# ---- aes_batch_sequencer ----
**aes_batch_sequencer: clock distribution**

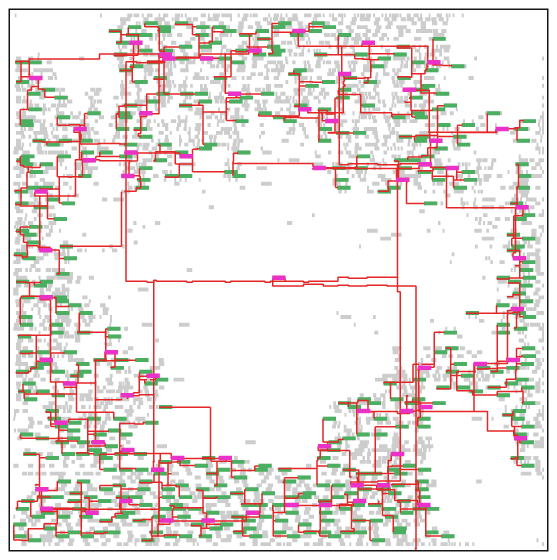

### src/rtl/aes_batch_sequencer.sv
// Batch sequencer for aes_core: runs N back-to-back AES-128 encryptions with a
// programmable idle gap, chaining/incrementing plaintext and driving the capture trigger.
module aes_batch_sequencer #(
    parameter int pCNT_WIDTH = 16,
    parameter int pGAP_WIDTH = 16,
    parameter int pTIMEOUT   = 64
) (
    input  logic                  dut_clk,
    input  logic                  dut_rst_n,
    input  logic                  cfg_start,
    input  logic                  cfg_abort,
    input  logic [pCNT_WIDTH-1:0] cfg_count,
    input  logic [pGAP_WIDTH-1:0] cfg_gap,
    input  logic [1:0]            cfg_mode,
    input  logic [127:0]          cfg_key,
    input  logic [127:0]          cfg_pt,
    output logic                  aes_load,
    output logic [255:0]          aes_key,
    output logic [127:0]          aes_din,
    input  logic [127:0]          aes_dout,
    input  logic                  aes_busy,
    output logic                  seq_busy,
    output logic                  seq_done,
    output logic                  seq_error,
    output logic                  trig_out,
    output logic [pCNT_WIDTH-1:0] enc_count,
    output logic [127:0]          last_ct
);
    localparam int TO_W = $clog2(pTIMEOUT + 1);

    typedef enum logic [2:0] {S_IDLE, S_LOAD, S_WAIT, S_RUN, S_GAP, S_DRAIN} state_t;

    state_t                state_q, state_d;
    logic [pCNT_WIDTH-1:0] cnt_q, cnt_d, enc_q, enc_d, enc_nxt;
    logic [pGAP_WIDTH-1:0] gap_q, gap_d, gcnt_q, gcnt_d;
    logic [TO_W-1:0]       to_q, to_d;
    logic [1:0]            mode_q, mode_d;
    logic [127:0]          key_q, key_d, pt_q, pt_d, ct_q, ct_d;
    logic                  err_q, err_d, done_q, done_d;

    assign enc_nxt = enc_q + pCNT_WIDTH'(1);

    always_ff @(posedge dut_clk or negedge dut_rst_n) begin
        if (!dut_rst_n) begin
            state_q <= S_IDLE;
            cnt_q   <= '0;
            enc_q   <= '0;
            gap_q   <= '0;
            gcnt_q  <= '0;
            to_q    <= '0;
            mode_q  <= '0;
            key_q   <= '0;
            pt_q    <= '0;
            ct_q    <= '0;
            err_q   <= 1'b0;
            done_q  <= 1'b0;
        end else begin
            state_q <= state_d;
            cnt_q   <= cnt_d;
            enc_q   <= enc_d;
            gap_q   <= gap_d;
            gcnt_q  <= gcnt_d;
            to_q    <= to_d;
            mode_q  <= mode_d;
            key_q   <= key_d;
            pt_q    <= pt_d;
            ct_q    <= ct_d;
            err_q   <= err_d;
            done_q  <= done_d;
        end
    end

    always_comb begin
        state_d = state_q;
        cnt_d   = cnt_q;
        enc_d   = enc_q;
        gap_d   = gap_q;
        gcnt_d  = gcnt_q;
        to_d    = to_q;
        mode_d  = mode_q;
        key_d   = key_q;
        pt_d    = pt_q;
        ct_d    = ct_q;
        err_d   = err_q;
        done_d  = 1'b0;
        case (state_q)
            S_IDLE: begin
                if (cfg_start && !cfg_abort) begin
                    cnt_d  = cfg_count;
                    gap_d  = cfg_gap;
                    mode_d = (cfg_mode == 2'd3) ? 2'd0 : cfg_mode;
                    key_d  = cfg_key;
                    pt_d   = cfg_pt;
                    enc_d  = '0;
                    err_d  = 1'b0;
                    // An empty batch completes without ever touching the core
                    if (cfg_count == '0) done_d = 1'b1;
                    else                 state_d = S_LOAD;
                end
            end
            S_LOAD: begin
                to_d    = '0;
                state_d = cfg_abort ? S_DRAIN : S_WAIT;
            end
            S_WAIT: begin
                if (cfg_abort)                         state_d = S_DRAIN;
                else if (aes_busy)                     state_d = S_RUN;
                else if (to_q == TO_W'(pTIMEOUT - 1)) begin
                    err_d   = 1'b1;
                    state_d = S_IDLE;
                end else                               to_d = to_q + TO_W'(1);
            end
            S_RUN: begin
                if (cfg_abort) state_d = S_DRAIN;
                else if (!aes_busy) begin
                    ct_d  = aes_dout;
                    enc_d = enc_nxt;
                    case (mode_q)
                        2'd1:    pt_d = aes_dout;
                        2'd2:    pt_d = pt_q + 128'd1;
                        default: pt_d = pt_q;
                    endcase
                    if (enc_nxt == cnt_q) begin
                        state_d = S_IDLE;
                        done_d  = 1'b1;
                    end else if (gap_q == '0) state_d = S_LOAD;
                    else begin
                        gcnt_d  = '0;
                        state_d = S_GAP;
                    end
                end
            end
            S_GAP: begin
                if (cfg_abort)                                  state_d = S_IDLE;
                else if (gcnt_q == gap_q - pGAP_WIDTH'(1))     state_d = S_LOAD;
                else                                            gcnt_d = gcnt_q + pGAP_WIDTH'(1);
            end
            S_DRAIN: begin
                if (!aes_busy) state_d = S_IDLE;
            end
            default: state_d = S_IDLE;
        endcase
    end

    // Outputs decode straight from registers, so reset drops aes_load cleanly
    assign aes_load  = (state_q == S_LOAD);
    assign aes_key   = {key_q, 128'h0};
    assign aes_din   = pt_q;
    assign seq_busy  = (state_q != S_IDLE);
    assign seq_done  = done_q;
    assign seq_error = err_q;
    assign trig_out  = (state_q == S_RUN);
    assign enc_count = enc_q;
    assign last_ct   = ct_q;
endmodule

### config.mk
export PLATFORM = sky130hd
export DESIGN_NAME = aes_batch_sequencer
export DESIGN_NICKNAME = d
export VERILOG_FILES = /design/src/rtl/aes_batch_sequencer.sv
export SDC_FILE = /design/constraint.sdc
export NUM_CORES = 1
export LEC_CHECK = 0
export CORE_AREA = 2 2 371 373
export DETAILED_ROUTE_END_ITERATION = 10
export DIE_AREA = 0 0 373 375
export GPL_ROUTABILITY_DRIVEN = 0
export PLACE_DENSITY = 0.48
export SLEW_MARGIN = 20
export SYNTH_ARGS = -nofsm -noshare
export SYNTH_HDL_FRONTEND = slang
export SYNTH_SLANG_ARGS = --single-unit
### constraint.sdc
create_clock -name dut_clk -period 4 [get_ports dut_clk]
set_input_delay 1 -clock dut_clk [delete_from_list [all_inputs] [get_ports dut_clk]]
set_output_delay 1 -clock dut_clk [all_outputs]
set_load 0.02 [all_outputs]
# ---- bfly_seq ----
File: config.mk
export PLATFORM = sky130hd
export DESIGN_NAME = bfly_seq
export DESIGN_NICKNAME = d
export VERILOG_FILES = /design/src/rtl/bfly_seq.sv
export SDC_FILE = /design/constraint.sdc
export NUM_CORES = 1
export LEC_CHECK = 0
export CAP_MARGIN = 10
export CORE_MARGIN = 2
export CORE_UTILIZATION = 50
export DETAILED_ROUTE_END_ITERATION = 8
export GPL_TIMING_DRIVEN = 0
export PLACE_DENSITY = 0.81
export SYNTH_ARGS = -nofsm -noshare
export SYNTH_HDL_FRONTEND = slang
export SYNTH_SLANG_ARGS = --single-unit
File: constraint.sdc
create_clock -name clk -period 2.4 [get_ports clk]
set_clock_uncertainty 0.2 [all_clocks]
set_input_delay 0.48 -clock clk [delete_from_list [all_inputs] [get_ports clk]]
set_output_delay 0.48 -clock clk [all_outputs]
set_load 0.03 [all_outputs]
File: src/rtl/bfly_seq.sv
`default_nettype none
// ============================================================================
// Module   : bfly_seq
// Brief    : Radix-2 butterfly sequencer; reads (a,b) register pairs, writes
//            a+b / a-b back in place. BFLY_SCALE_EN enables 1/2 scaling.
// Revision : 1.0 - initial release
// ============================================================================
module bfly_seq #(
    parameter int N = 8
) (
    input  logic         clk,
    input  logic         nReset,
    input  logic         start,
    input  logic [4:0]   base_a,
    input  logic [4:0]   base_b,
    input  logic [4:0]   npairs,
    output logic         busy,
    output logic         done,
    output logic         ovf,
    output logic [4:0]   Raddr1,
    output logic [4:0]   Raddr2,
    input  logic [N-1:0] Rdata1,
    input  logic [N-1:0] Rdata2,
    output logic         w,
    output logic         w2,
    output logic [N-1:0] Wdata,
    output logic [N-1:0] Wdata2
);

    typedef enum logic [2:0] {
        S_IDLE  = 3'd0,
        S_READ  = 3'd1,
        S_CALC  = 3'd2,
        S_WRITE = 3'd3,
        S_DONE  = 3'd4
    } state_t;

    state_t       r_state;
    state_t       w_next;
    logic [4:0]   r_idx;
    logic [4:0]   r_npairs;
    logic         w_accept;
    logic         w_last;
    logic [N-1:0] w_sum;
    logic [N-1:0] w_diff;
    logic         w_ovf;

    assign w_accept = (r_state == S_IDLE) && start && (npairs != 5'd0);
    assign w_last   = ((r_idx + 5'd1) == r_npairs);

`ifdef BFLY_SCALE_EN
    logic [N:0] w_sum_x;
    logic [N:0] w_diff_x;

    // One guard bit keeps the full-precision result before halving.
    assign w_sum_x  = {Rdata1[N-1], Rdata1} + {Rdata2[N-1], Rdata2};
    assign w_diff_x = {Rdata1[N-1], Rdata1} - {Rdata2[N-1], Rdata2};
    assign w_sum    = w_sum_x[N:1];
    assign w_diff   = w_diff_x[N:1];
    assign w_ovf    = 1'b0;
`else
    assign w_sum  = Rdata1 + Rdata2;
    assign w_diff = Rdata1 - Rdata2;
    assign w_ovf  = ((Rdata1[N-1] == Rdata2[N-1]) && (w_sum[N-1]  != Rdata1[N-1])) ||
                    ((Rdata1[N-1] != Rdata2[N-1]) && (w_diff[N-1] != Rdata1[N-1]));
`endif

    always_ff @(posedge clk or negedge nReset) begin
        if (!nReset) begin
            r_state <= S_IDLE;
        end else begin
            r_state <= w_next;
        end
    end

    // Strobes decode straight from state so reset drops them without a clock.
    always_comb begin
        w_next = r_state;
        busy   = 1'b0;
        done   = 1'b0;
        w      = 1'b0;
        w2     = 1'b0;
        case (r_state)
            S_IDLE: begin
                if (w_accept) begin
                    w_next = S_READ;
                end else if (start) begin
                    w_next = S_DONE;
                end
            end
            S_READ: begin
                busy   = 1'b1;
                w_next = S_CALC;
            end
            S_CALC: begin
                busy   = 1'b1;
                w_next = S_WRITE;
            end
            S_WRITE: begin
                busy   = 1'b1;
                w      = (Raddr1 != Raddr2);
                w2     = 1'b1;
                w_next = w_last ? S_DONE : S_READ;
            end
            S_DONE: begin
                done   = 1'b1;
                w_next = S_IDLE;
            end
            default: begin
                w_next = S_IDLE;
            end
        endcase
    end

    always_ff @(posedge clk or negedge nReset) begin
        if (!nReset) begin
            r_idx    <= 5'd0;
            r_npairs <= 5'd0;
            Raddr1   <= 5'd0;
            Raddr2   <= 5'd0;
            Wdata    <= '0;
            Wdata2   <= '0;
            ovf      <= 1'b0;
        end else begin
            if ((r_state == S_IDLE) && start) begin
                ovf <= 1'b0;
            end
            if (w_accept) begin
                r_npairs <= npairs;
                r_idx    <= 5'd0;
                Raddr1   <= base_a;
                Raddr2   <= base_b;
            end
            if (r_state == S_CALC) begin
                Wdata  <= w_sum;
                Wdata2 <= w_diff;
                if (w_ovf) begin
                    ovf <= 1'b1;
                end
            end
            // Addresses advance only between pairs so writes land where read.
            if (r_state == S_WRITE) begin
                r_idx <= r_idx + 5'd1;
                if (!w_last) begin
                    Raddr1 <= Raddr1 + 5'd1;
                    Raddr2 <= Raddr2 + 5'd1;
                end
            end
        end
    end

endmodule
`default_nettype wire

# ---- adc_line_sampler ----
### src/rtl/line_sensor_pkg.sv
// Shared constants and enums for the line-sensor ADC front end and the
// downstream decision block.
package line_sensor_pkg;
  localparam int SAMPLE_W        = 12;
  localparam int FRAME_SCLKS     = 16;
  localparam int DATA_FIRST_EDGE = 5;
  localparam int ADDR_FIRST_EDGE = 3;
  localparam int ADDR_LAST_EDGE  = 5;
  localparam int NUM_CH          = 3;

  typedef enum logic [1:0] {CH_IDX_L, CH_IDX_C, CH_IDX_R} ch_idx_t;
  typedef enum logic [1:0] {ST_IDLE, ST_FRAME, ST_GAP} state_t;

  function automatic ch_idx_t next_ch(input ch_idx_t c);
    case (c)
      CH_IDX_L: return CH_IDX_C;
      CH_IDX_C: return CH_IDX_R;
      default:  return CH_IDX_L;
    endcase
  endfunction
endpackage

### src/rtl/adc_sclk_gen.sv
// SCLK generator: low half first, CLK_DIV clocks per half; parked high and
// phase-reset whenever run is low so each frame starts with a falling edge.
module adc_sclk_gen #(
  parameter int CLK_DIV = 10
) (
  input  logic clk,
  input  logic rst_n,
  input  logic run,
  output logic sclk,
  output logic fall_tick,
  output logic rise_tick,
  output logic period_end
);
  localparam int CW = $clog2(CLK_DIV);

  logic [CW-1:0] cnt;
  logic          phase;
  logic          half_last;

  assign half_last = (cnt == CW'(CLK_DIV - 1));

  always_ff @(posedge clk or negedge rst_n) begin
    if (!rst_n) begin
      cnt   <= '0;
      phase <= 1'b0;
    end else if (!run) begin
      cnt   <= '0;
      phase <= 1'b0;
    end else if (half_last) begin
      cnt   <= '0;
      phase <= ~phase;
    end else begin
      cnt   <= cnt + 1'b1;
    end
  end

  assign sclk       = run ? phase : 1'b1;
  assign fall_tick  = run & ~phase & (cnt == '0);
  assign rise_tick  = run &  phase & (cnt == '0);
  assign period_end = run &  phase & half_last;
endmodule

### src/rtl/adc_line_sampler.sv
// ADC128S022 front end: round-robins L/C/R channels and publishes one
// coherent thresholded triplet per round.
module adc_line_sampler import line_sensor_pkg::*; #(
  parameter int         CLK_DIV = 10,
  parameter logic [2:0] CH_L    = 3'd5,
  parameter logic [2:0] CH_C    = 3'd6,
  parameter logic [2:0] CH_R    = 3'd7
) (
  input  logic                clk,
  input  logic                rst_n,
  input  logic                enable,
  input  logic [SAMPLE_W-1:0] threshold,
  input  logic                adc_data,
  output logic                adc_cs_n,
  output logic                adc_sclk,
  output logic                adc_din,
  output logic [SAMPLE_W-1:0] sample_l,
  output logic [SAMPLE_W-1:0] sample_c,
  output logic [SAMPLE_W-1:0] sample_r,
  output logic [2:0]          line_bits,
  output logic                sample_valid
);
  localparam int EW = $clog2(FRAME_SCLKS + 1);
  localparam int GW = $clog2(2 * CLK_DIV);

  state_t                           state, state_nxt;
  logic [EW-1:0]                    edge_cnt, cur_edge;
  logic [GW-1:0]                    gap_cnt;
  ch_idx_t                          ptr, prev_ptr;
  logic                             primed;
  logic [NUM_CH-1:0]                have;
  logic [SAMPLE_W-1:0]              shreg;
  logic [NUM_CH-1:0][SAMPLE_W-1:0]  hold;
  logic [2:0]                       cur_addr;
  logic run, fall_tick, rise_tick, period_end, frame_end, gap_end, publish;

  assign run      = (state == ST_FRAME);
  assign adc_cs_n = ~run;

  adc_sclk_gen #(.CLK_DIV(CLK_DIV)) u_sclk (
    .clk(clk), .rst_n(rst_n), .run(run), .sclk(adc_sclk),
    .fall_tick(fall_tick), .rise_tick(rise_tick), .period_end(period_end)
  );

  assign frame_end = period_end && (edge_cnt == EW'(FRAME_SCLKS));
  assign gap_end   = (state == ST_GAP) && (gap_cnt == GW'(2 * CLK_DIV - 1));
  // Only the R word completes a round; L and C must already be held.
  assign publish   = frame_end && primed && (prev_ptr == CH_IDX_R)
                     && have[CH_IDX_L] && have[CH_IDX_C];

  always_ff @(posedge clk or negedge rst_n) begin
    if (!rst_n) state <= ST_IDLE;
    else        state <= state_nxt;
  end

  always_comb begin
    state_nxt = state;
    unique case (state)
      ST_IDLE:  if (enable) state_nxt = ST_FRAME;
      ST_FRAME: if (frame_end) state_nxt = ST_GAP;
      ST_GAP:   if (gap_end) state_nxt = enable ? ST_FRAME : ST_IDLE;
      default:  state_nxt = ST_IDLE;
    endcase
  end

  // Edge index including a falling edge happening this cycle, so DIN
  // switches in the same clock as SCLK drops.
  always_comb begin
    cur_edge = edge_cnt + EW'(fall_tick);
    case (ptr)
      CH_IDX_L: cur_addr = CH_L;
      CH_IDX_C: cur_addr = CH_C;
      default:  cur_addr = CH_R;
    endcase
    adc_din = 1'b0;
    if (run) begin
      case (cur_edge)
        EW'(ADDR_FIRST_EDGE):     adc_din = cur_addr[2];
        EW'(ADDR_FIRST_EDGE + 1): adc_din = cur_addr[1];
        EW'(ADDR_LAST_EDGE):      adc_din = cur_addr[0];
        default:                  adc_din = 1'b0;
      endcase
    end
  end

  always_ff @(posedge clk or negedge rst_n) begin
    if (!rst_n) begin
      edge_cnt     <= '0;
      gap_cnt      <= '0;
      ptr          <= CH_IDX_L;
      prev_ptr     <= CH_IDX_L;
      primed       <= 1'b0;
      have         <= '0;
      shreg        <= '0;
      hold         <= '0;
      sample_l     <= '0;
      sample_c     <= '0;
      sample_r     <= '0;
      line_bits    <= '0;
      sample_valid <= 1'b0;
    end else begin
      sample_valid <= publish;
      gap_cnt      <= (state == ST_GAP) ? gap_cnt + 1'b1 : '0;
      edge_cnt     <= run ? edge_cnt + EW'(fall_tick) : '0;
      if (rise_tick && edge_cnt >= EW'(DATA_FIRST_EDGE))
        shreg <= {shreg[SAMPLE_W-2:0], adc_data};
      if (frame_end) begin
        if (primed) begin
          hold[prev_ptr] <= shreg;
          have[prev_ptr] <= 1'b1;
        end
        if (publish) begin
          have      <= '0;
          sample_l  <= hold[CH_IDX_L];
          sample_c  <= hold[CH_IDX_C];
          sample_r  <= shreg;
          line_bits <= {hold[CH_IDX_L] >= threshold,
                        hold[CH_IDX_C] >= threshold,
                        shreg >= threshold};
        end
        prev_ptr <= ptr;
        ptr      <= next_ch(ptr);
        primed   <= 1'b1;
      end
      // Leaving the run restarts the pipeline from L with a priming frame.
      if (gap_end && !enable) begin
        primed <= 1'b0;
        ptr    <= CH_IDX_L;
        have   <= '0;
      end
    end
  end
endmodule

### config.mk
export PLATFORM = sky130hd
export DESIGN_NAME = adc_line_sampler
export DESIGN_NICKNAME = d
export VERILOG_FILES = /design/src/rtl/line_sensor_pkg.sv /design/src/rtl/adc_sclk_gen.sv /design/src/rtl/adc_line_sampler.sv
export SDC_FILE = /design/constraint.sdc
export NUM_CORES = 1
export LEC_CHECK = 0
export ABC_CLOCK_PERIOD_IN_PS = 3670
export CORE_ASPECT_RATIO = 0.8
export CORE_MARGIN = 5
export CORE_UTILIZATION = 40
export DETAILED_ROUTE_END_ITERATION = 10
export HOLD_SLACK_MARGIN = 0.02
export SLEW_MARGIN = 20
export SYNTH_ARGS = -nofsm -noshare
export SYNTH_HDL_FRONTEND = slang
export SYNTH_SLANG_ARGS = --single-unit
### constraint.sdc
create_clock -name clk -period 3.67 [get_ports clk]
set_input_delay 0.5505 -clock clk [delete_from_list [all_inputs] [get_ports clk]]
set_output_delay 0.5505 -clock clk [all_outputs]
set_load 0.05 [all_outputs]
# ---- data_memory_ctrl_flat ----
[config.mk]
export PLATFORM = sky130hd
export DESIGN_NAME = data_memory_ctrl_flat
export DESIGN_NICKNAME = d
export VERILOG_FILES = /design/src/rtl/data_memory_ctrl_pkg.sv /design/src/rtl/data_memory_ctrl_if.sv /design/src/rtl/data_memory_ctrl_mem_lane_align.sv /design/src/rtl/data_memory_ctrl.sv /design/src/flat_wrapper.sv
export SDC_FILE = /design/constraint.sdc
export NUM_CORES = 2
export LEC_CHECK = 0
export CAP_MARGIN = 0
export CORE_AREA = 2 2 396 398
export DETAILED_ROUTE_END_ITERATION = 7
export DIE_AREA = 0 0 398 400
export PLACE_DENSITY = 0.71
export SYNTH_ARGS = -nofsm -noshare
export SYNTH_HDL_FRONTEND = slang
export SYNTH_SLANG_ARGS = --single-unit
[constraint.sdc]
create_clock -name clk -period 6.1 [get_ports clk]
set_input_delay 1.22 -clock clk [delete_from_list [all_inputs] [get_ports clk]]
set_output_delay 1.22 -clock clk [all_outputs]
set_load 0.1 [all_outputs]
[src/rtl/data_memory_ctrl_pkg.sv]
// rtl/data_memory_ctrl_pkg.sv - shared types and constants for the data memory controller
// Contents:
//   SZ_B/SZ_H/SZ_W  access size encodings (2'b11 is illegal)
//   state_t         controller FSM states
//   lat_cnt_w()     wait counter width for a given latency
package data_mem_pkg;

  localparam logic [1:0] SZ_B = 2'b00;
  localparam logic [1:0] SZ_H = 2'b01;
  localparam logic [1:0] SZ_W = 2'b10;

  typedef enum logic [1:0] {INIT, IDLE, WAIT, RESP} state_t;

  // $clog2(LATENCY+1), kept at least 1 bit so LATENCY=0 still gives a legal vector
  function automatic int lat_cnt_w(input int latency);
    return (latency < 1) ? 1 : $clog2(latency + 1);
  endfunction

endpackage

[src/rtl/data_memory_ctrl_if.sv]
// rtl/data_memory_ctrl_if.sv - request/response bus of the data memory controller
// Signals:
//   req_valid/req_ready           request handshake
//   req_we/req_size/req_unsigned  access kind
//   req_addr/req_wdata            byte address, right-aligned store data
//   rsp_valid/rsp_ready           response handshake
//   rsp_rdata/rsp_err             extended load data, error flag
//   init_done                     init sweep complete
// Modports: master drives requests, slave is the memory.
interface data_memory_ctrl_if #(
  parameter int ADDR_W = 32
);

  logic              req_valid;
  logic              req_ready;
  logic              req_we;
  logic [1:0]        req_size;
  logic              req_unsigned;
  logic [ADDR_W-1:0] req_addr;
  logic [31:0]       req_wdata;
  logic              rsp_valid;
  logic              rsp_ready;
  logic [31:0]       rsp_rdata;
  logic              rsp_err;
  logic              init_done;

  modport master (
    output req_valid, req_we, req_size, req_unsigned, req_addr, req_wdata, rsp_ready,
    input  req_ready, rsp_valid, rsp_rdata, rsp_err, init_done
  );

  modport slave (
    input  req_valid, req_we, req_size, req_unsigned, req_addr, req_wdata, rsp_ready,
    output req_ready, rsp_valid, rsp_rdata, rsp_err, init_done
  );

endinterface

[src/rtl/data_memory_ctrl_mem_lane_align.sv]
// rtl/data_memory_ctrl_mem_lane_align.sv - little-endian byte/half/word lane steering
// Ports:
//   addr        in   2   byte offset within the word
//   size        in   2   access size (SZ_B/SZ_H/SZ_W, 11 illegal)
//   uns         in   1   zero-extend loads when 1, sign-extend when 0
//   old_word    in   32  current word contents
//   wdata       in   32  right-aligned store data
//   load_val    out  32  extended load result (0 for illegal size)
//   store_word  out  32  old word with the addressed lanes replaced
//   misalign    out  1   half on odd byte or word not on a word boundary
module mem_lane_align (
  input  logic [1:0]  addr,
  input  logic [1:0]  size,
  input  logic        uns,
  input  logic [31:0] old_word,
  input  logic [31:0] wdata,
  output logic [31:0] load_val,
  output logic [31:0] store_word,
  output logic        misalign
);
  import data_mem_pkg::*;

  logic [7:0]  lane_b;
  logic [15:0] lane_h;

  always_comb begin
    lane_b     = old_word[8*addr +: 8];
    lane_h     = old_word[16*addr[1] +: 16];
    load_val   = '0;
    store_word = old_word;
    misalign   = 1'b0;
    case (size)
      SZ_B: begin
        load_val = uns ? {24'b0, lane_b} : {{24{lane_b[7]}}, lane_b};
        store_word[8*addr +: 8] = wdata[7:0];
      end
      SZ_H: begin
        load_val = uns ? {16'b0, lane_h} : {{16{lane_h[15]}}, lane_h};
        store_word[16*addr[1] +: 16] = wdata[15:0];
        misalign = addr[0];
      end
      SZ_W: begin
        load_val   = old_word;
        store_word = wdata;
        misalign   = |addr;
      end
      default: ;
    endcase
  end

endmodule

[src/rtl/data_memory_ctrl.sv]
// rtl/data_memory_ctrl.sv - load/store data memory with handshake, wait states and init sweep
// Ports:
//   clk   in     1  clock, rising edge
//   rst   in     1  asynchronous, active-high reset
//   bus   slave     request/response bus (see data_memory_ctrl_if)
// Parameters: DEPTH words (power of 2), ADDR_W byte-address bits,
//   LATENCY wait cycles (0..15), INIT_CLEAR zero the array after reset.
module data_memory_ctrl #(
  parameter int DEPTH      = 64,
  parameter int ADDR_W     = 32,
  parameter int LATENCY    = 1,
  parameter int INIT_CLEAR = 1
) (
  input logic               clk,
  input logic               rst,
  data_memory_ctrl_if.slave bus
);
  import data_mem_pkg::*;

  localparam int              IDX_W    = $clog2(DEPTH);
  localparam int              CNT_W    = lat_cnt_w(LATENCY);
  localparam logic [CNT_W-1:0] CNT_INIT = CNT_W'(LATENCY);
  localparam logic [IDX_W-1:0] IDX_LAST = IDX_W'(DEPTH - 1);

  state_t            state;
  state_t            state_nx;
  logic [IDX_W-1:0]  idx;
  logic [CNT_W-1:0]  cnt;

  logic              lat_we;
  logic              lat_uns;
  logic [1:0]        lat_size;
  logic [ADDR_W-1:0] lat_addr;
  logic [31:0]       lat_wdata;

  logic [31:0]       mem [DEPTH];

  logic              rsp_valid_q;
  logic              rsp_err_q;
  logic [31:0]       rsp_rdata_q;
  logic              init_done_q;

  logic              accept;
  logic              access;
  logic              rsp_take;
  logic              init_we;

  logic [IDX_W-1:0]  widx;
  logic [31:0]       old_word;
  logic [31:0]       load_val;
  logic [31:0]       store_word;
  logic              misalign;
  logic              illegal;
  logic              oor;
  logic              err;

  assign widx     = lat_addr[IDX_W+1:2];
  assign old_word = mem[widx];
  assign illegal  = (lat_size == 2'b11);
  assign err      = illegal | misalign | oor;

  // DEPTH is a power of 2, so a word index is out of range exactly when any
  // address bit above the index field is set.
  generate
    if (ADDR_W > IDX_W + 2) begin : g_oor
      assign oor = |lat_addr[ADDR_W-1:IDX_W+2];
    end else begin : g_no_oor
      assign oor = 1'b0;
    end
  endgenerate

  mem_lane_align u_align (
    .addr       (lat_addr[1:0]),
    .size       (lat_size),
    .uns        (lat_uns),
    .old_word   (old_word),
    .wdata      (lat_wdata),
    .load_val   (load_val),
    .store_word (store_word),
    .misalign   (misalign)
  );

  always_ff @(posedge clk or posedge rst) begin
    if (rst) state <= INIT;
    else     state <= state_nx;
  end

  always_comb begin
    state_nx = state;
    accept   = 1'b0;
    access   = 1'b0;
    rsp_take = 1'b0;
    init_we  = 1'b0;
    case (state)
      INIT: begin
        init_we = (INIT_CLEAR != 0);
        if (INIT_CLEAR == 0 || idx == IDX_LAST) state_nx = IDLE;
      end
      IDLE: begin
        if (bus.req_valid) begin
          accept   = 1'b1;
          state_nx = WAIT;
        end
      end
      WAIT: begin
        if (cnt == '0) begin
          access   = 1'b1;
          state_nx = RESP;
        end
      end
      RESP: begin
        // Returning to IDLE first keeps a new request out of the handshake cycle.
        if (bus.rsp_ready) begin
          rsp_take = 1'b1;
          state_nx = IDLE;
        end
      end
      default: state_nx = INIT;
    endcase
  end

  always_ff @(posedge clk or posedge rst) begin
    if (rst) begin
      idx         <= '0;
      cnt         <= '0;
      lat_we      <= 1'b0;
      lat_uns     <= 1'b0;
      lat_size    <= 2'b00;
      lat_addr    <= '0;
      lat_wdata   <= '0;
      rsp_valid_q <= 1'b0;
      rsp_err_q   <= 1'b0;
      rsp_rdata_q <= '0;
      init_done_q <= 1'b0;
    end else begin
      if (state == INIT) begin
        idx <= idx + 1'b1;
        if (state_nx == IDLE) init_done_q <= 1'b1;
      end
      if (accept) begin
        lat_we    <= bus.req_we;
        lat_uns   <= bus.req_unsigned;
        lat_size  <= bus.req_size;
        lat_addr  <= bus.req_addr;
        lat_wdata <= bus.req_wdata;
        cnt       <= CNT_INIT;
      end else if (state == WAIT && cnt != '0) begin
        cnt <= cnt - 1'b1;
      end
      if (access) begin
        rsp_valid_q <= 1'b1;
        rsp_err_q   <= err;
        rsp_rdata_q <= (lat_we || err) ? 32'h0 : load_val;
      end else if (rsp_take) begin
        rsp_valid_q <= 1'b0;
      end
    end
  end

  // No reset on the array itself; the INIT sweep clears it. The FSM's async
  // reset forces INIT, so an access edge can never land while rst is high.
  always_ff @(posedge clk) begin
    if (init_we) begin
      mem[idx] <= '0;
    end else if (access && lat_we && !err) begin
      mem[widx] <= store_word;
    end
  end

  assign bus.req_ready = (state == IDLE);
  assign bus.rsp_valid = rsp_valid_q;
  assign bus.rsp_rdata = rsp_rdata_q;
  assign bus.rsp_err   = rsp_err_q;
  assign bus.init_done = init_done_q;

endmodule

[src/flat_wrapper.sv]
// flat-port wrapper written by rule: the top's interface ports become plain ports
module data_memory_ctrl_flat import data_mem_pkg::*;
#(
  parameter int DEPTH      = 64,
  parameter int ADDR_W     = 32,
  parameter int LATENCY    = 1,
  parameter int INIT_CLEAR = 1
)
  (clk, rst, bus_req_valid, bus_req_we, bus_req_size, bus_req_unsigned, bus_req_addr, bus_req_wdata, bus_rsp_ready, bus_req_ready, bus_rsp_valid, bus_rsp_rdata, bus_rsp_err, bus_init_done);
  data_memory_ctrl_if #(.ADDR_W(ADDR_W)) bus_i ();
  input logic clk;
  input logic rst;
  input wire logic [$bits(bus_i.req_valid)-1:0] bus_req_valid;
  input wire logic [$bits(bus_i.req_we)-1:0] bus_req_we;
  input wire logic [$bits(bus_i.req_size)-1:0] bus_req_size;
  input wire logic [$bits(bus_i.req_unsigned)-1:0] bus_req_unsigned;
  input wire logic [$bits(bus_i.req_addr)-1:0] bus_req_addr;
  input wire logic [$bits(bus_i.req_wdata)-1:0] bus_req_wdata;
  input wire logic [$bits(bus_i.rsp_ready)-1:0] bus_rsp_ready;
  output wire logic [$bits(bus_i.req_ready)-1:0] bus_req_ready;
  output wire logic [$bits(bus_i.rsp_valid)-1:0] bus_rsp_valid;
  output wire logic [$bits(bus_i.rsp_rdata)-1:0] bus_rsp_rdata;
  output wire logic [$bits(bus_i.rsp_err)-1:0] bus_rsp_err;
  output wire logic [$bits(bus_i.init_done)-1:0] bus_init_done;
  assign bus_i.req_valid = bus_req_valid;
  assign bus_i.req_we = bus_req_we;
  assign bus_i.req_size = bus_req_size;
  assign bus_i.req_unsigned = bus_req_unsigned;
  assign bus_i.req_addr = bus_req_addr;
  assign bus_i.req_wdata = bus_req_wdata;
  assign bus_i.rsp_ready = bus_rsp_ready;
  assign bus_req_ready = bus_i.req_ready;
  assign bus_rsp_valid = bus_i.rsp_valid;
  assign bus_rsp_rdata = bus_i.rsp_rdata;
  assign bus_rsp_err = bus_i.rsp_err;
  assign bus_init_done = bus_i.init_done;
  data_memory_ctrl #(.DEPTH(DEPTH), .ADDR_W(ADDR_W), .LATENCY(LATENCY), .INIT_CLEAR(INIT_CLEAR)) u_core (.clk(clk), .rst(rst), .bus(bus_i));
endmodule

==> screenshots <==
Clock distribution.
panel A
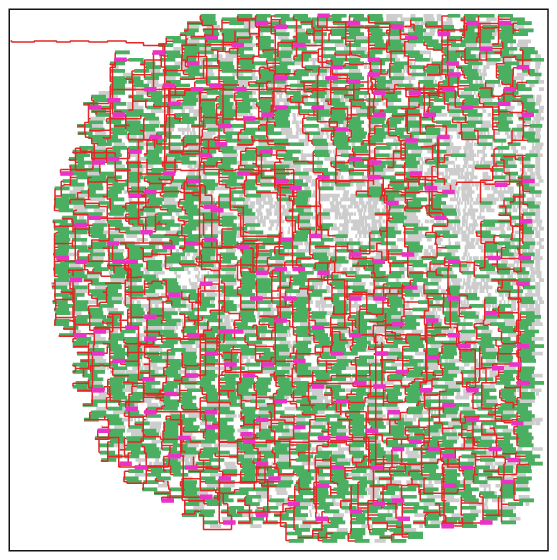
panel B
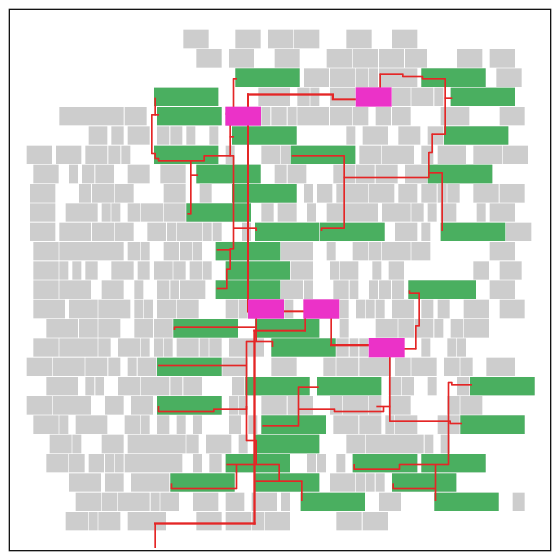
panel C
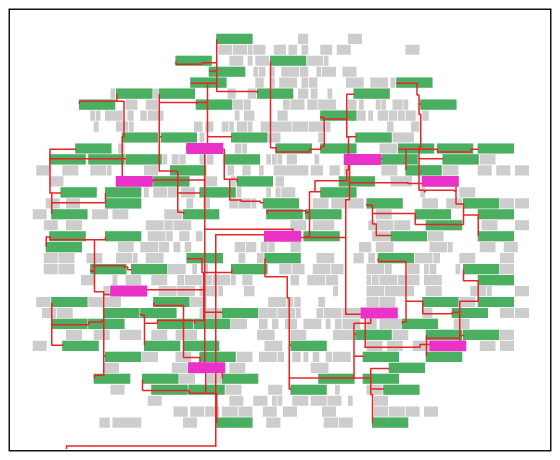
| from | picture |
|---|---|
| data_memory_ctrl_flat | panel A |
| adc_line_sampler | panel C |
| bfly_seq | panel B |
- most sequential cells: panel A
- fewest sequential cells: panel B

**data_memory_ctrl_flat: metal layers overlaid**

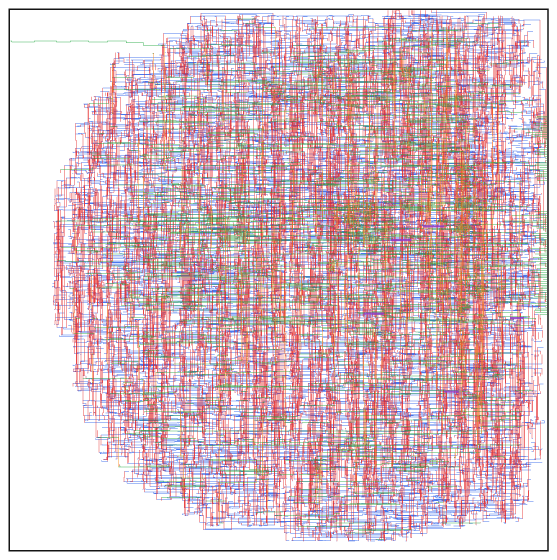
M1: in blue, wire length 86.6 mm. M4: in orange, wire length 8450 µm. M3: in green, wire length 28.1 mm. M5: in purple, wire length 58.9 µm. M2: in red, wire length 109 mm.

==> impl_metrics.csv, data_memory_ctrl_flat <==
group,metric,value,unit
detailed_routing,post-route-drc-count,2,
clock_network,cts_tree,"done",
run,maxCapViolations,1,
detailed_routing,wl_met2,109500,µm
run_status,outcome,"finished with violations",
finish,seq_share,66.49,%
synth,netlist.area_leader.share,72.51,%
power_and_ir_drop,sequentialPowerShare,55.9,%
worst_setup_path,crit_path_max_incr_delay,1.30,ns
synth,flop_cell,"edfxtp_1",
synth,synthesis.area,84820,µm²
detailed_routing,dr.pass1.iters,8,
worst_hold_path,holdPathStages,2,
worst_setup_path,crit_chain,"inv_1, ha_1, o21ai_0, a2111oi_1, nand2_1, nor2_1, a31oi_2, nor2_4, buf_4",
sta,rsz0062_at_grt,"false",
power_and_ir_drop,power_frac_clock,43.8,%
worst_setup_path,crit_type,"reg -> reg",
worst_setup_path,cp-endpoint,"u_core.mem[52][11]",
global_route,track_usage,29.57,%
worst_setup_path,cp-end-kind,"register",
run_status,violations,"DRC, capacitance limit",
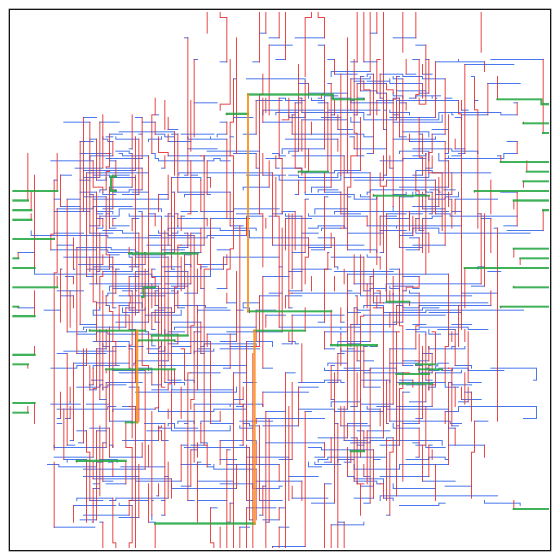
**Above:** bfly_seq (metal layers overlaid).
M2: in red, wire length 3390 µm. M1: in blue, wire length 2720 µm. M4: in orange, wire length 70.7 µm. M3: in green, wire length 264 µm.

==> impl_metrics.csv, bfly_seq <==
group,metric,value,unit
power_and_ir_drop,maxPowerGroup,"combinational logic",
power_and_ir_drop,power.total,4.440,mW
finish,nNonClkBuffers,84,
sta,fin_setup_tns,0,ns
floorplan,die_w,76.18,µm
global_route,grt_pass1_wl,10690,µm
detailed_routing,dr.pass1.iters,4,
clock_network,path_clk_slew,0.08,ns
power_and_ir_drop,p_leak,1.578,nW
global_route,grt_max_degree,40,
power_and_ir_drop,p_comb,2.70,mW
worst_setup_path,path_depth,8,
clock_network,cts-resized-gates,28,
synth,xor_share,8.261,%
worst_hold_path,hold_class,"in -> async",
floorplan,pin_count,65,
synth,logic_family,"simple AND/OR/NAND/NOR gates",
finish,largest_cell_class,"logic gates",
finish,logic_area,1550,µm²
synth,ys_top_cells_by_count,"nand2_1, dfrtp_1, o21ai_0",
sta,rsz0062_at_grt,"true",
power_and_ir_drop,sequentialPowerShare,29.4,%
power_and_ir_drop,power_frac_comb,60.8,%
global_route,first_global_vias,2385,
run_status,outcome,"finished clean",
run,log.warning_count,34,
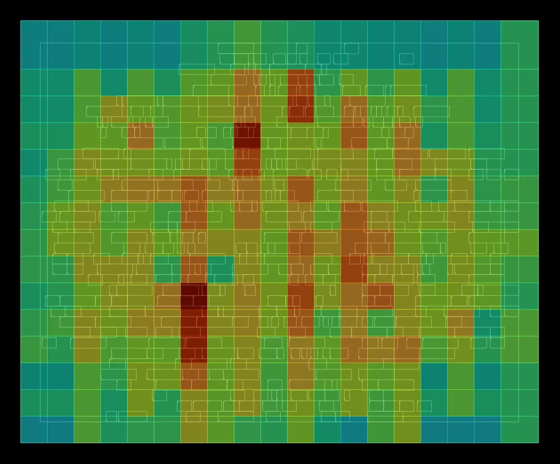
**Above:** adc_line_sampler (congestion heat map).
met1 usage: 20.69%
Final Util: 49.04%
Most Crowded Layer GR: met2
met2 usage: 23.50%

==> impl_metrics.csv, adc_line_sampler <==
group,metric,value,unit
floorplan,taps,152,
finish,comb_cells,262,
sta,period_used_share,87.09,%
floorplan,rows,36,
finish,antenna_cells,0,
worst_setup_path,r2r-start,"u_sclk.cnt[1]",
run_status,outcome,"finished clean",
power_and_ir_drop,powerClk,0.854,mW
worst_setup_path,worstSetupStartpoint,"state[1]",
synth,ys_seq_elements,100,
detailed_routing,routed.top_layer,"met4",
sta,hold_ws,0.2359,ns
worst_setup_path,reg2reg_to,"sample_l[1]",
sta,fmax,0.3129,GHz
clock_network,path_clk_slew,0.07,ns
sta,max_slew_margin,50.97,%
clock_network,cts-root-buf,"clkbuf_16",
synth,ys_seq_share,50.92,%
finish,nFillCells,1071,
power_and_ir_drop,sequentialPowerShare,54.4,%
finish,logic_area,2270,µm²
floorplan,chip_area,14620,µm²
synth,yosysChipArea,4915,µm²
worst_setup_path,crit_chain,"nor2b_1, nand2b_1, nor2_1, ha_1, ha_1, xnor2_1, mux2i_1, o32ai_1, and3_1, buf_4",
global_route,grt_max_degree,101,
synth,yosys-top-cells-area,"dfrtp_1, mux2_2, ha_1",
detailed_routing,wl_met2,4537,µm
detailed_routing,vias,3155,
sta,finalCriticalPeriod,3.196,ns
finish,nNetsFinal,515,
worst_setup_path,rrSetupSlack,0.93,ns
synth,ys_warn_count,0,
worst_setup_path,crit_path_max_incr_delay,0.41,ns
synth,logic_family,"multiplexers",
global_route,first_global_vias,3445,
placed_design,io_buffers,58,
clock_network,cts-resized-gates,0,
worst_setup_path,timing.critical_path.buf_inv,1,
power_and_ir_drop,p_leak,2.871,nW
synth,syn-num-nets,450,
finish,nNonClkBuffers,64,
synth,synthesis.area,4915,µm²
finish,seq_share,42.11,%
worst_setup_path,r2r_cells,7,
sta,slew_violations,0,
floorplan,pin_count,59,
floorplan,fp_util,40.56,%
worst_setup_path,cp_common_cell,"ha_1",
clock_network,cts_setup_buffers,0,
detailed_routing,wl_met3,413,µm
finish,flops,100,
synth,yosysCellCount,392,
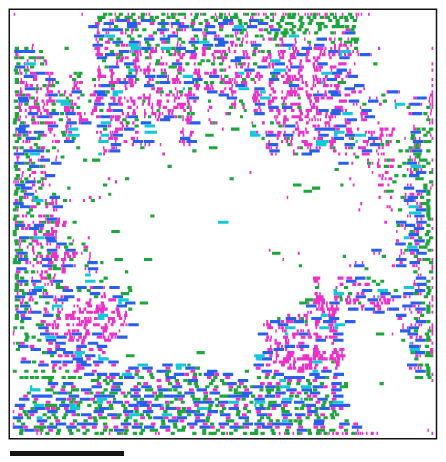
**Above:** aes_batch_sequencer (cell classes on the final placement).
Bar = 100 µm.
remaining buffers and delay cells: in green, cells 892, share of their area 26%. registers: in blue, cells 462, share of their area 33%. remaining logic cells: in magenta, cells 2198, share of their area 35%. clock drivers and dummy loads: in cyan, cells 118, share of their area 6.4%.

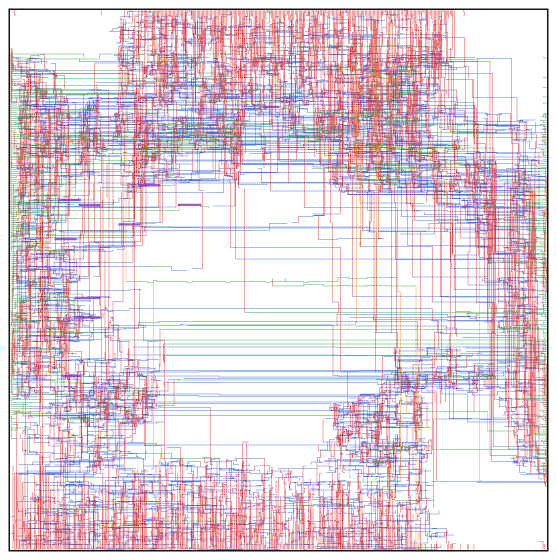
**Above:** aes_batch_sequencer (metal layers overlaid).
M2: in red, wire length 62.0 mm. M1: in blue, wire length 56.9 mm. M3: in green, wire length 11400 µm. M4: in orange, wire length 3200 µm. M5: in purple, wire length 139 µm.

Notes on 'clock distribution' of aes_batch_sequencer above:
clock-net drivers: in magenta, count 66. flip-flops: in green, count 462. clock wires: in red, length 9050 µm.
Position of the flops: all over the die.

==> impl_metrics.csv, aes_batch_sequencer <==
group,metric,value,unit
power_and_ir_drop,seq_cell_power,8.94,mW
worst_setup_path,worst_setup_path_start_kind,"register",
floorplan,die_y,375,µm
sta,period_used_share,89.46,%
synth,aoi_share,13.67,%
power_and_ir_drop,power_frac_comb,46.6,%
synth,fa_ha_area_share,0.2497,%
finish,clkbuf_count,92,
sta,max_slew_margin,26.72,%
placed_design,hpwl,103800,µm
clock_network,cts_sinks,462,
power_and_ir_drop,maxPowerGroup,"combinational logic",
detailed_routing,ant_nets,0,
global_route,first_global_vias,24210,
sta,hold_ws,0.3575,ns
finish,final_area,37490,µm²
run_status,outcome,"finished clean",
worst_setup_path,timing.critical_path.buf_inv,0,

# ---- ifetch_unit ----
**ifetch_unit: clock distribution**

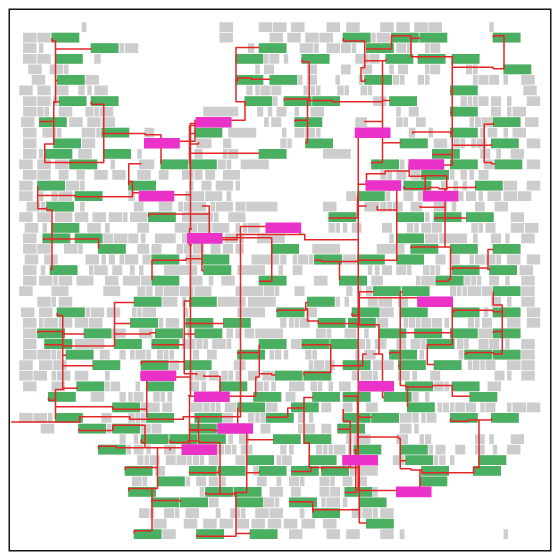

===== config.mk =====
export PLATFORM = sky130hd
export DESIGN_NAME = ifetch_unit
export DESIGN_NICKNAME = d
export VERILOG_FILES = /design/src/rtl/ifetch_unit.sv
export SDC_FILE = /design/constraint.sdc
export NUM_CORES = 1
export LEC_CHECK = 0
export CORE_MARGIN = 2
export CORE_UTILIZATION = 40
export CTS_CLUSTER_DIAMETER = 150
export DETAILED_ROUTE_END_ITERATION = 7
export PLACE_DENSITY = 0.69
export SYNTH_ARGS = -nofsm -noshare
export SYNTH_HDL_FRONTEND = slang
export SYNTH_SLANG_ARGS = --single-unit

===== constraint.sdc =====
create_clock -name clk -period 2.9 [get_ports clk]
set_clock_uncertainty 0.15 [all_clocks]
set_input_delay 0.58 -clock clk [delete_from_list [all_inputs] [get_ports clk]]
set_output_delay 0.58 -clock clk [all_outputs]
set_load 0.01 [all_outputs]

===== src/rtl/ifetch_unit.sv =====
// Instruction fetch unit: owns the PC, issues fetches to a one-cycle-latency
// instruction memory and buffers returned words in a 2-entry FIFO for decode.
module ifetch_unit #(
    parameter logic [31:0] RESET_PC = 32'h0000_0000,
    parameter int unsigned N        = 32'd20
) (
    input  logic        clk,
    input  logic        rst,
    output logic [31:0] imem_pc,
    input  logic [31:0] imem_inst,
    input  logic        redirect_valid,
    input  logic [31:0] redirect_pc,
    input  logic        dec_ready,
    output logic        dec_valid,
    output logic [31:0] dec_inst,
    output logic [31:0] dec_pc,
    output logic        misalign_err,
    output logic        range_err
);
    localparam logic [31:0] LAST_IDX = 32'(N);

    logic [31:0] pc_q, pc_d;
    logic        infl_v_q, infl_v_d;
    logic [31:0] infl_pc_q, infl_pc_d;
    logic [1:0]  count_q, count_d;
    logic [31:0] inst0_q, inst0_d, pc0_q, pc0_d;
    logic [31:0] inst1_q, inst1_d, pc1_q, pc1_d;
    logic        dec_valid_q, dec_valid_d;
    logic        misalign_err_q, misalign_err_d;
    logic        range_err_q, range_err_d;
    logic        pop_s, in_range_s, issue_s;
    logic [2:0]  occ_s;

    // Issue decision: room must remain for the word already in flight.
    always_comb begin
        pop_s      = dec_valid_q & dec_ready;
        in_range_s = ({2'b00, pc_q[31:2]} <= LAST_IDX);
        occ_s      = {1'b0, count_q} + {2'b00, infl_v_q} - {2'b00, pop_s};
        issue_s    = !redirect_valid && in_range_s && (occ_s < 3'd2);
    end

    // Next-state for PC, in-flight tag, FIFO entries and sticky error flags.
    always_comb begin
        pc_d           = pc_q;
        infl_v_d       = 1'b0;
        infl_pc_d      = infl_pc_q;
        count_d        = count_q;
        inst0_d        = inst0_q;
        pc0_d          = pc0_q;
        inst1_d        = inst1_q;
        pc1_d          = pc1_q;
        misalign_err_d = misalign_err_q;
        if (!in_range_s) begin
            range_err_d = 1'b1;
        end else begin
            range_err_d = range_err_q;
        end
        if (redirect_valid) begin
            // Flush; any word returning this cycle belongs to the old stream.
            pc_d    = {redirect_pc[31:2], 2'b00};
            count_d = 2'd0;
            if (redirect_pc[1:0] != 2'b00) begin
                misalign_err_d = 1'b1;
            end else begin
                misalign_err_d = misalign_err_q;
            end
        end else begin
            if (issue_s) begin
                pc_d      = pc_q + 32'd4;
                infl_v_d  = 1'b1;
                infl_pc_d = pc_q;
            end else begin
                pc_d     = pc_q;
                infl_v_d = 1'b0;
            end
            // Entry 0 is always the head; entry 1 shifts down on pop.
            case ({infl_v_q, pop_s})
                2'b10: begin
                    count_d = count_q + 2'd1;
                    if (count_q == 2'd0) begin
                        inst0_d = imem_inst;
                        pc0_d   = infl_pc_q;
                    end else begin
                        inst1_d = imem_inst;
                        pc1_d   = infl_pc_q;
                    end
                end
                2'b01: begin
                    count_d = count_q - 2'd1;
                    inst0_d = inst1_q;
                    pc0_d   = pc1_q;
                end
                2'b11: begin
                    if (count_q == 2'd1) begin
                        inst0_d = imem_inst;
                        pc0_d   = infl_pc_q;
                    end else begin
                        inst0_d = inst1_q;
                        pc0_d   = pc1_q;
                        inst1_d = imem_inst;
                        pc1_d   = infl_pc_q;
                    end
                end
                default: begin
                    count_d = count_q;
                end
            endcase
        end
        dec_valid_d = (count_d != 2'd0);
    end

    // State registers; reset overrides everything including a full FIFO.
    always_ff @(posedge clk) begin
        if (rst) begin
            pc_q           <= RESET_PC;
            infl_v_q       <= 1'b0;
            infl_pc_q      <= 32'd0;
            count_q        <= 2'd0;
            inst0_q        <= 32'd0;
            pc0_q          <= 32'd0;
            inst1_q        <= 32'd0;
            pc1_q          <= 32'd0;
            dec_valid_q    <= 1'b0;
            misalign_err_q <= 1'b0;
            range_err_q    <= 1'b0;
        end else begin
            pc_q           <= pc_d;
            infl_v_q       <= infl_v_d;
            infl_pc_q      <= infl_pc_d;
            count_q        <= count_d;
            inst0_q        <= inst0_d;
            pc0_q          <= pc0_d;
            inst1_q        <= inst1_d;
            pc1_q          <= pc1_d;
            dec_valid_q    <= dec_valid_d;
            misalign_err_q <= misalign_err_d;
            range_err_q    <= range_err_d;
        end
    end

    assign imem_pc      = pc_q;
    assign dec_valid    = dec_valid_q;
    assign dec_inst     = inst0_q;
    assign dec_pc       = pc0_q;
    assign misalign_err = misalign_err_q;
    assign range_err    = range_err_q;

endmodule


# ---- pipe_ctrl ----
[config.mk]
export PLATFORM = sky130hd
export DESIGN_NAME = pipe_ctrl
export DESIGN_NICKNAME = d
export VERILOG_FILES = /design/src/rtl/pipe_ctrl_pkg.sv /design/src/rtl/pipe_ctrl_sat_counter.sv /design/src/rtl/pipe_ctrl.sv
export SDC_FILE = /design/constraint.sdc
export NUM_CORES = 1
export LEC_CHECK = 0
export ABC_AREA = 1
export ABC_CLOCK_PERIOD_IN_PS = 5400
export CAP_MARGIN = 30
export CORE_UTILIZATION = 51
export DETAILED_ROUTE_END_ITERATION = 8
export PLACE_DENSITY = 0.89
export REMOVE_ABC_BUFFERS = 1
export SYNTH_ARGS = -nofsm -noshare
export SYNTH_HDL_FRONTEND = slang
export SYNTH_SLANG_ARGS = --single-unit
[constraint.sdc]
create_clock -name clk -period 5.4 [get_ports clk]
set_input_delay 1.62 -clock clk [delete_from_list [all_inputs] [get_ports clk]]
set_output_delay 1.62 -clock clk [all_outputs]
set_load 0.02 [all_outputs]
[src/rtl/pipe_ctrl_pkg.sv]
// Shared definitions for the pipeline hazard/halt controller.
// Latency: n/a (types, constants and a combinational helper only).
// Backpressure: n/a.
package pipe_ctrl_pkg;

  typedef enum logic [2:0] {
    RUN       = 3'd0,
    STALL_MEM = 3'd1,
    DRAIN     = 3'd2,
    HALTED    = 3'd3,
    STEP      = 3'd4
  } ctrlState_t;

  // Cycles needed to retire the instructions already past ID when HALT is seen.
  localparam int DRAIN_DEPTH = 3;
  localparam int DRAIN_CNT_W = $clog2(DRAIN_DEPTH + 1);
  localparam int STALL_CNT_W = 16;

  // A load in EX feeding a source of the ID instruction; $zero never creates a hazard.
  function automatic logic loadUse(
    input logic       exMemRead,
    input logic [4:0] exRt,
    input logic [4:0] idRs,
    input logic [4:0] idRt,
    input logic       idUsesRt
  );
    return exMemRead & (exRt != 5'd0) &
           ((exRt == idRs) | (idUsesRt & (exRt == idRt)));
  endfunction

endpackage

[src/rtl/pipe_ctrl_sat_counter.sv]
// Saturating up-counter used for the stall-cycle statistic.
// Latency: count reflects an increment one cycle after inc is sampled.
// Backpressure: none; holds at all-ones instead of wrapping.
module sat_counter #(
  parameter int W = 16
) (
  input  logic         clk,
  input  logic         reset,
  input  logic         inc,
  output logic [W-1:0] count
);

  // Count up on inc, stick at the maximum value.
  always_ff @(posedge clk) begin
    if (reset) begin
      count <= '0;
    end else if (inc && (count != {W{1'b1}})) begin
      count <= count + W'(1);
    end
  end

endmodule

[src/rtl/pipe_ctrl.sv]
// Pipeline control: load-use stall, memory-wait hold, HALT drain and debug resume/step.
// Latency: latch enables and flush are combinational; state, halted and stall_cnt are registered.
// Backpressure: mem_busy freezes every stage; optional single-step under PIPE_CTRL_STEP_EN.
module pipe_ctrl
  import pipe_ctrl_pkg::*;
(
  input  logic                   clk,
  input  logic                   reset,
  input  logic [4:0]             id_rs,
  input  logic [4:0]             id_rt,
  input  logic                   id_uses_rt,
  input  logic                   ex_memread,
  input  logic [4:0]             ex_rt,
  input  logic                   mem_busy,
  input  logic                   halt_in,
  input  logic                   run_req,
  input  logic                   step_req,
  output logic                   pc_le,
  output logic                   ifid_le,
  output logic                   idex_le,
  output logic                   exmem_le,
  output logic                   memwb_le,
  output logic                   idex_flush,
  output logic [2:0]             state,
  output logic                   halted,
  output logic [STALL_CNT_W-1:0] stall_cnt
);

  ctrlState_t             stateQ, stateNext;
  logic [DRAIN_CNT_W-1:0] drainCntQ, drainCntNext;
  // Remembers that a memory stall began inside a single step, so it ends in HALTED.
  logic                   stallToHaltedQ, stallToHaltedNext;
  logic                   haltedQ;
  logic                   hazard;
  logic                   stepGo;
  logic                   stallInc;

  assign hazard = loadUse(ex_memread, ex_rt, id_rs, id_rt, id_uses_rt);

`ifdef PIPE_CTRL_STEP_EN
  assign stepGo = step_req & ~run_req;
`else
  // Stepping compiled out: the port stays but can never leave HALTED.
  assign stepGo = 1'b0 & step_req;
`endif

  // State register with synchronous reset.
  always_ff @(posedge clk) begin
    if (reset) begin
      stateQ         <= RUN;
      drainCntQ      <= '0;
      stallToHaltedQ <= 1'b0;
      haltedQ        <= 1'b0;
    end else begin
      stateQ         <= stateNext;
      drainCntQ      <= drainCntNext;
      stallToHaltedQ <= stallToHaltedNext;
      haltedQ        <= (stateNext == HALTED);
    end
  end

  // Next-state logic; RUN priority is mem_busy, then load-use, then halt.
  always_comb begin
    stateNext         = stateQ;
    drainCntNext      = drainCntQ;
    stallToHaltedNext = stallToHaltedQ;
    case (stateQ)
      RUN: begin
        if (mem_busy) begin
          stateNext         = STALL_MEM;
          stallToHaltedNext = 1'b0;
        end else if (hazard) begin
          stateNext = RUN;
        end else if (halt_in) begin
          stateNext    = DRAIN;
          drainCntNext = DRAIN_CNT_W'(DRAIN_DEPTH);
        end
      end
      STALL_MEM: begin
        if (!mem_busy) begin
          stateNext         = stallToHaltedQ ? HALTED : RUN;
          stallToHaltedNext = 1'b0;
        end
      end
      DRAIN: begin
        if (!mem_busy) begin
          if (drainCntQ <= DRAIN_CNT_W'(1)) begin
            stateNext    = HALTED;
            drainCntNext = '0;
          end else begin
            drainCntNext = drainCntQ - DRAIN_CNT_W'(1);
          end
        end
      end
      HALTED: begin
        if (run_req) begin
          stateNext = RUN;
        end else if (stepGo) begin
          stateNext = STEP;
        end
      end
      STEP: begin
        if (mem_busy) begin
          stateNext         = STALL_MEM;
          stallToHaltedNext = 1'b1;
        end else begin
          stateNext = HALTED;
        end
      end
      default: stateNext = RUN;
    endcase
  end

  // Latch enables and ID/EX bubble; reset holds everything and flushes.
  always_comb begin
    pc_le      = 1'b0;
    ifid_le    = 1'b0;
    idex_le    = 1'b0;
    exmem_le   = 1'b0;
    memwb_le   = 1'b0;
    idex_flush = 1'b0;
    if (reset) begin
      idex_flush = 1'b1;
    end else begin
      case (stateQ)
        RUN: begin
          if (mem_busy) begin
            idex_flush = 1'b0;
          end else if (hazard || halt_in) begin
            // Freeze fetch, inject a bubble, let older instructions advance.
            idex_le    = 1'b1;
            exmem_le   = 1'b1;
            memwb_le   = 1'b1;
            idex_flush = 1'b1;
          end else begin
            pc_le    = 1'b1;
            ifid_le  = 1'b1;
            idex_le  = 1'b1;
            exmem_le = 1'b1;
            memwb_le = 1'b1;
          end
        end
        STALL_MEM, STEP: begin
          if (!mem_busy) begin
            pc_le    = 1'b1;
            ifid_le  = 1'b1;
            idex_le  = 1'b1;
            exmem_le = 1'b1;
            memwb_le = 1'b1;
          end
        end
        DRAIN: begin
          idex_flush = 1'b1;
          idex_le    = ~mem_busy;
          exmem_le   = ~mem_busy;
          memwb_le   = ~mem_busy;
        end
        default: begin
          idex_flush = 1'b0;
        end
      endcase
    end
  end

  // Count stalled fetch cycles while the pipeline is live.
  assign stallInc = ((stateQ == RUN) || (stateQ == STALL_MEM) || (stateQ == DRAIN)) && !pc_le;

  sat_counter #(
    .W(STALL_CNT_W)
  ) uStallCnt (
    .clk  (clk),
    .reset(reset),
    .inc  (stallInc),
    .count(stall_cnt)
  );

  assign state  = stateQ;
  assign halted = haltedQ;

endmodule

==> gallery <==
Cell classes on the final placement.
picture 1
Bar = 20 µm.
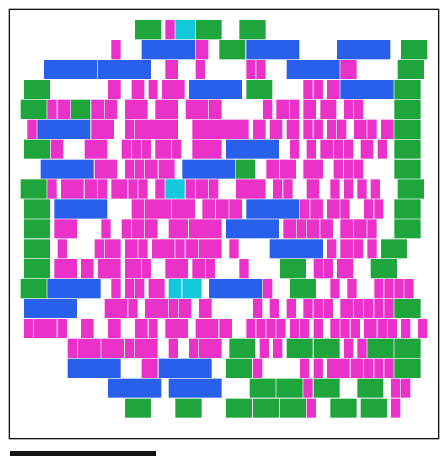
picture 2
Bar = 50 µm.
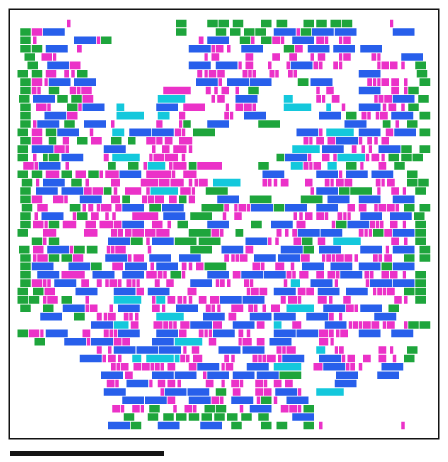
The one with the highest utilization is picture 1.
The one with the largest die is picture 2.
Picture 2 is ifetch_unit.
Picture 1 is pipe_ctrl.

Key to picture 1:
remaining logic cells: in magenta, cells 221, share of their area 53%. clock drivers and dummy loads: in cyan, cells 4, share of their area 1.3%. registers: in blue, cells 23, share of their area 22%. remaining buffers and delay cells: in green, cells 49, share of their area 23%.

**ifetch_unit: metal layers overlaid**

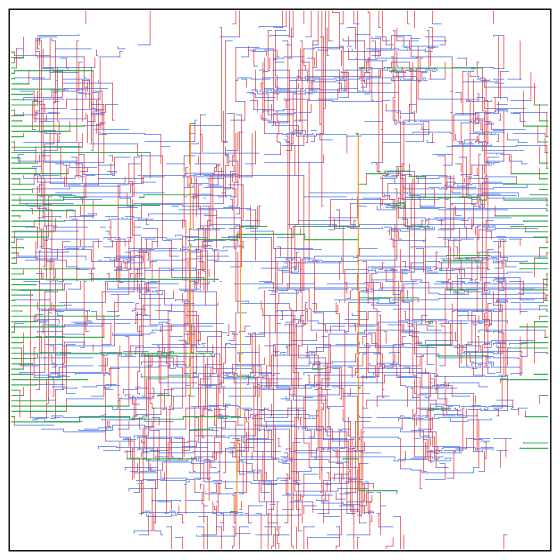
M4: in orange, wire length 225 µm. M3: in green, wire length 1260 µm. M2: in red, wire length 7880 µm. M1: in blue, wire length 8090 µm.

Notes on 'clock distribution' of ifetch_unit above:
clock-net drivers: in magenta, count 17. clock wires: in red, length 2180 µm. flip-flops: in green, count 190.
Position of the flops: all over the die. There are 18 routed clock nets.

==> impl_metrics.csv, ifetch_unit <==
group,metric,value,unit
floorplan,pin_count,167,
finish,drive_above_1_share,11.41,%
run_status,outcome,"finished clean",
power_and_ir_drop,power.internal,3.988,mW
finish,largest_cell_class,"registers",
synth,ys_seq_elements,190,
worst_setup_path,worstSetupStartpoint,"dec_ready",
worst_setup_path,path_depth,13,
power_and_ir_drop,swShare,24.18,%
placed_design,preCtsSetupSlack,-0.4824,ns
finish,nNonClkInverters,11,
synth,xor_share,0.3602,%
worst_setup_path,cp.required,3.08,ns
placed_design,hpwl,11140,µm
finish,area_growth_syn_to_layout,36.35,%
clock_network,hold_buffers,0,
finish,final_area,9946,µm²
sta,slew_violations,0,
sta,fmax,0.3550,GHz
synth,logic_family,"AND-OR/OR-AND gates",
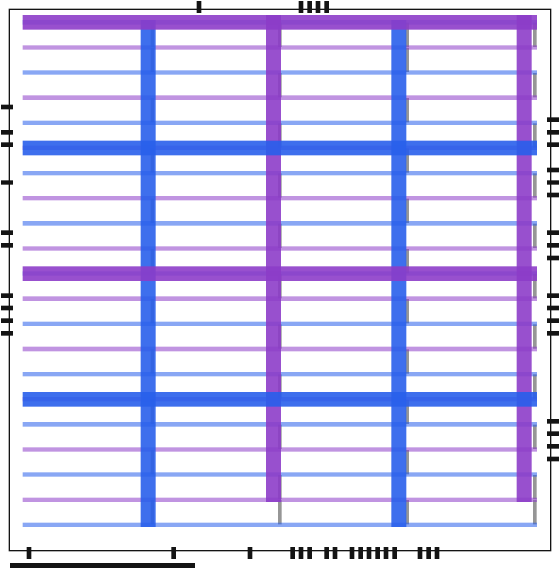
**Above:** pipe_ctrl (floorplan with the power grid).
Bar = 20 µm. Pins as bars on the die edge. Tap cells in gray.
VSS: in blue. VDD: in purple.
4 straps on met5. 49 signal pins sit on the boundary. 44 tap cells. The core has 20 rows. 4 straps on met4.

==> impl_metrics.csv, pipe_ctrl <==
group,metric,value,unit
run_status,outcome,"finished clean",
clock_network,cts-root-buf,"clkbuf_4",
worst_hold_path,hold_end,"drainCntQ[0]",
global_route,gr-total-overflow,0,
synth,edf_count,0,
worst_hold_path,hold_class,"reg -> reg",
run,log.warning_count,26,
finish,comb_cells,184,
sta,worstMarginPinSlew,0.5469,ns
worst_setup_path,cp.required,3.78,ns
clock_network,htree_num_levels,1,
power_and_ir_drop,maxPowerGroup,"registers",
global_route,track_usage,22.70,%
sta,rsz0062_at_grt,"false",
finish,layout_top_cells,"nand2_1, clkdlybuf4s50_1, inv_1, nand3_1, dfxtp_1",
finish,flops,23,
power_and_ir_drop,p_comb,0.0974,mW
worst_setup_path,timing.critical_path.buf_inv,5,
worst_setup_path,r2r_cells,9,
floorplan,rows,20,

# ---- branch_history_unit ----
**branch_history_unit: cell classes on the final placement**

Bar = 20 µm.
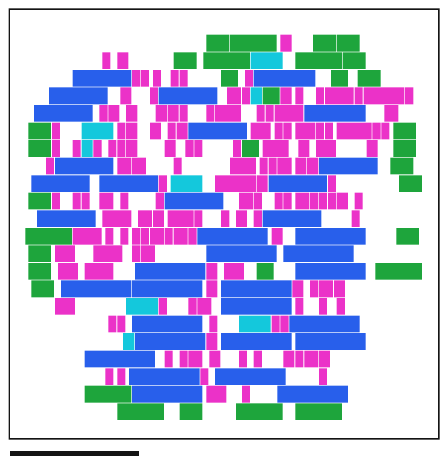

### config.mk
export PLATFORM = sky130hd
export DESIGN_NAME = branch_history_unit
export DESIGN_NICKNAME = d
export VERILOG_FILES = /design/src/rtl/branch_history_unit.sv
export SDC_FILE = /design/constraint.sdc
export NUM_CORES = 1
export LEC_CHECK = 0
export ABC_AREA = 1
export CAP_MARGIN = 15
export CORE_MARGIN = 2
export CORE_UTILIZATION = 46
export DETAILED_ROUTE_END_ITERATION = 8
export PLACE_DENSITY = 0.77
export SLEW_MARGIN = 0
export SYNTH_ARGS = -nofsm -noshare
export SYNTH_HDL_FRONTEND = slang
export SYNTH_SLANG_ARGS = --single-unit
export TNS_END_PERCENT = 100
### constraint.sdc
create_clock -name clk -period 2.24 [get_ports clk]
set_input_delay 0.224 -clock clk [delete_from_list [all_inputs] [get_ports clk]]
set_output_delay 0.224 -clock clk [all_outputs]
set_load 0.05 [all_outputs]
### src/rtl/branch_history_unit.sv
// -----------------------------------------------------------------------------
// branch_history_unit
//
// Front end of a gshare predictor. Builds PHT lookup indices from the fetch PC
// XORed with a speculative global history (sghr), and remembers every accepted
// prediction in an in-order queue. When the oldest branch resolves, its stored
// index is replayed to the PHT for training. The committed history (cghr) is
// used to repair sghr after a mispredict or a flush.
//
// Ports
//   clk               clock, all state on posedge
//   rst               asynchronous active-low reset
//   fetch_pc          PC of the fetch-stage branch
//   fetch_is_br       fetch-stage conditional branch, requests a lookup
//   predicted_branch  PHT prediction for pht_index (combinational from PHT)
//   pred_accept       lookup accepted this cycle, queue entry allocated
//   pred_taken        prediction returned to fetch (0 when not accepted)
//   resolve_valid     oldest in-flight branch resolved this cycle
//   resolve_taken     actual direction of the resolved branch
//   flush             discard all in-flight entries
//   mispredict        resolved direction differs from the stored prediction
//   pht_index         PHT index (update index or lookup index)
//   pht_ld            PHT counter update strobe
//   cpu_br_en         actual direction for the PHT update
//   ghr               speculative global history
//   inflight_count    occupied queue entries
//   full              queue is full
// -----------------------------------------------------------------------------
module branch_history_unit #(
  parameter int INDEX  = 4,
  parameter int DEPTH  = 4,
  parameter int PC_LSB = 2
) (
  input  logic                     clk,
  input  logic                     rst,
  input  logic [31:0]              fetch_pc,
  input  logic                     fetch_is_br,
  input  logic                     predicted_branch,
  output logic                     pred_accept,
  output logic                     pred_taken,
  input  logic                     resolve_valid,
  input  logic                     resolve_taken,
  input  logic                     flush,
  output logic                     mispredict,
  output logic [INDEX-1:0]         pht_index,
  output logic                     pht_ld,
  output logic                     cpu_br_en,
  output logic [INDEX-1:0]         ghr,
  output logic [$clog2(DEPTH):0]   inflight_count,
  output logic                     full
);

  localparam int PTR_W = $clog2(DEPTH);
  localparam int CNT_W = PTR_W + 1;

  logic [INDEX-1:0] r_sghr;
  logic [INDEX-1:0] r_cghr;
  logic [PTR_W-1:0] r_head;
  logic [PTR_W-1:0] r_tail;
  logic [CNT_W-1:0] r_count;

  logic [INDEX-1:0] r_q_idx  [DEPTH];
  logic             r_q_pred [DEPTH];

  logic [INDEX-1:0] w_lookup_idx;
  logic [INDEX-1:0] w_head_idx;
  logic             w_head_pred;
  logic             w_full;
  logic             w_upd;
  logic             w_lookup;
  logic             w_mispredict;
  logic [INDEX-1:0] w_cghr_next;
  logic [INDEX-1:0] w_sghr_push;

  assign w_lookup_idx = fetch_pc[PC_LSB +: INDEX] ^ r_sghr;
  assign w_head_idx   = r_q_idx[r_head];
  assign w_head_pred  = r_q_pred[r_head];
  assign w_full       = (r_count == CNT_W'(DEPTH));
  assign w_cghr_next  = {r_cghr[INDEX-2:0], resolve_taken};
  assign w_sghr_push  = {r_sghr[INDEX-2:0], predicted_branch};

  // rst is folded into the strobes so they drop the moment reset asserts,
  // not at the next clock edge.
  assign w_upd        = rst & resolve_valid & (r_count != '0);
  assign w_lookup     = rst & ~w_upd & fetch_is_br & ~w_full & ~flush;
  assign w_mispredict = w_upd & (resolve_taken != w_head_pred);

  always_comb begin
    pht_index   = w_lookup_idx;
    pht_ld      = 1'b0;
    cpu_br_en   = 1'b0;
    pred_accept = 1'b0;
    pred_taken  = 1'b0;
    mispredict  = 1'b0;
    if (w_upd) begin
      // The update owns the PHT port; fetch stalls this cycle.
      pht_index  = w_head_idx;
      pht_ld     = 1'b1;
      cpu_br_en  = resolve_taken;
      mispredict = w_mispredict;
    end else if (w_lookup) begin
      pred_accept = 1'b1;
      pred_taken  = predicted_branch;
    end
  end

  always_ff @(posedge clk or negedge rst) begin
    if (!rst) begin
      r_sghr  <= '0;
      r_cghr  <= '0;
      r_head  <= '0;
      r_tail  <= '0;
      r_count <= '0;
    end else if (w_upd) begin
      r_cghr <= w_cghr_next;
      if (w_mispredict || flush) begin
        // Everything younger than the resolved branch is wrong-path; restart
        // speculation from the freshly committed history.
        r_head  <= '0;
        r_tail  <= '0;
        r_count <= '0;
        r_sghr  <= w_cghr_next;
      end else begin
        r_head  <= r_head + 1'b1;
        r_count <= r_count - 1'b1;
      end
    end else if (flush) begin
      r_head  <= '0;
      r_tail  <= '0;
      r_count <= '0;
      r_sghr  <= r_cghr;
    end else if (w_lookup) begin
      r_tail  <= r_tail + 1'b1;
      r_count <= r_count + 1'b1;
      r_sghr  <= w_sghr_push;
    end
  end

  // Entry payload needs no reset: an entry is only read while count > 0,
  // and it is always written before it is counted.
  always_ff @(posedge clk) begin
    if (w_lookup) begin
      r_q_idx[r_tail]  <= w_lookup_idx;
      r_q_pred[r_tail] <= predicted_branch;
    end
  end

  assign ghr            = r_sghr;
  assign inflight_count = r_count;
  assign full           = w_full;

endmodule

# ---- clk_div_multi ----
File: config.mk
export PLATFORM = sky130hd
export DESIGN_NAME = clk_div_multi
export DESIGN_NICKNAME = d
export VERILOG_FILES = /design/src/rtl/clk_div_pkg.sv /design/src/rtl/clk_div_chan.sv /design/src/rtl/clk_div_multi.sv
export SDC_FILE = /design/constraint.sdc
export NUM_CORES = 1
export LEC_CHECK = 0
export ABC_AREA = 1
export CAP_MARGIN = 20
export CORE_MARGIN = 4
export CORE_UTILIZATION = 40
export CTS_CLUSTER_DIAMETER = 30
export CTS_CLUSTER_SIZE = 28
export DETAILED_ROUTE_END_ITERATION = 10
export HOLD_SLACK_MARGIN = 0.05
export PLACE_DENSITY_LB_ADDON = 0.25
export SYNTH_ARGS = -nofsm -noshare
export SYNTH_HDL_FRONTEND = slang
export SYNTH_SLANG_ARGS = --single-unit
File: constraint.sdc
create_clock -name CLK -period 2.2 [get_ports CLK]
set_input_delay 0.22 -clock CLK [delete_from_list [all_inputs] [get_ports CLK]]
set_output_delay 0.22 -clock CLK [all_outputs]
set_load 0.01 [all_outputs]
File: src/rtl/clk_div_pkg.sv
// Shared constants and helpers for the multi-channel clock divider.
package clk_div_pkg;

  localparam int unsigned CNT_W_DEF = 27;
  localparam logic [CNT_W_DEF-1:0] DEFAULT_HALF_DEF = 27'h3FFFFFF;

  // Channel-select width; a single channel still gets a 1-bit select.
  function automatic int unsigned sel_w(input int unsigned channels);
    return (channels > 1) ? int'($clog2(channels)) : 1;
  endfunction

  // Half-period value giving f_out from f_clk.
  function automatic int unsigned half_for_hz(input int unsigned f_clk,
                                              input int unsigned f_out);
    return f_clk / (2 * f_out) - 1;
  endfunction

endpackage

File: src/rtl/clk_div_chan.sv
// One divider channel: free-running counter, staged half-period reload,
// square-wave output and a tick on every toggle.
module clk_div_chan
  import clk_div_pkg::*;
#(
  parameter int unsigned       CNT_W        = CNT_W_DEF,
  parameter logic [CNT_W-1:0]  DEFAULT_HALF = CNT_W'(DEFAULT_HALF_DEF)
) (
  input  logic             i_clk,
  input  logic             i_rst,
  input  logic             i_en,
  input  logic             i_sync,
  input  logic             i_wr,
  input  logic [CNT_W-1:0] i_data,
  output logic             o_clk,
  output logic             o_tick,
  output logic             o_pend
);

  logic [CNT_W-1:0] r_cnt, r_half, r_pend_val;
  logic             r_pend, r_clk, r_tick;

  logic [CNT_W-1:0] w_cnt_nxt, w_half_nxt, w_pend_val_nxt;
  logic             w_pend_nxt, w_clk_nxt, w_tick_nxt;
  logic             w_boundary, w_apply;

  always_comb begin
    w_cnt_nxt      = r_cnt;
    w_half_nxt     = r_half;
    w_pend_val_nxt = r_pend_val;
    w_pend_nxt     = r_pend;
    w_clk_nxt      = r_clk;
    w_tick_nxt     = 1'b0;

    // >= keeps a count that overshot a freshly shrunk half from running away
    w_boundary = i_en && !i_sync && (r_cnt >= r_half);
    w_apply    = !i_en || i_sync || w_boundary;

    if (!i_en || i_sync) begin
      w_cnt_nxt = '0;
      w_clk_nxt = 1'b1;
    end else if (w_boundary) begin
      w_cnt_nxt  = '0;
      w_clk_nxt  = ~r_clk;
      w_tick_nxt = 1'b1;
    end else begin
      w_cnt_nxt = r_cnt + CNT_W'(1);
    end

    // A write landing on an apply event goes straight into half
    if (w_apply) begin
      w_pend_nxt = 1'b0;
      if (i_wr) begin
        w_half_nxt = i_data;
      end else if (r_pend) begin
        w_half_nxt = r_pend_val;
      end
    end else if (i_wr) begin
      w_pend_val_nxt = i_data;
      w_pend_nxt     = 1'b1;
    end
  end

  always_ff @(posedge i_clk) begin
    if (i_rst) begin
      r_cnt      <= '0;
      r_half     <= DEFAULT_HALF;
      r_pend_val <= DEFAULT_HALF;
      r_pend     <= 1'b0;
      r_clk      <= 1'b1;
      r_tick     <= 1'b0;
    end else begin
      r_cnt      <= w_cnt_nxt;
      r_half     <= w_half_nxt;
      r_pend_val <= w_pend_val_nxt;
      r_pend     <= w_pend_nxt;
      r_clk      <= w_clk_nxt;
      r_tick     <= w_tick_nxt;
    end
  end

  assign o_clk  = r_clk;
  assign o_tick = r_tick;
  assign o_pend = r_pend;

endmodule

File: src/rtl/clk_div_multi.sv
// Multi-channel programmable clock divider: write decode and sync fan-out
// over CHANNELS independent clk_div_chan instances.
module clk_div_multi
  import clk_div_pkg::*;
#(
  parameter int unsigned      CHANNELS     = 4,
  parameter int unsigned      CNT_W        = CNT_W_DEF,
  parameter logic [CNT_W-1:0] DEFAULT_HALF = CNT_W'(DEFAULT_HALF_DEF)
) (
  input  logic                       CLK,
  input  logic                       rst,
  input  logic [CHANNELS-1:0]        en,
  input  logic                       sync,
  input  logic                       div_wr,
  input  logic [sel_w(CHANNELS)-1:0] div_sel,
  input  logic [CNT_W-1:0]           div_data,
  output logic [CHANNELS-1:0]        clk_o,
  output logic [CHANNELS-1:0]        tick_o,
  output logic [CHANNELS-1:0]        pend_o
);

  logic [CHANNELS-1:0] w_wr;

  // Out-of-range selects match no channel and are dropped
  for (genvar g = 0; g < CHANNELS; g++) begin : g_chan
    assign w_wr[g] = div_wr && (32'(div_sel) == 32'(g));

    clk_div_chan #(
      .CNT_W        (CNT_W),
      .DEFAULT_HALF (DEFAULT_HALF)
    ) u_chan (
      .i_clk  (CLK),
      .i_rst  (rst),
      .i_en   (en[g]),
      .i_sync (sync),
      .i_wr   (w_wr[g]),
      .i_data (div_data),
      .o_clk  (clk_o[g]),
      .o_tick (tick_o[g]),
      .o_pend (pend_o[g])
    );
  end

endmodule

# ---- code_lock_fsm ----
==> config.mk <==
export PLATFORM = sky130hd
export DESIGN_NAME = code_lock_fsm
export DESIGN_NICKNAME = d
export VERILOG_FILES = /design/src/rtl/code_lock_pkg.sv /design/src/rtl/code_lock_fsm_lockout_timer.sv /design/src/rtl/code_lock_fsm.sv
export SDC_FILE = /design/constraint.sdc
export NUM_CORES = 1
export LEC_CHECK = 0
export ABC_CLOCK_PERIOD_IN_PS = 4850
export CAP_MARGIN = 10
export CORE_MARGIN = 2
export CORE_UTILIZATION = 50
export CTS_CLUSTER_SIZE = 25
export DETAILED_ROUTE_END_ITERATION = 8
export PLACE_DENSITY = 0.74
export RECOVER_POWER = 50
export SKIP_CTS_REPAIR_TIMING = 1
export SLEW_MARGIN = 20
export SYNTH_ARGS = -nofsm -noshare
export SYNTH_HDL_FRONTEND = slang
export SYNTH_HIERARCHICAL = 1
export SYNTH_SLANG_ARGS = --single-unit
==> constraint.sdc <==
create_clock -name clk -period 4.85 [get_ports clk]
set_input_delay 0.7275 -clock clk [delete_from_list [all_inputs] [get_ports clk]]
set_output_delay 0.7275 -clock clk [all_outputs]
set_load 0.02 [all_outputs]
==> src/rtl/code_lock_pkg.sv <==
// code_lock_pkg: shared state type and width helpers for the serial code lock.
package code_lock_pkg;
  typedef enum logic [1:0] {ENTRY, OPEN, LOCKOUT} lock_state_t;
  function automatic int cnt_w(input int n);
    return (n > 1) ? $clog2(n) : 1;
  endfunction
  function automatic int tries_w(input int m);
    return $clog2(m + 1);
  endfunction
endpackage

==> src/rtl/code_lock_fsm_lockout_timer.sv <==
// lockout_timer: loadable down-counter that parks at zero and flags it with done.
module lockout_timer #(
  parameter int W = 4
) (
  input  logic         clk,
  input  logic         rst,
  input  logic         load,
  input  logic [W-1:0] load_val,
  output logic         done
);
  logic [W-1:0] cnt;
  always_ff @(posedge clk) begin
    if (rst) cnt <= '0;
    else     cnt <= load ? load_val : ((cnt != '0) ? cnt - W'(1) : cnt);
  end
  assign done = (cnt == '0);
endmodule

==> src/rtl/code_lock_fsm.sv <==
// code_lock_fsm: serial LSB-first code lock with programmable code and timed lockout.
module code_lock_fsm
  import code_lock_pkg::*;
#(
  parameter int                  CODE_LEN       = 5,
  parameter logic [CODE_LEN-1:0] RESET_CODE     = 5'b01011,
  parameter int                  MAX_TRIES      = 3,
  parameter int                  LOCKOUT_CYCLES = 16
) (
  input  logic                             clk,
  input  logic                             rst,
  input  logic                             key_valid,
  input  logic                             key,
  input  logic                             lock,
  input  logic                             prog_en,
  input  logic [CODE_LEN-1:0]              prog_code,
  output logic                             unlocked,
  output logic                             alarm,
  output logic                             attempt_fail,
  output logic [tries_w(MAX_TRIES)-1:0]    tries_left
);
  localparam int CW  = cnt_w(CODE_LEN);
  localparam int TRW = tries_w(MAX_TRIES);
  localparam int LW  = cnt_w(LOCKOUT_CYCLES);
  localparam logic [CW-1:0]  LAST = CW'(CODE_LEN - 1);
  localparam logic [TRW-1:0] FULL = TRW'(MAX_TRIES);
  localparam logic [LW-1:0]  LOAD = LW'(LOCKOUT_CYCLES - 1);

  lock_state_t         state, state_n;
  logic [CW-1:0]       bit_cnt, bit_cnt_n;
  logic                mism, mism_n, miss, fail_n, tmr_load, tmr_done;
  logic [CODE_LEN-1:0] code, code_n;
  logic [TRW-1:0]      tries_n;

  lockout_timer #(.W(LW)) u_timer (
    .clk(clk), .rst(rst), .load(tmr_load), .load_val(LOAD), .done(tmr_done)
  );

  always_comb begin
    state_n   = state;
    bit_cnt_n = bit_cnt;
    mism_n    = mism;
    code_n    = code;
    tries_n   = tries_left;
    fail_n    = 1'b0;
    tmr_load  = 1'b0;
    miss      = mism | (key != code[bit_cnt]);
    case (state)
      ENTRY: if (key_valid) begin
        bit_cnt_n = (bit_cnt == LAST) ? '0 : bit_cnt + CW'(1);
        mism_n    = (bit_cnt == LAST) ? 1'b0 : miss;
        if (bit_cnt == LAST) begin
          state_n  = miss ? ((tries_left == TRW'(1)) ? LOCKOUT : ENTRY) : OPEN;
          tries_n  = miss ? tries_left - TRW'(1) : FULL;
          fail_n   = miss;
          tmr_load = miss && (tries_left == TRW'(1));
        end
      end
      OPEN: begin
        code_n = prog_en ? prog_code : code;
        if (lock) begin
          state_n   = ENTRY;
          bit_cnt_n = '0;
          mism_n    = 1'b0;
        end
      end
      LOCKOUT: if (tmr_done) begin
        state_n = ENTRY;
        tries_n = FULL;
      end
      default: state_n = ENTRY;
    endcase
  end

  // Outputs are flopped from the next state so they change with the state itself.
  always_ff @(posedge clk) begin
    if (rst) begin
      state        <= ENTRY;
      bit_cnt      <= '0;
      mism         <= 1'b0;
      code         <= RESET_CODE;
      tries_left   <= FULL;
      attempt_fail <= 1'b0;
      unlocked     <= 1'b0;
      alarm        <= 1'b0;
    end else begin
      state        <= state_n;
      bit_cnt      <= bit_cnt_n;
      mism         <= mism_n;
      code         <= code_n;
      tries_left   <= tries_n;
      attempt_fail <= fail_n;
      unlocked     <= (state_n == OPEN);
      alarm        <= (state_n == LOCKOUT);
    end
  end
endmodule

# ---- program_loader ----
[src/rtl/computer_pkg.sv]
// rtl/computer_pkg.sv - constants and loader state/flag types shared by the loader and memory
package computer_pkg;

  localparam int         DEF_DEPTH     = 16;
  localparam int         DEF_ADDR_W    = 4;
  localparam int         DEF_DATA_W    = 8;
  localparam logic [7:0] DEF_SYNC_BYTE = 8'hA5;
  localparam int         DEF_TIMEOUT   = 50_000_000;

  typedef enum logic [2:0] {
    IDLE, SYNC, COUNT, DATA, WRITE, CHECK, DONE, ERROR
  } loader_state_t;

  typedef struct packed {
    logic rx_ready;
    logic prog;
    logic cpu_rst;
    logic busy;
    logic done;
    logic err;
  } loader_flags_t;

  // Output levels that hold for the whole time the loader sits in state s.
  function automatic loader_flags_t flags_of(loader_state_t s);
    loader_flags_t f;
    f          = '0;
    f.busy     = !(s inside {IDLE, DONE, ERROR});
    f.rx_ready = s inside {SYNC, COUNT, DATA, CHECK};
    f.prog     = f.busy;
    f.cpu_rst  = f.busy || (s == ERROR);
    f.done     = (s == DONE);
    f.err      = (s == ERROR);
    return f;
  endfunction

endpackage

[src/rtl/loader_watchdog.sv]
// rtl/loader_watchdog.sv - idle-cycle counter that flags a stalled frame
module loader_watchdog #(
  parameter int TIMEOUT = 50_000_000
) (
  input  logic clk,
  input  logic rst,
  input  logic clear,
  input  logic enable,
  output logic expired
);

  localparam int            CW   = (TIMEOUT > 1) ? $clog2(TIMEOUT) : 1;
  localparam logic [CW-1:0] LAST = CW'(TIMEOUT - 1);

  logic [CW-1:0] cnt;

  always_ff @(posedge clk) begin
    if (rst || clear) begin
      cnt <= '0;
    end else if (enable && cnt != LAST) begin
      cnt <= cnt + CW'(1);
    end
  end

  // Fires on the TIMEOUT-th consecutive enabled cycle without a clear.
  assign expired = enable && !clear && (cnt == LAST);

endmodule

[src/rtl/program_loader.sv]
// rtl/program_loader.sv - frames a byte stream into RAM writes through the manual-programming port
module program_loader
  import computer_pkg::*;
#(
  parameter int                DEPTH     = DEF_DEPTH,
  parameter int                ADDR_W    = DEF_ADDR_W,
  parameter int                DATA_W    = DEF_DATA_W,
  parameter logic [DATA_W-1:0] SYNC_BYTE = DATA_W'(DEF_SYNC_BYTE),
  parameter int                TIMEOUT   = DEF_TIMEOUT
) (
  input  logic              clk,
  input  logic              rst,
  input  logic              start,
  input  logic              rx_valid,
  input  logic [DATA_W-1:0] rx_data,
  output logic              rx_ready,
  output logic [ADDR_W-1:0] manual_addr,
  output logic [DATA_W-1:0] manual_value,
  output logic              manual_WE,
  output logic              PROG,
  output logic              cpu_rst,
  output logic              busy,
  output logic              done,
  output logic              err
);

  localparam logic [DATA_W:0] DEPTH_V = (DATA_W + 1)'(DEPTH);

  loader_state_t     state;
  loader_flags_t     flags;
  logic [ADDR_W-1:0] addr_cnt;
  logic [ADDR_W-1:0] last_addr;
  logic [DATA_W-1:0] csum;
  logic              accept;
  logic              wd_en;
  logic              wd_expired;

  assign accept = rx_valid && rx_ready;
  assign wd_en  = state inside {COUNT, DATA, CHECK};
  assign {rx_ready, PROG, cpu_rst, busy, done, err} = flags;

  loader_watchdog #(.TIMEOUT(TIMEOUT)) u_watchdog (
    .clk     (clk),
    .rst     (rst),
    .clear   (accept || !wd_en),
    .enable  (wd_en),
    .expired (wd_expired)
  );

  // Flags are loaded together with the state so every output is a register.
  always_ff @(posedge clk) begin
    if (rst) begin
      state        <= IDLE;
      flags        <= '0;
      addr_cnt     <= '0;
      last_addr    <= '0;
      csum         <= '0;
      manual_addr  <= '0;
      manual_value <= '0;
      manual_WE    <= 1'b0;
    end else begin
      manual_WE <= 1'b0;
      case (state)
        IDLE, DONE, ERROR: begin
          if (start) begin
            state <= SYNC;
            flags <= flags_of(SYNC);
          end
        end
        SYNC: begin
          if (accept && rx_data == SYNC_BYTE) begin
            state <= COUNT;
            flags <= flags_of(COUNT);
          end
        end
        COUNT: begin
          if (accept) begin
            if (rx_data == '0 || {1'b0, rx_data} > DEPTH_V) begin
              state <= ERROR;
              flags <= flags_of(ERROR);
            end else begin
              last_addr <= ADDR_W'(rx_data - DATA_W'(1));
              addr_cnt  <= '0;
              csum      <= '0;
              state     <= DATA;
              flags     <= flags_of(DATA);
            end
          end else if (wd_expired) begin
            state <= ERROR;
            flags <= flags_of(ERROR);
          end
        end
        DATA: begin
          if (accept) begin
            manual_value <= rx_data;
            manual_addr  <= addr_cnt;
            manual_WE    <= 1'b1;
            csum         <= csum + rx_data;
            state        <= WRITE;
            flags        <= flags_of(WRITE);
          end else if (wd_expired) begin
            state <= ERROR;
            flags <= flags_of(ERROR);
          end
        end
        WRITE: begin
          // The counter only advances when another word follows, so it never wraps.
          if (addr_cnt == last_addr) begin
            state <= CHECK;
            flags <= flags_of(CHECK);
          end else begin
            addr_cnt <= addr_cnt + ADDR_W'(1);
            state    <= DATA;
            flags    <= flags_of(DATA);
          end
        end
        CHECK: begin
          if (accept) begin
            state <= (rx_data == csum) ? DONE : ERROR;
            flags <= flags_of((rx_data == csum) ? DONE : ERROR);
          end else if (wd_expired) begin
            state <= ERROR;
            flags <= flags_of(ERROR);
          end
        end
        default: begin
          state <= IDLE;
          flags <= '0;
        end
      endcase
    end
  end

endmodule

[config.mk]
export PLATFORM = sky130hd
export DESIGN_NAME = program_loader
export DESIGN_NICKNAME = d
export VERILOG_FILES = /design/src/rtl/computer_pkg.sv /design/src/rtl/loader_watchdog.sv /design/src/rtl/program_loader.sv
export SDC_FILE = /design/constraint.sdc
export NUM_CORES = 1
export LEC_CHECK = 0
export CAP_MARGIN = 20
export CORE_MARGIN = 2
export CORE_UTILIZATION = 55
export DETAILED_ROUTE_END_ITERATION = 6
export MAX_ROUTING_LAYER = met4
export PLACE_DENSITY = 0.76
export SLEW_MARGIN = 20
export SYNTH_ARGS = -nofsm -noshare
export SYNTH_HDL_FRONTEND = slang
export SYNTH_HIERARCHICAL = 1
export SYNTH_SLANG_ARGS = --single-unit
[constraint.sdc]
create_clock -name clk -period 2.8 [get_ports clk]
set_input_delay 0.42 -clock clk [delete_from_list [all_inputs] [get_ports clk]]
set_output_delay 0.42 -clock clk [all_outputs]
set_load 0.03 [all_outputs]

## Gallery

Floorplan with the power grid.
Plate I
Bar = 20 µm. Pins as bars on the die edge. Tap cells in gray.
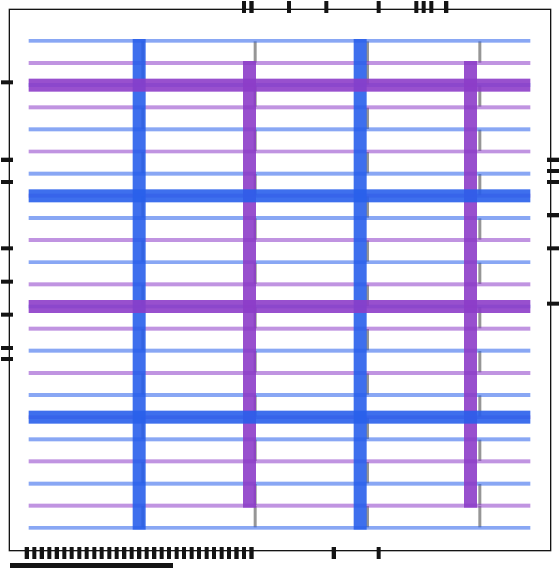
Plate II
Bar = 20 µm. Pins as bars on the die edge. Tap cells in gray.
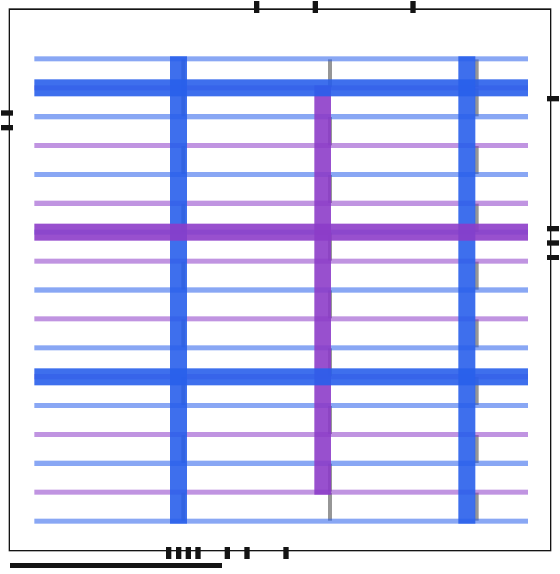
Plate III
Bar = 20 µm. Pins as bars on the die edge. Tap cells in gray.
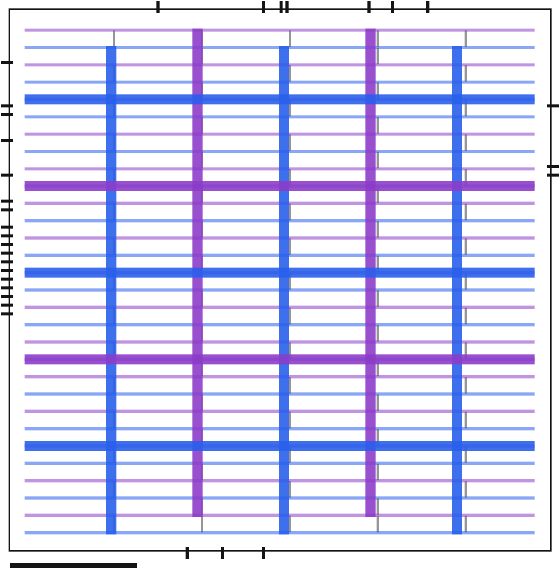
Plate IV
Bar = 50 µm. Pins as bars on the die edge. Tap cells in gray.
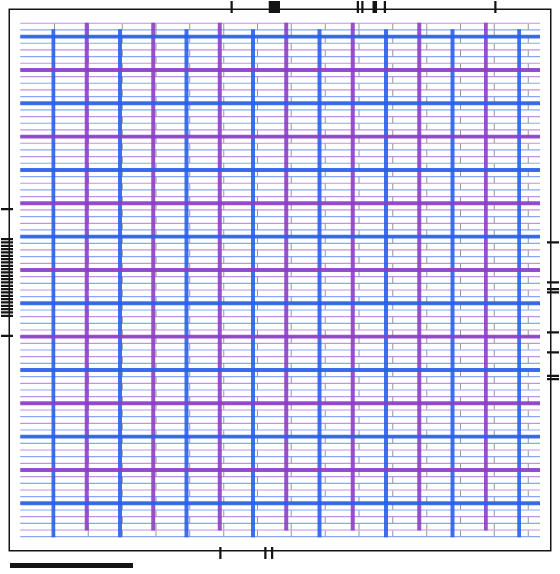
Plate I -> branch_history_unit
Plate II -> code_lock_fsm
Plate III -> program_loader
Plate IV -> clk_div_multi
The one with the smallest die is Plate II.
The one with the largest die is Plate IV.

Key to Plate I:
VDD: in purple. VSS: in blue.
The core has 22 rows. 56 signal pins sit on the boundary. 4 straps on met4. 23 met1 rails follow the rows.

**branch_history_unit: metal layers overlaid**

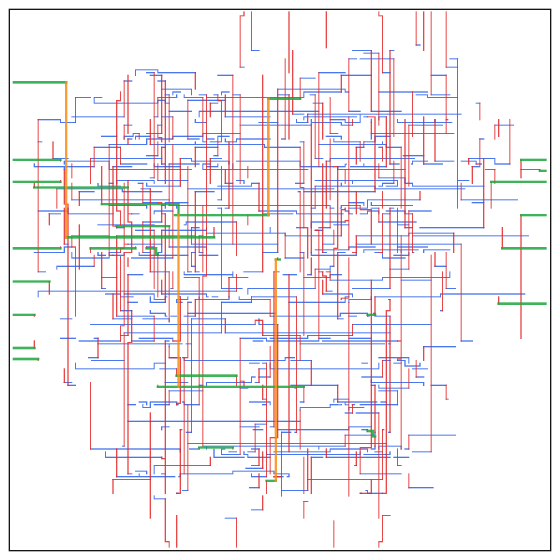
M4: in orange, wire length 81.6 µm. M1: in blue, wire length 1710 µm. M3: in green, wire length 163 µm. M2: in red, wire length 1700 µm.

Notes on 'cell classes on the final placement' of branch_history_unit above:
remaining logic cells: in magenta, cells 152, share of their area 36%. clock drivers and dummy loads: in cyan, cells 8, share of their area 3.7%. registers: in blue, cells 35, share of their area 43%. remaining buffers and delay cells: in green, cells 32, share of their area 18%.

==> impl_metrics.csv, branch_history_unit <==
group,metric,value,unit
run_status,outcome,"finished clean",
sta,max_slew_margin,67.12,%
synth,ys_warn_count,0,
clock_network,htree_num_levels,2,
floorplan,die_y,66.35,µm
detailed_routing,vias,1382,
detailed_routing,met1_length,1709,µm
floorplan,rows,22,
finish,fin_cells,275,
power_and_ir_drop,swShare,40.94,%
clock_network,clock_path_buffers,2,
finish,layout_top_cells,"nand2_1, edfxtp_1, o21ai_0, inv_1, clkdlybuf4s50_1",
power_and_ir_drop,power.internal,1.449,mW
synth,synth_area_leader_cell,"edfxtp_1",
global_route,grt_pass1_wl,5878,µm
worst_setup_path,worst_setup_path_start_kind,"register",
worst_hold_path,hold_class,"in -> async",
worst_setup_path,cp-endpoint,"full",
finish,final_area,2330,µm²
sta,skew,0.01011,ns
floorplan,taps,48,
finish,seq_share,42.00,%
worst_setup_path,reg2reg_to,"r_q_idx[3][1]",
worst_setup_path,crit_path_max_incr_delay,0.79,ns
worst_setup_path,crit_chain,"inv_1, ha_2, nand2_1, inv_1, clkdlybuf4s50_1",
run,log.warning_count,59,
global_route,first_global_vias,1284,
finish,logic_area,724.4,µm²
synth,yosysChipArea,1788,µm²
global_route,grt_use_met2,28.25,%
finish,bufAreaShareNonClock,17.08,%
placed_design,hpwl,2643,µm
synth,edf_count,20,
synth,fa_ha_area_share,4.899,%
detailed_routing,wl_met3,163,µm
sta,fin_setup_tns,0,ns
finish,clkbuf_count,5,
finish,area_growth_syn_to_layout,30.30,%
power_and_ir_drop,power_frac_comb,44.7,%
finish,sh_comb_area,31.10,%
sta,slew_violations,0,
sta,hold_ws,0.1768,ns
placed_design,gp_congestion,0.8232,
finish,comb_cells,130,
synth,ys_top_cells_by_count,"nand2_1, nor2_1, edfxtp_1",
synth,yosysCellCount,191,
worst_setup_path,cp.required,2.02,ns
floorplan,fp.coreArea,3689,µm²
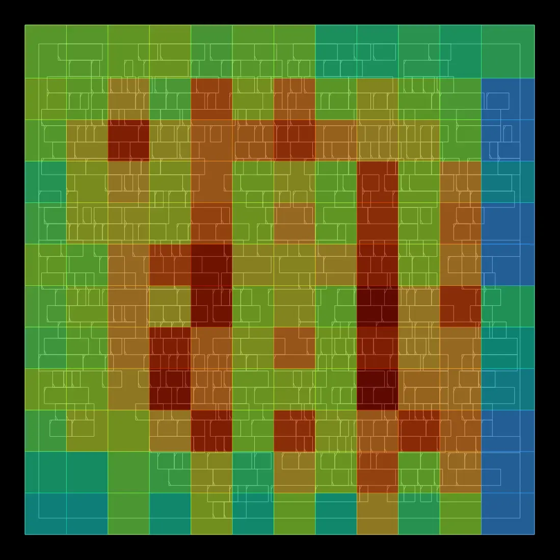
**Above:** program_loader (congestion heat map).
GRT Total Usage: 25.67%
met2 usage: 41.09%
met3 usage: 4.818%

==> impl_metrics.csv, program_loader <==
group,metric,value,unit
global_route,gr-max-usage-layer,"met2",
synth,synth_cell_types,71,
finish,final-clk-cell-share,3.727,%
floorplan,chip_area,7182,µm²
sta,finalCriticalPeriod,2.557,ns
finish,comb_cells,338,
clock_network,cts-root-buf,"clkbuf_8",
worst_setup_path,cp_top_family,"simple AND/OR/NAND/NOR gates",
clock_network,hold_buffers,0,
synth,flop_cell,"dfxtp_1",
run_status,outcome,"finished clean",
synth,synth-simple-area-share,28.54,%
detailed_routing,routed_wl,8560,µm
clock_network,cts_setup_buffers,0,
power_and_ir_drop,power.internal,1.303,mW
synth,syn-num-nets,454,
detailed_routing,vias,3400,
synth,synthesis.area,3586,µm²
global_route,grt_pass1_wl,14640,µm
worst_setup_path,critPathSlowestCell,"dfxtp_1",
detailed_routing,post-route-drc-count,0,
global_route,grt_max_degree,44,
synth,ys_warn_count,6,
finish,layout_top_cells,"dfxtp_1, nand2_1, a21oi_1, clkdlybuf4s50_1, nor2_1",
power_and_ir_drop,peakVddDrop,0.0003397,V
detailed_routing,routed.top_layer,"met4",
detailed_routing,avgRoutedWirePerCell,15.71,µm
worst_setup_path,reg2reg_to,"state[1]",
global_route,grt_antenna_before_repair,0,
floorplan,die_w,84.75,µm
sta,max_slew_margin,61.90,%
finish,nNonClkInverters,8,
synth,syn_inst,429,
finish,bufAreaShareNonClock,9.818,%
finish,lay_top_count,"dfxtp_1",
finish,area_growth_syn_to_layout,15.14,%
placed_design,hpwl,6142,µm
floorplan,die_y,84.75,µm
detailed_routing,wl_met2,4140,µm
finish,clkbuf_count,13,
finish,reg.largest.list,"u_watchdog/cnt (26), csum (8), manual_value (8)",
clock_network,cts-resized-gates,0,
power_and_ir_drop,power.density,412.9,nW/µm²
detailed_routing,dr.pass1.iters,5,
floorplan,pin_count,31,
detailed_routing,vias_per_cell,6.239,
finish,largest_reg_flops,26,
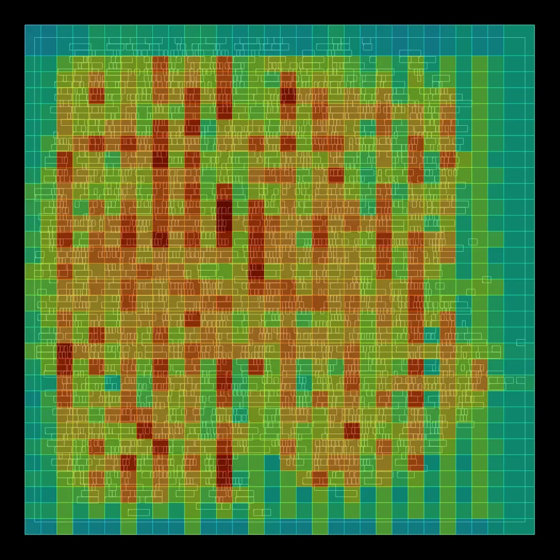
**Above:** clk_div_multi (congestion heat map).
GRT Total Usage: 20.24%
met1 usage: 27.17%
Most Crowded Layer GR: met2
routed len/inst: 14.66 µm

==> impl_metrics.csv, clk_div_multi <==
group,metric,value,unit
synth,yosysChipArea,18030,µm²
power_and_ir_drop,peakVddDrop,0.0006508,V
sta,hold_viol_final,0,
global_route,first_global_vias,16290,
synth,yosysMostFrequentCell,"nand2_1",
clock_network,path_clk_slew,0.04,ns
finish,area_growth_syn_to_layout,31.21,%
worst_setup_path,cp_common_cell,"nand2_1",
synth,yosys-top-cells-area,"dfxtp_1, nand2_1, nand3_1",
worst_hold_path,hold_class,"in -> reg",
synth,fa_ha_area_share,7.773,%
synth,netlist.area_leader.share,37.31,%
worst_setup_path,critPathSlowestCell,"dfxtp_1",
clock_network,cts_sinks,336,
worst_hold_path,hold_end,"g_chan[2].u_chan.r_cnt[22]",
finish,nNonClkInverters,273,
floorplan,rows,77,
worst_setup_path,cp.required,2.75,ns
detailed_routing,met1_length,22610,µm
finish,final_area,23650,µm²
clock_network,worstSkewPairLatency,0.61,ns
clock_network,cts-root-buf,"clkbuf_16",
clock_network,hold_buffers,0,
worst_setup_path,crit_fanout,7,
global_route,grt_pass1_wl,80070,µm
sta,skew,0.01987,ns
clock_network,cts-resized-gates,0,
placed_design,preCtsSetupSlack,0.09205,ns
worst_hold_path,holdPathStages,5,
power_and_ir_drop,power_frac_clock,65.9,%
synth,synthesis.area,18030,µm²
floorplan,fp_util,40.59,%
power_and_ir_drop,power.internal,17.29,mW
finish,comb_cells,1885,
finish,lay_top_count,"nand2_1",
detailed_routing,routed_wl,50050,µm
finish,seqCellArea,6764,µm²
floorplan,die_y,220.3,µm
detailed_routing,dr.pass1.iters,5,
worst_setup_path,cp-end-kind,"register",
power_and_ir_drop,powerClk,14.6,mW
worst_setup_path,cp-endpoint,"g_chan[2].u_chan.r_pend_val[24]",
run_status,outcome,"finished clean",
power_and_ir_drop,power_frac_comb,5.3,%
worst_setup_path,critical_path_arrival,2.71,ns
finish,nFillCells,4137,
placed_design,place_area,19530,µm²
finish,seq_share,28.60,%
clock_network,cts_buffers,95,
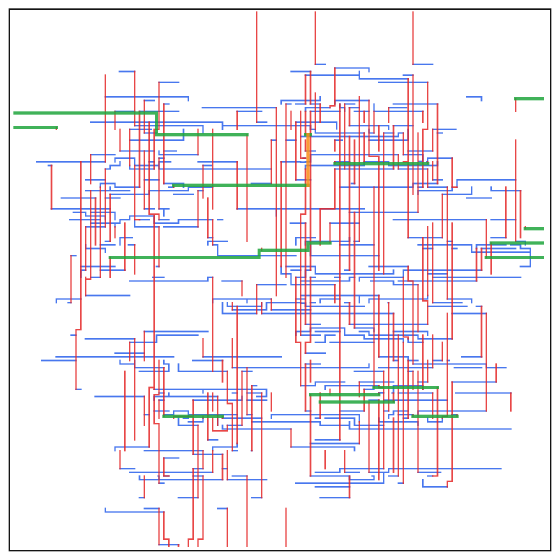
**Above:** code_lock_fsm (metal layers overlaid).
M2: in red, wire length 1070 µm. M4: in orange, wire length 4.80 µm. M1: in blue, wire length 1070 µm. M3: in green, wire length 115 µm.

==> impl_metrics.csv, code_lock_fsm <==
group,metric,value,unit
run_status,outcome,"finished clean",
detailed_routing,routed.top_layer,"met4",
run,maxCapViolations,0,
global_route,gr-total-overflow,0,
power_and_ir_drop,powerClk,0.0757,mW
power_and_ir_drop,maxPowerGroup,"registers",
worst_setup_path,timing.critical_path.buf_inv,1,
worst_setup_path,crit_type,"in -> reg",
finish,nNonClkInverters,10,
global_route,grt_use_met1,24.68,%
worst_setup_path,r2r_cells,6,
sta,skew,0.001766,ns
detailed_routing,wl_met2,1074,µm
power_and_ir_drop,sequentialPowerShare,50.1,%
finish,lay_top_count,"dfxtp_1",
finish,nNetsFinal,162,
sta,finalSetupViolCount,0,
synth,yosys-top-cells-area,"dfxtp_1, a21oi_1, ha_1",
clock_network,worstSkewPairLatency,0.29,ns
synth,xor_share,0,%
sta,fin_setup_tns,0,ns
clock_network,htree_num_levels,1,
finish,bufAreaShareNonClock,11.59,%
floorplan,taps,27,
worst_hold_path,holdPathStages,2,
synth,ys_warn_count,6,
power_and_ir_drop,power_frac_comb,30.4,%
synth,ys_seq_share,36.49,%
finish,clkbuf_count,3,
sta,fmax,0.3991,GHz

# ---- ps_ecc_codec_arbiter ----
**ps_ecc_codec_arbiter: clock distribution**

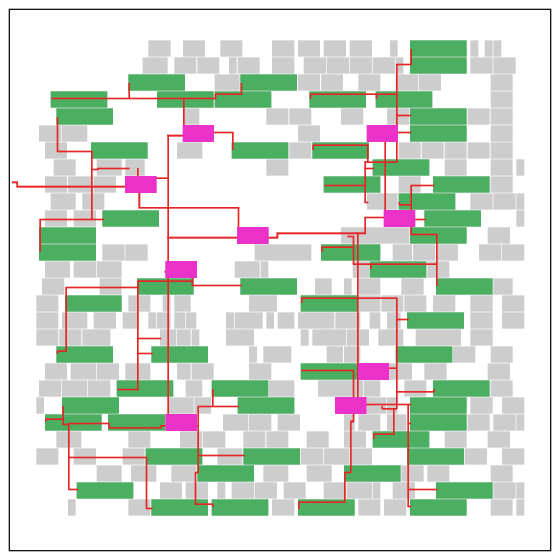

**config.mk**
```make
export PLATFORM = sky130hd
export DESIGN_NAME = ps_ecc_codec_arbiter
export DESIGN_NICKNAME = d
export VERILOG_FILES = /design/src/rtl/ps_ecc_pkg.sv /design/src/rtl/ps_ecc_rr_arb2.sv /design/src/rtl/ps_ecc_codec_arbiter.sv
export SDC_FILE = /design/constraint.sdc
export NUM_CORES = 1
export LEC_CHECK = 0
export CAP_MARGIN = 0
export CORE_MARGIN = 4
export CORE_UTILIZATION = 39
export DETAILED_ROUTE_END_ITERATION = 10
export PLACE_DENSITY = 0.8
export SYNTH_ARGS = -nofsm -noshare
export SYNTH_HDL_FRONTEND = slang
export SYNTH_SLANG_ARGS = --single-unit
```
**constraint.sdc**
```tcl
create_clock -name clk -period 1.9 [get_ports clk]
set_input_delay 0.285 -clock clk [delete_from_list [all_inputs] [get_ports clk]]
set_output_delay 0.285 -clock clk [all_outputs]
set_load 0.05 [all_outputs]
```
**src/rtl/ps_ecc_pkg.sv**
```systemverilog
// ps_ecc_pkg: shared types and default widths for the primary/secondary ECC codec arbiter.
//   state_e : arbiter sequencing states (IDLE, ISSUE, CAPT, RESP)
//   op_e    : operation / grant identity (ENC = write path, DEC = read path)
package ps_ecc_pkg;

    localparam int DEF_DATA_WIDTH     = 8;
    localparam int DEF_CODEWORD_WIDTH = 16;

    typedef enum logic [1:0] {
        IDLE,
        ISSUE,
        CAPT,
        RESP
    } state_e;

    typedef enum logic {
        ENC,
        DEC
    } op_e;

endpackage

```
**src/rtl/ps_ecc_rr_arb2.sv**
```systemverilog
// ps_ecc_rr_arb2: two-way round-robin grant between the encode and decode requesters.
//   clk, rst_n  : clock, asynchronous active-low reset
//   req_enc     : encode requester wants service
//   req_dec     : decode requester wants service
//   update      : strobe; records the current grant as last_grant
//   grant       : requester selected this cycle (meaningful when grant_valid)
//   grant_valid : at least one requester is asking
module ps_ecc_rr_arb2
    import ps_ecc_pkg::*;
(
    input  logic clk,
    input  logic rst_n,
    input  logic req_enc,
    input  logic req_dec,
    input  logic update,
    output op_e  grant,
    output logic grant_valid
);

    op_e last_grant;

    // A contested request goes to whoever did not win last time.
    always_comb begin
        grant       = (req_enc && req_dec) ? ((last_grant == ENC) ? DEC : ENC)
                                           : (req_enc ? ENC : DEC);
        grant_valid = req_enc || req_dec;
    end

    // Resetting to DEC lets encode win the first contested round.
    always_ff @(posedge clk or negedge rst_n) begin
        if (!rst_n)
            last_grant <= DEC;
        else if (update)
            last_grant <= grant;
    end

endmodule

```
**src/rtl/ps_ecc_codec_arbiter.sv**
```systemverilog
// ps_ecc_codec_arbiter: shares one primary/secondary ECC codec between an encode and a decode requester.
//   clk, rst_n               : clock, asynchronous active-low reset (shared with the codec)
//   enc_req_*                : encode request channel (valid/ready, data)
//   enc_rsp_*                : encode response channel (valid/ready, codeword)
//   dec_req_*                : decode request channel (valid/ready, codeword)
//   dec_rsp_*                : decode response channel (valid/ready, data, error)
//   cdc_*                    : connection to the single codec instance
//   err_count                : saturating count of decodes that reported an error
// Optional feature: define PS_ECC_ARB_ERR_CNT_EN to build the error counter; otherwise err_count is 0.
module ps_ecc_codec_arbiter
    import ps_ecc_pkg::*;
#(
    parameter int DATA_WIDTH     = DEF_DATA_WIDTH,
    parameter int CODEWORD_WIDTH = DEF_CODEWORD_WIDTH,
    parameter int ERR_CNT_WIDTH  = 16
) (
    input  logic                      clk,
    input  logic                      rst_n,
    input  logic                      enc_req_valid,
    output logic                      enc_req_ready,
    input  logic [DATA_WIDTH-1:0]     enc_req_data,
    output logic                      enc_rsp_valid,
    input  logic                      enc_rsp_ready,
    output logic [CODEWORD_WIDTH-1:0] enc_rsp_codeword,
    input  logic                      dec_req_valid,
    output logic                      dec_req_ready,
    input  logic [CODEWORD_WIDTH-1:0] dec_req_codeword,
    output logic                      dec_rsp_valid,
    input  logic                      dec_rsp_ready,
    output logic [DATA_WIDTH-1:0]     dec_rsp_data,
    output logic                      dec_rsp_error,
    output logic                      cdc_encode_en,
    output logic                      cdc_decode_en,
    output logic [DATA_WIDTH-1:0]     cdc_data_in,
    output logic [CODEWORD_WIDTH-1:0] cdc_codeword_in,
    input  logic [CODEWORD_WIDTH-1:0] cdc_codeword_out,
    input  logic [DATA_WIDTH-1:0]     cdc_data_out,
    input  logic                      cdc_error_detected,
    output logic [ERR_CNT_WIDTH-1:0]  err_count
);

    state_e state;
    op_e    op;
    op_e    grant;
    logic   grant_valid;
    logic   enc_hs;
    logic   dec_hs;
    logic   rsp_hs;

    ps_ecc_rr_arb2 u_arb (
        .clk         (clk),
        .rst_n       (rst_n),
        .req_enc     (enc_req_valid),
        .req_dec     (dec_req_valid),
        .update      (enc_hs || dec_hs),
        .grant       (grant),
        .grant_valid (grant_valid)
    );

    // Readies are gated by rst_n so nothing is offered while reset is asserted.
    assign enc_req_ready = rst_n && (state == IDLE) && grant_valid && (grant == ENC);
    assign dec_req_ready = rst_n && (state == IDLE) && grant_valid && (grant == DEC);
    assign enc_hs        = enc_req_valid && enc_req_ready;
    assign dec_hs        = dec_req_valid && dec_req_ready;
    assign rsp_hs        = (enc_rsp_valid && enc_rsp_ready) || (dec_rsp_valid && dec_rsp_ready);

    // The cdc_* input registers double as the operand latch: loaded on accept,
    // presented for the single ISSUE cycle, then cleared.
    always_ff @(posedge clk or negedge rst_n) begin
        if (!rst_n) begin
            state            <= IDLE;
            op               <= ENC;
            cdc_encode_en    <= 1'b0;
            cdc_decode_en    <= 1'b0;
            cdc_data_in      <= '0;
            cdc_codeword_in  <= '0;
            enc_rsp_valid    <= 1'b0;
            enc_rsp_codeword <= '0;
            dec_rsp_valid    <= 1'b0;
            dec_rsp_data     <= '0;
            dec_rsp_error    <= 1'b0;
        end else begin
            case (state)
                IDLE: begin
                    if (enc_hs || dec_hs) begin
                        op              <= dec_hs ? DEC : ENC;
                        cdc_encode_en   <= enc_hs;
                        cdc_decode_en   <= dec_hs;
                        cdc_data_in     <= enc_hs ? enc_req_data : '0;
                        cdc_codeword_in <= dec_hs ? dec_req_codeword : '0;
                        state           <= ISSUE;
                    end
                end
                ISSUE: begin
                    cdc_encode_en   <= 1'b0;
                    cdc_decode_en   <= 1'b0;
                    cdc_data_in     <= '0;
                    cdc_codeword_in <= '0;
                    state           <= CAPT;
                end
                CAPT: begin
                    if (op == ENC) begin
                        enc_rsp_codeword <= cdc_codeword_out;
                        enc_rsp_valid    <= 1'b1;
                    end else begin
                        dec_rsp_data  <= cdc_data_out;
                        dec_rsp_error <= cdc_error_detected;
                        dec_rsp_valid <= 1'b1;
                    end
                    state <= RESP;
                end
                RESP: begin
                    if (rsp_hs) begin
                        enc_rsp_valid <= 1'b0;
                        dec_rsp_valid <= 1'b0;
                        state         <= IDLE;
                    end
                end
            endcase
        end
    end

`ifdef PS_ECC_ARB_ERR_CNT_EN
    always_ff @(posedge clk or negedge rst_n) begin
        if (!rst_n)
            err_count <= '0;
        else if ((state == CAPT) && (op == DEC) && cdc_error_detected && (err_count != '1))
            err_count <= err_count + ERR_CNT_WIDTH'(1);
    end
`else
    assign err_count = '0;
`endif

endmodule

```
# ---- load_unit ----
File: config.mk
export PLATFORM = sky130hd
export DESIGN_NAME = load_unit
export DESIGN_NICKNAME = d
export VERILOG_FILES = /design/src/rtl/load_unit_pkg.sv /design/src/rtl/load_unit_extend.sv /design/src/rtl/load_unit.sv
export SDC_FILE = /design/constraint.sdc
export NUM_CORES = 1
export LEC_CHECK = 0
export ABC_AREA = 1
export CAP_MARGIN = 20
export CORE_AREA = 2 2 139 168
export DETAILED_ROUTE_END_ITERATION = 10
export DIE_AREA = 0 0 141 170
export GPL_TIMING_DRIVEN = 0
export SETUP_SLACK_MARGIN = 0.1
export SLEW_MARGIN = 20
export SYNTH_ARGS = -nofsm -noshare
export SYNTH_HDL_FRONTEND = slang
export SYNTH_SLANG_ARGS = --single-unit
File: constraint.sdc
create_clock -name clk_i -period 3.3 [get_ports clk_i]
set_input_delay 0.99 -clock clk_i [delete_from_list [all_inputs] [get_ports clk_i]]
set_output_delay 0.99 -clock clk_i [all_outputs]
set_load 0.1 [all_outputs]
File: src/rtl/load_unit_pkg.sv
// Shared types and helpers for the byte-serial load unit.
package load_unit_pkg;

    localparam int WORD_W    = 32;
    localparam int REGADDR_W = 5;

    typedef logic [WORD_W-1:0]    word_t;
    typedef logic [REGADDR_W-1:0] regaddr_t;

    // Decoded operation; only the L-type encodings are meaningful here.
    typedef enum logic [2:0] {
        OP_NOP = 3'd0,
        OP_LB  = 3'd1,
        OP_LH  = 3'd2,
        OP_LW  = 3'd3,
        OP_LBU = 3'd4,
        OP_LHU = 3'd5,
        OP_ADD = 3'd6
    } oper_t;

    localparam word_t ZERO_WORD = '0;

    // Bytes moved by a load; 0 marks an op this unit does not execute.
    function automatic logic [2:0] op_nbytes(oper_t op);
        case (op)
            OP_LB, OP_LBU: op_nbytes = 3'd1;
            OP_LH, OP_LHU: op_nbytes = 3'd2;
            OP_LW:         op_nbytes = 3'd4;
            default:       op_nbytes = 3'd0;
        endcase
    endfunction

endpackage

File: src/rtl/load_unit_extend.sv
// Sign/zero extension of the assembled little-endian load word.
module load_extend
    import load_unit_pkg::*;
(
    input  oper_t op_i,
    input  word_t raw_i,
    output word_t data_o
);

    // Pick the width from the op and replicate the sign bit or zero-fill.
    always_comb begin
        data_o = raw_i;
        case (op_i)
            OP_LB:   data_o = {{24{raw_i[7]}}, raw_i[7:0]};
            OP_LBU:  data_o = {24'd0, raw_i[7:0]};
            OP_LH:   data_o = {{16{raw_i[15]}}, raw_i[15:0]};
            OP_LHU:  data_o = {16'd0, raw_i[15:0]};
            default: data_o = raw_i;
        endcase
    end

endmodule

File: src/rtl/load_unit.sv
// Load unit: one load in flight, bytes read one at a time over a shared
// 8-bit read port, assembled little-endian and extended for writeback.
module load_unit
    import load_unit_pkg::*;
#(
    parameter int MEM_LATENCY = 1
) (
    input  logic     clk_i,
    input  logic     rst_i,
    input  logic     flush_i,
    input  logic     in_valid_i,
    output logic     in_ready_o,
    input  oper_t    in_op_i,
    input  word_t    in_base_i,
    input  word_t    in_imm_i,
    input  regaddr_t in_rd_i,
    output logic     mem_req_o,
    input  logic     mem_gnt_i,
    output word_t    mem_addr_o,
    input  logic [7:0] mem_din_i,
    output logic     out_valid_o,
    input  logic     out_ready_i,
    output word_t    out_data_o,
    output regaddr_t out_rd_o
);

    typedef enum logic [1:0] {IDLE, ISSUE, WAIT, RESP} state_t;

    state_t                 state_q, state_d;
    word_t                  ea_q, ea_d;
    oper_t                  op_q, op_d;
    regaddr_t               rd_q, rd_d;
    logic [2:0]             nbytes_q, nbytes_d;
    logic [2:0]             issue_cnt_q, issue_cnt_d;
    logic [2:0]             cap_cnt_q, cap_cnt_d;
    logic [MEM_LATENCY-1:0] trk_q, trk_d;
    word_t                  raw_q, raw_d;

    logic issue_fire;
    logic cap_fire;
    logic last_cap;

    assign issue_fire = (state_q == ISSUE) && mem_gnt_i;
    // Returns arrive in issue order, so the tail of the strobe shift marks
    // which cycle carries the next byte on mem_din.
    assign cap_fire   = trk_q[MEM_LATENCY-1];
    assign last_cap   = cap_fire && ((cap_cnt_q + 3'd1) == nbytes_q);

    assign in_ready_o  = (state_q == IDLE) && !flush_i;
    assign mem_req_o   = (state_q == ISSUE);
    assign mem_addr_o  = ea_q + 32'(issue_cnt_q);
    assign out_valid_o = (state_q == RESP);
    assign out_rd_o    = rd_q;

    load_extend u_ext (
        .op_i   (op_q),
        .raw_i  (raw_q),
        .data_o (out_data_o)
    );

    // Next-state: FSM, issue/capture counters, return tracker, byte assembly.
    always_comb begin
        state_d     = state_q;
        ea_d        = ea_q;
        op_d        = op_q;
        rd_d        = rd_q;
        nbytes_d    = nbytes_q;
        issue_cnt_d = issue_cnt_q;
        cap_cnt_d   = cap_cnt_q;
        raw_d       = raw_q;

        trk_d    = '0;
        trk_d[0] = issue_fire;
        for (int i = 1; i < MEM_LATENCY; i++) trk_d[i] = trk_q[i-1];

        if (cap_fire) begin
            raw_d[{cap_cnt_q[1:0], 3'b000} +: 8] = mem_din_i;
            cap_cnt_d = cap_cnt_q + 3'd1;
        end

        case (state_q)
            IDLE: begin
                // Non-load ops are consumed silently.
                if (in_valid_i && op_nbytes(in_op_i) != 3'd0) begin
                    ea_d        = in_base_i + in_imm_i;
                    op_d        = in_op_i;
                    rd_d        = in_rd_i;
                    nbytes_d    = op_nbytes(in_op_i);
                    issue_cnt_d = '0;
                    cap_cnt_d   = '0;
                    state_d     = ISSUE;
                end
            end
            ISSUE: begin
                if (issue_fire) begin
                    issue_cnt_d = issue_cnt_q + 3'd1;
                    if ((issue_cnt_q + 3'd1) == nbytes_q) state_d = WAIT;
                end
            end
            WAIT: begin
                // Go straight to RESP on the cycle the final byte lands.
                if (last_cap || cap_cnt_q == nbytes_q) state_d = RESP;
            end
            RESP: begin
                if (out_ready_i) state_d = IDLE;
            end
            default: state_d = IDLE;
        endcase

        // A mispredict drops the load and any bytes still in flight.
        if (flush_i) begin
            state_d = IDLE;
            trk_d   = '0;
        end
    end

    // State register with synchronous reset.
    always_ff @(posedge clk_i) begin
        if (rst_i) begin
            state_q     <= IDLE;
            ea_q        <= ZERO_WORD;
            op_q        <= OP_NOP;
            rd_q        <= '0;
            nbytes_q    <= '0;
            issue_cnt_q <= '0;
            cap_cnt_q   <= '0;
            trk_q       <= '0;
            raw_q       <= ZERO_WORD;
        end else begin
            state_q     <= state_d;
            ea_q        <= ea_d;
            op_q        <= op_d;
            rd_q        <= rd_d;
            nbytes_q    <= nbytes_d;
            issue_cnt_q <= issue_cnt_d;
            cap_cnt_q   <= cap_cnt_d;
            trk_q       <= trk_d;
            raw_q       <= raw_d;
        end
    end

endmodule

**load_unit: cell classes on the final placement**

Bar = 50 µm.
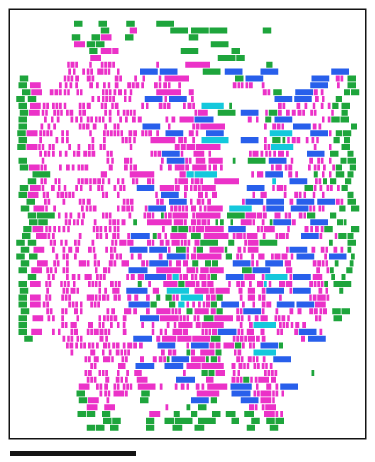
remaining buffers and delay cells: in green, cells 213, share of their area 21%. remaining logic cells: in magenta, cells 1071, share of their area 59%. registers: in blue, cells 84, share of their area 17%. clock drivers and dummy loads: in cyan, cells 16, share of their area 3.2%.

==> impl_metrics.csv, load_unit <==
group,metric,value,unit
synth,synth-simple-area-share,37.99,%
worst_setup_path,path_depth,10,
synth,ys_sh_mux,0,%
finish,fin_cells,1663,
sta,fin_ws,-0.1179,ns
worst_setup_path,cp-endpoint,"mem_addr_o[18]",
sta,hold_viol_final,0,
finish,sh_comb_area,49.37,%
placed_design,gp_congestion,0.8885,
finish,comb_cells,869,
detailed_routing,vias,7756,
detailed_routing,routed.top_layer,"met4",
finish,bufAreaShareNonClock,19.91,%
run_status,outcome,"finished with violations",
detailed_routing,post-route-drc-count,0,
detailed_routing,wl_met3,985,µm
run_status,violations,"setup timing",
sta,slew_violations,0,
clock_network,cts_buffers,9,
clock_network,hold_buffers,0,
worst_setup_path,worst_setup_path_start_kind,"register",
power_and_ir_drop,power_frac_clock,27.4,%
sta,finalSetupViolCount,7,
global_route,track_usage,19.80,%
finish,seqCellArea,1712,µm²
placed_design,place_area,9260,µm²
power_and_ir_drop,seq_cell_power,1.18,mW
global_route,grt_pass1_wl,37470,µm
floorplan,fp.coreArea,22300,µm²
finish,seq_share,16.79,%
worst_setup_path,critical_path_arrival,2.43,ns
clock_network,worstSkewPairLatency,0.35,ns
synth,synth_area_leader_cell,"dfxtp_1",
power_and_ir_drop,maxPowerGroup,"combinational logic",
power_and_ir_drop,power.internal,2.281,mW
worst_setup_path,critPathSlowestCell,"dfxtp_4",
worst_setup_path,crit_path_max_incr_delay,0.36,ns
power_and_ir_drop,p_sw,1.622,mW
sta,worstMarginPinSlew,1.040,ns
sta,period_used_share,103.6,%
clock_network,cts_setup_buffers,18,
synth,fa_ha_area_share,8.795,%
synth,yosysChipArea,6999,µm²
worst_setup_path,cp_top_family,"simple AND/OR/NAND/NOR gates",
floorplan,taps,279,
sta,fmax,0.2926,GHz
finish,flops,84,
clock_network,cts-resized-gates,364,
power_and_ir_drop,swShare,41.56,%
power_and_ir_drop,sequentialPowerShare,30.2,%
sta,rsz0062_at_grt,"true",
clock_network,htree_num_levels,3,
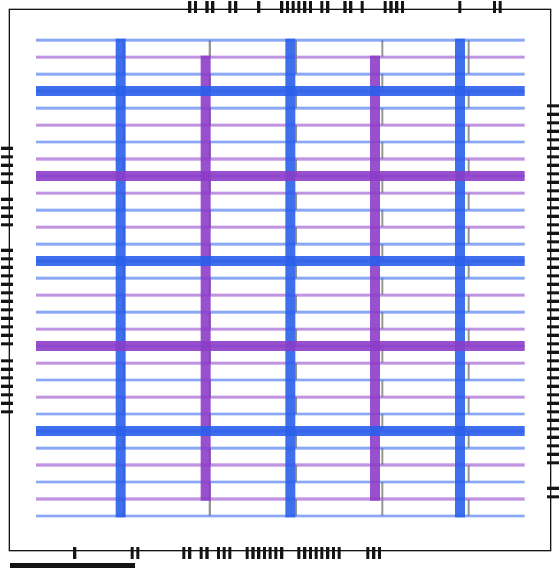
**Above:** ps_ecc_codec_arbiter (floorplan with the power grid).
Bar = 20 µm. Pins as bars on the die edge. Tap cells in gray.
VDD: in purple. VSS: in blue.
126 signal pins sit on the boundary. The core has 28 rows.

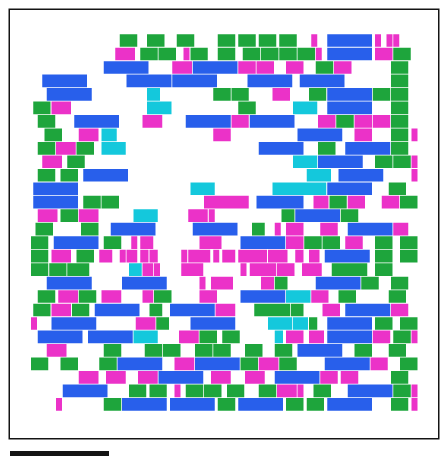
**Above:** ps_ecc_codec_arbiter (cell classes on the final placement).
Bar = 20 µm.
clock drivers and dummy loads: in cyan, cells 16, share of their area 5.6%. remaining logic cells: in magenta, cells 102, share of their area 24%. registers: in blue, cells 57, share of their area 39%. remaining buffers and delay cells: in green, cells 116, share of their area 32%.

Notes on 'clock distribution' of ps_ecc_codec_arbiter above:
clock-net drivers: in magenta, count 9. clock wires: in red, length 709 µm. flip-flops: in green, count 57.
Position of the flops: all over the die. There are 10 routed clock nets.

==> impl_metrics.csv, ps_ecc_codec_arbiter <==
group,metric,value,unit
run_status,outcome,"finished clean",
sta,max_slew_margin,60.25,%
clock_network,path_clk_slew,0.07,ns
sta,hold_viol_final,0,
worst_setup_path,rrSetupSlack,0.23,ns
finish,fin_cells,366,
synth,synth-simple-area-share,2.766,%
power_and_ir_drop,swShare,46.16,%
worst_setup_path,critPathSlowestCell,"clkdlybuf4s50_1",
placed_design,preCtsSetupSlack,0.1313,ns
floorplan,rows,28,
synth,yosys-top-cells-area,"dfrtp_1, mux2_2, a22o_2",
sta,hold_ws,0.4833,ns
synth,xor_share,0,%
synth,flop_cell,"dfrtp_1",
finish,final-clk-cell-share,5.425,%

==> gallery <==
Metal layers overlaid.
image #1
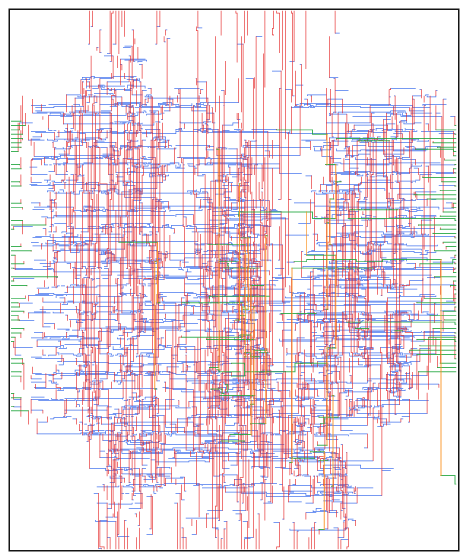
image #2
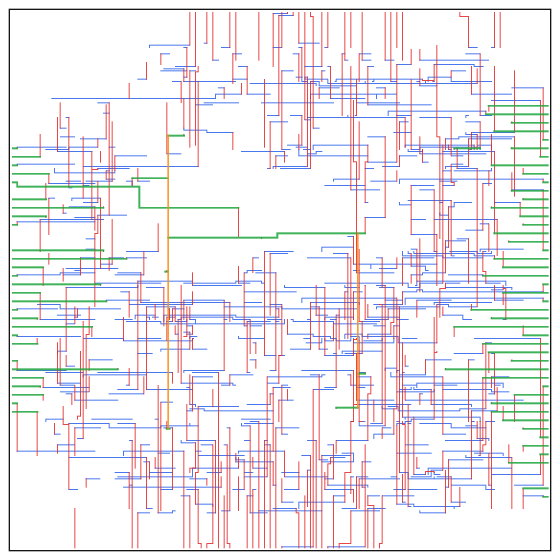
- most wire: image #1
| from | picture |
|---|---|
| load_unit | image #1 |
| ps_ecc_codec_arbiter | image #2 |



==> screenshots <==
Congestion heat map.
shot_01.png
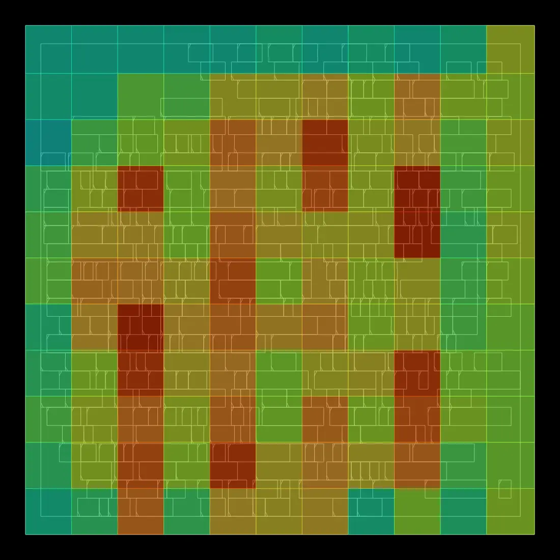
shot_02.png
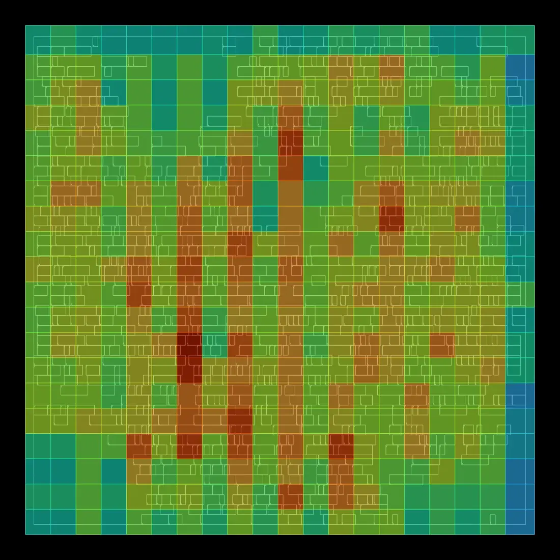
shot_03.png
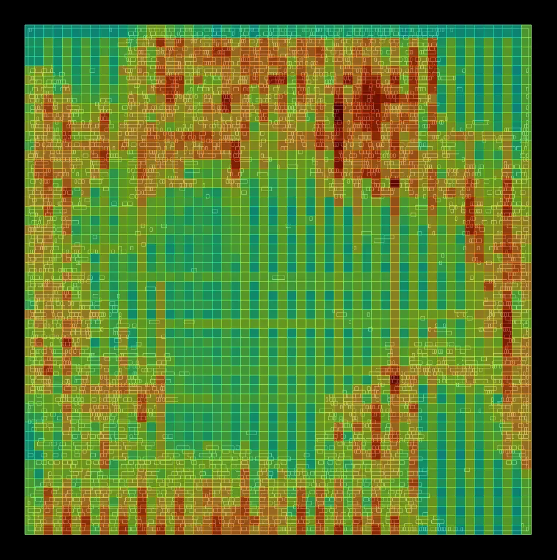
shot_04.png
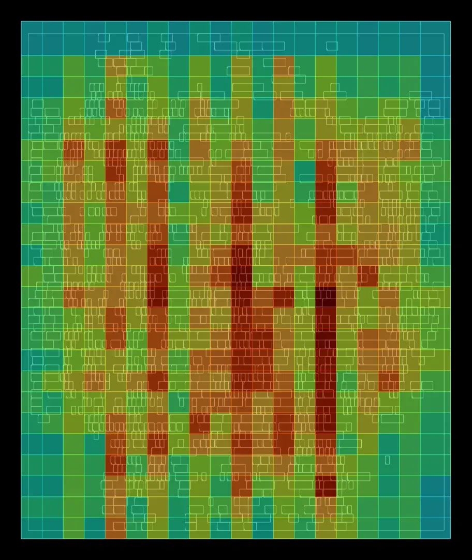
shot_05.png
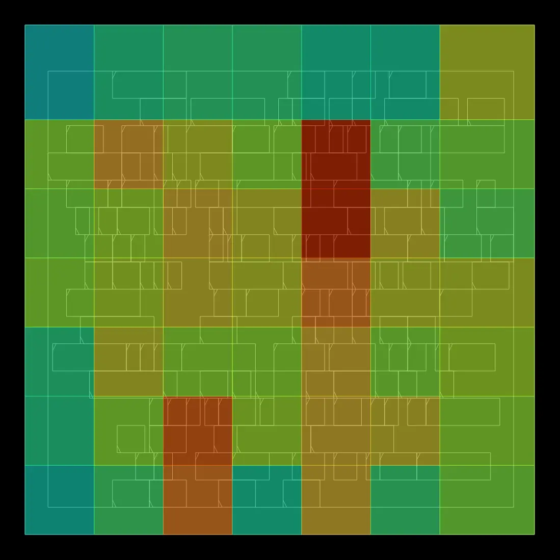
shot_06.png
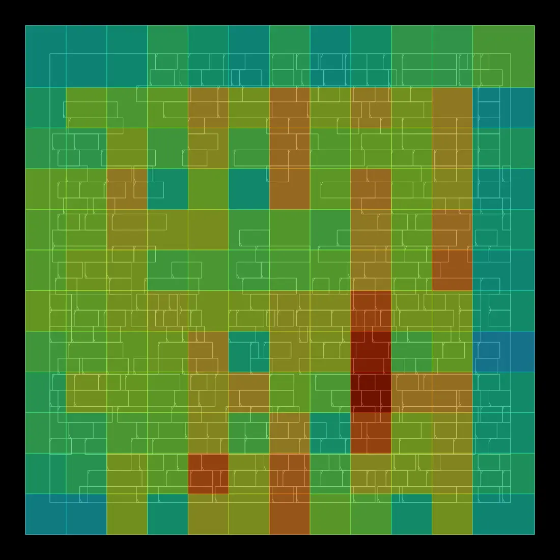
- lowest utilization: shot_03.png
- aes_batch_sequencer = shot_03.png
- ps_ecc_codec_arbiter = shot_06.png
- bfly_seq = shot_01.png
- load_unit = shot_04.png
- ifetch_unit = shot_02.png
- code_lock_fsm = shot_05.png


==> layout pictures side by side <==
Metal layers overlaid.
(a)
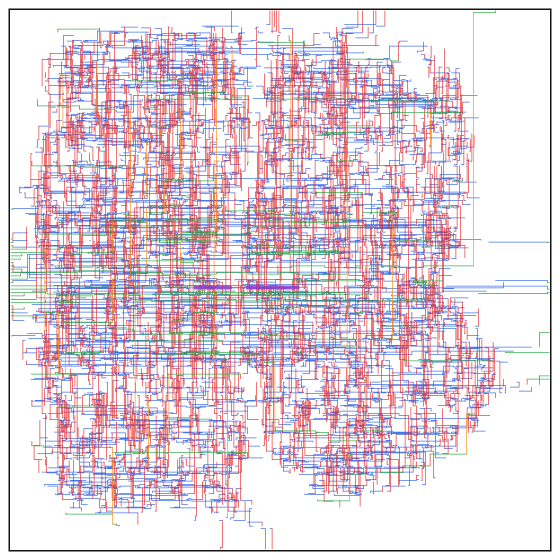
(b)
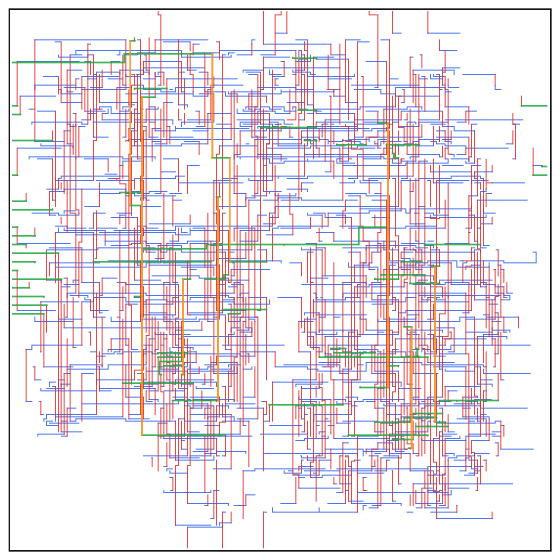
(c)
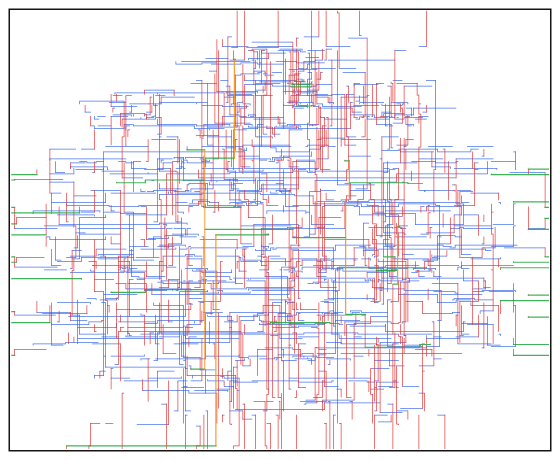
(d)
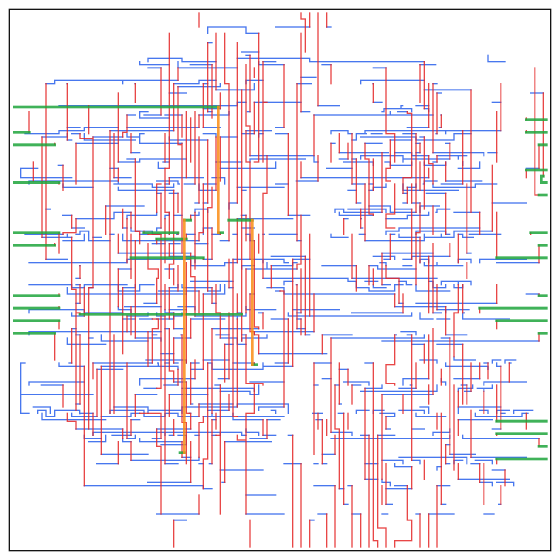
- (a) = clk_div_multi
- (c) = adc_line_sampler
- (d) = pipe_ctrl
- (b) = program_loader

Key to (a):
M4: in orange, wire length 1330 µm. M3: in green, wire length 3310 µm. M1: in blue, wire length 22.6 mm. M5: in purple, wire length 34.0 µm. M2: in red, wire length 22.8 mm.

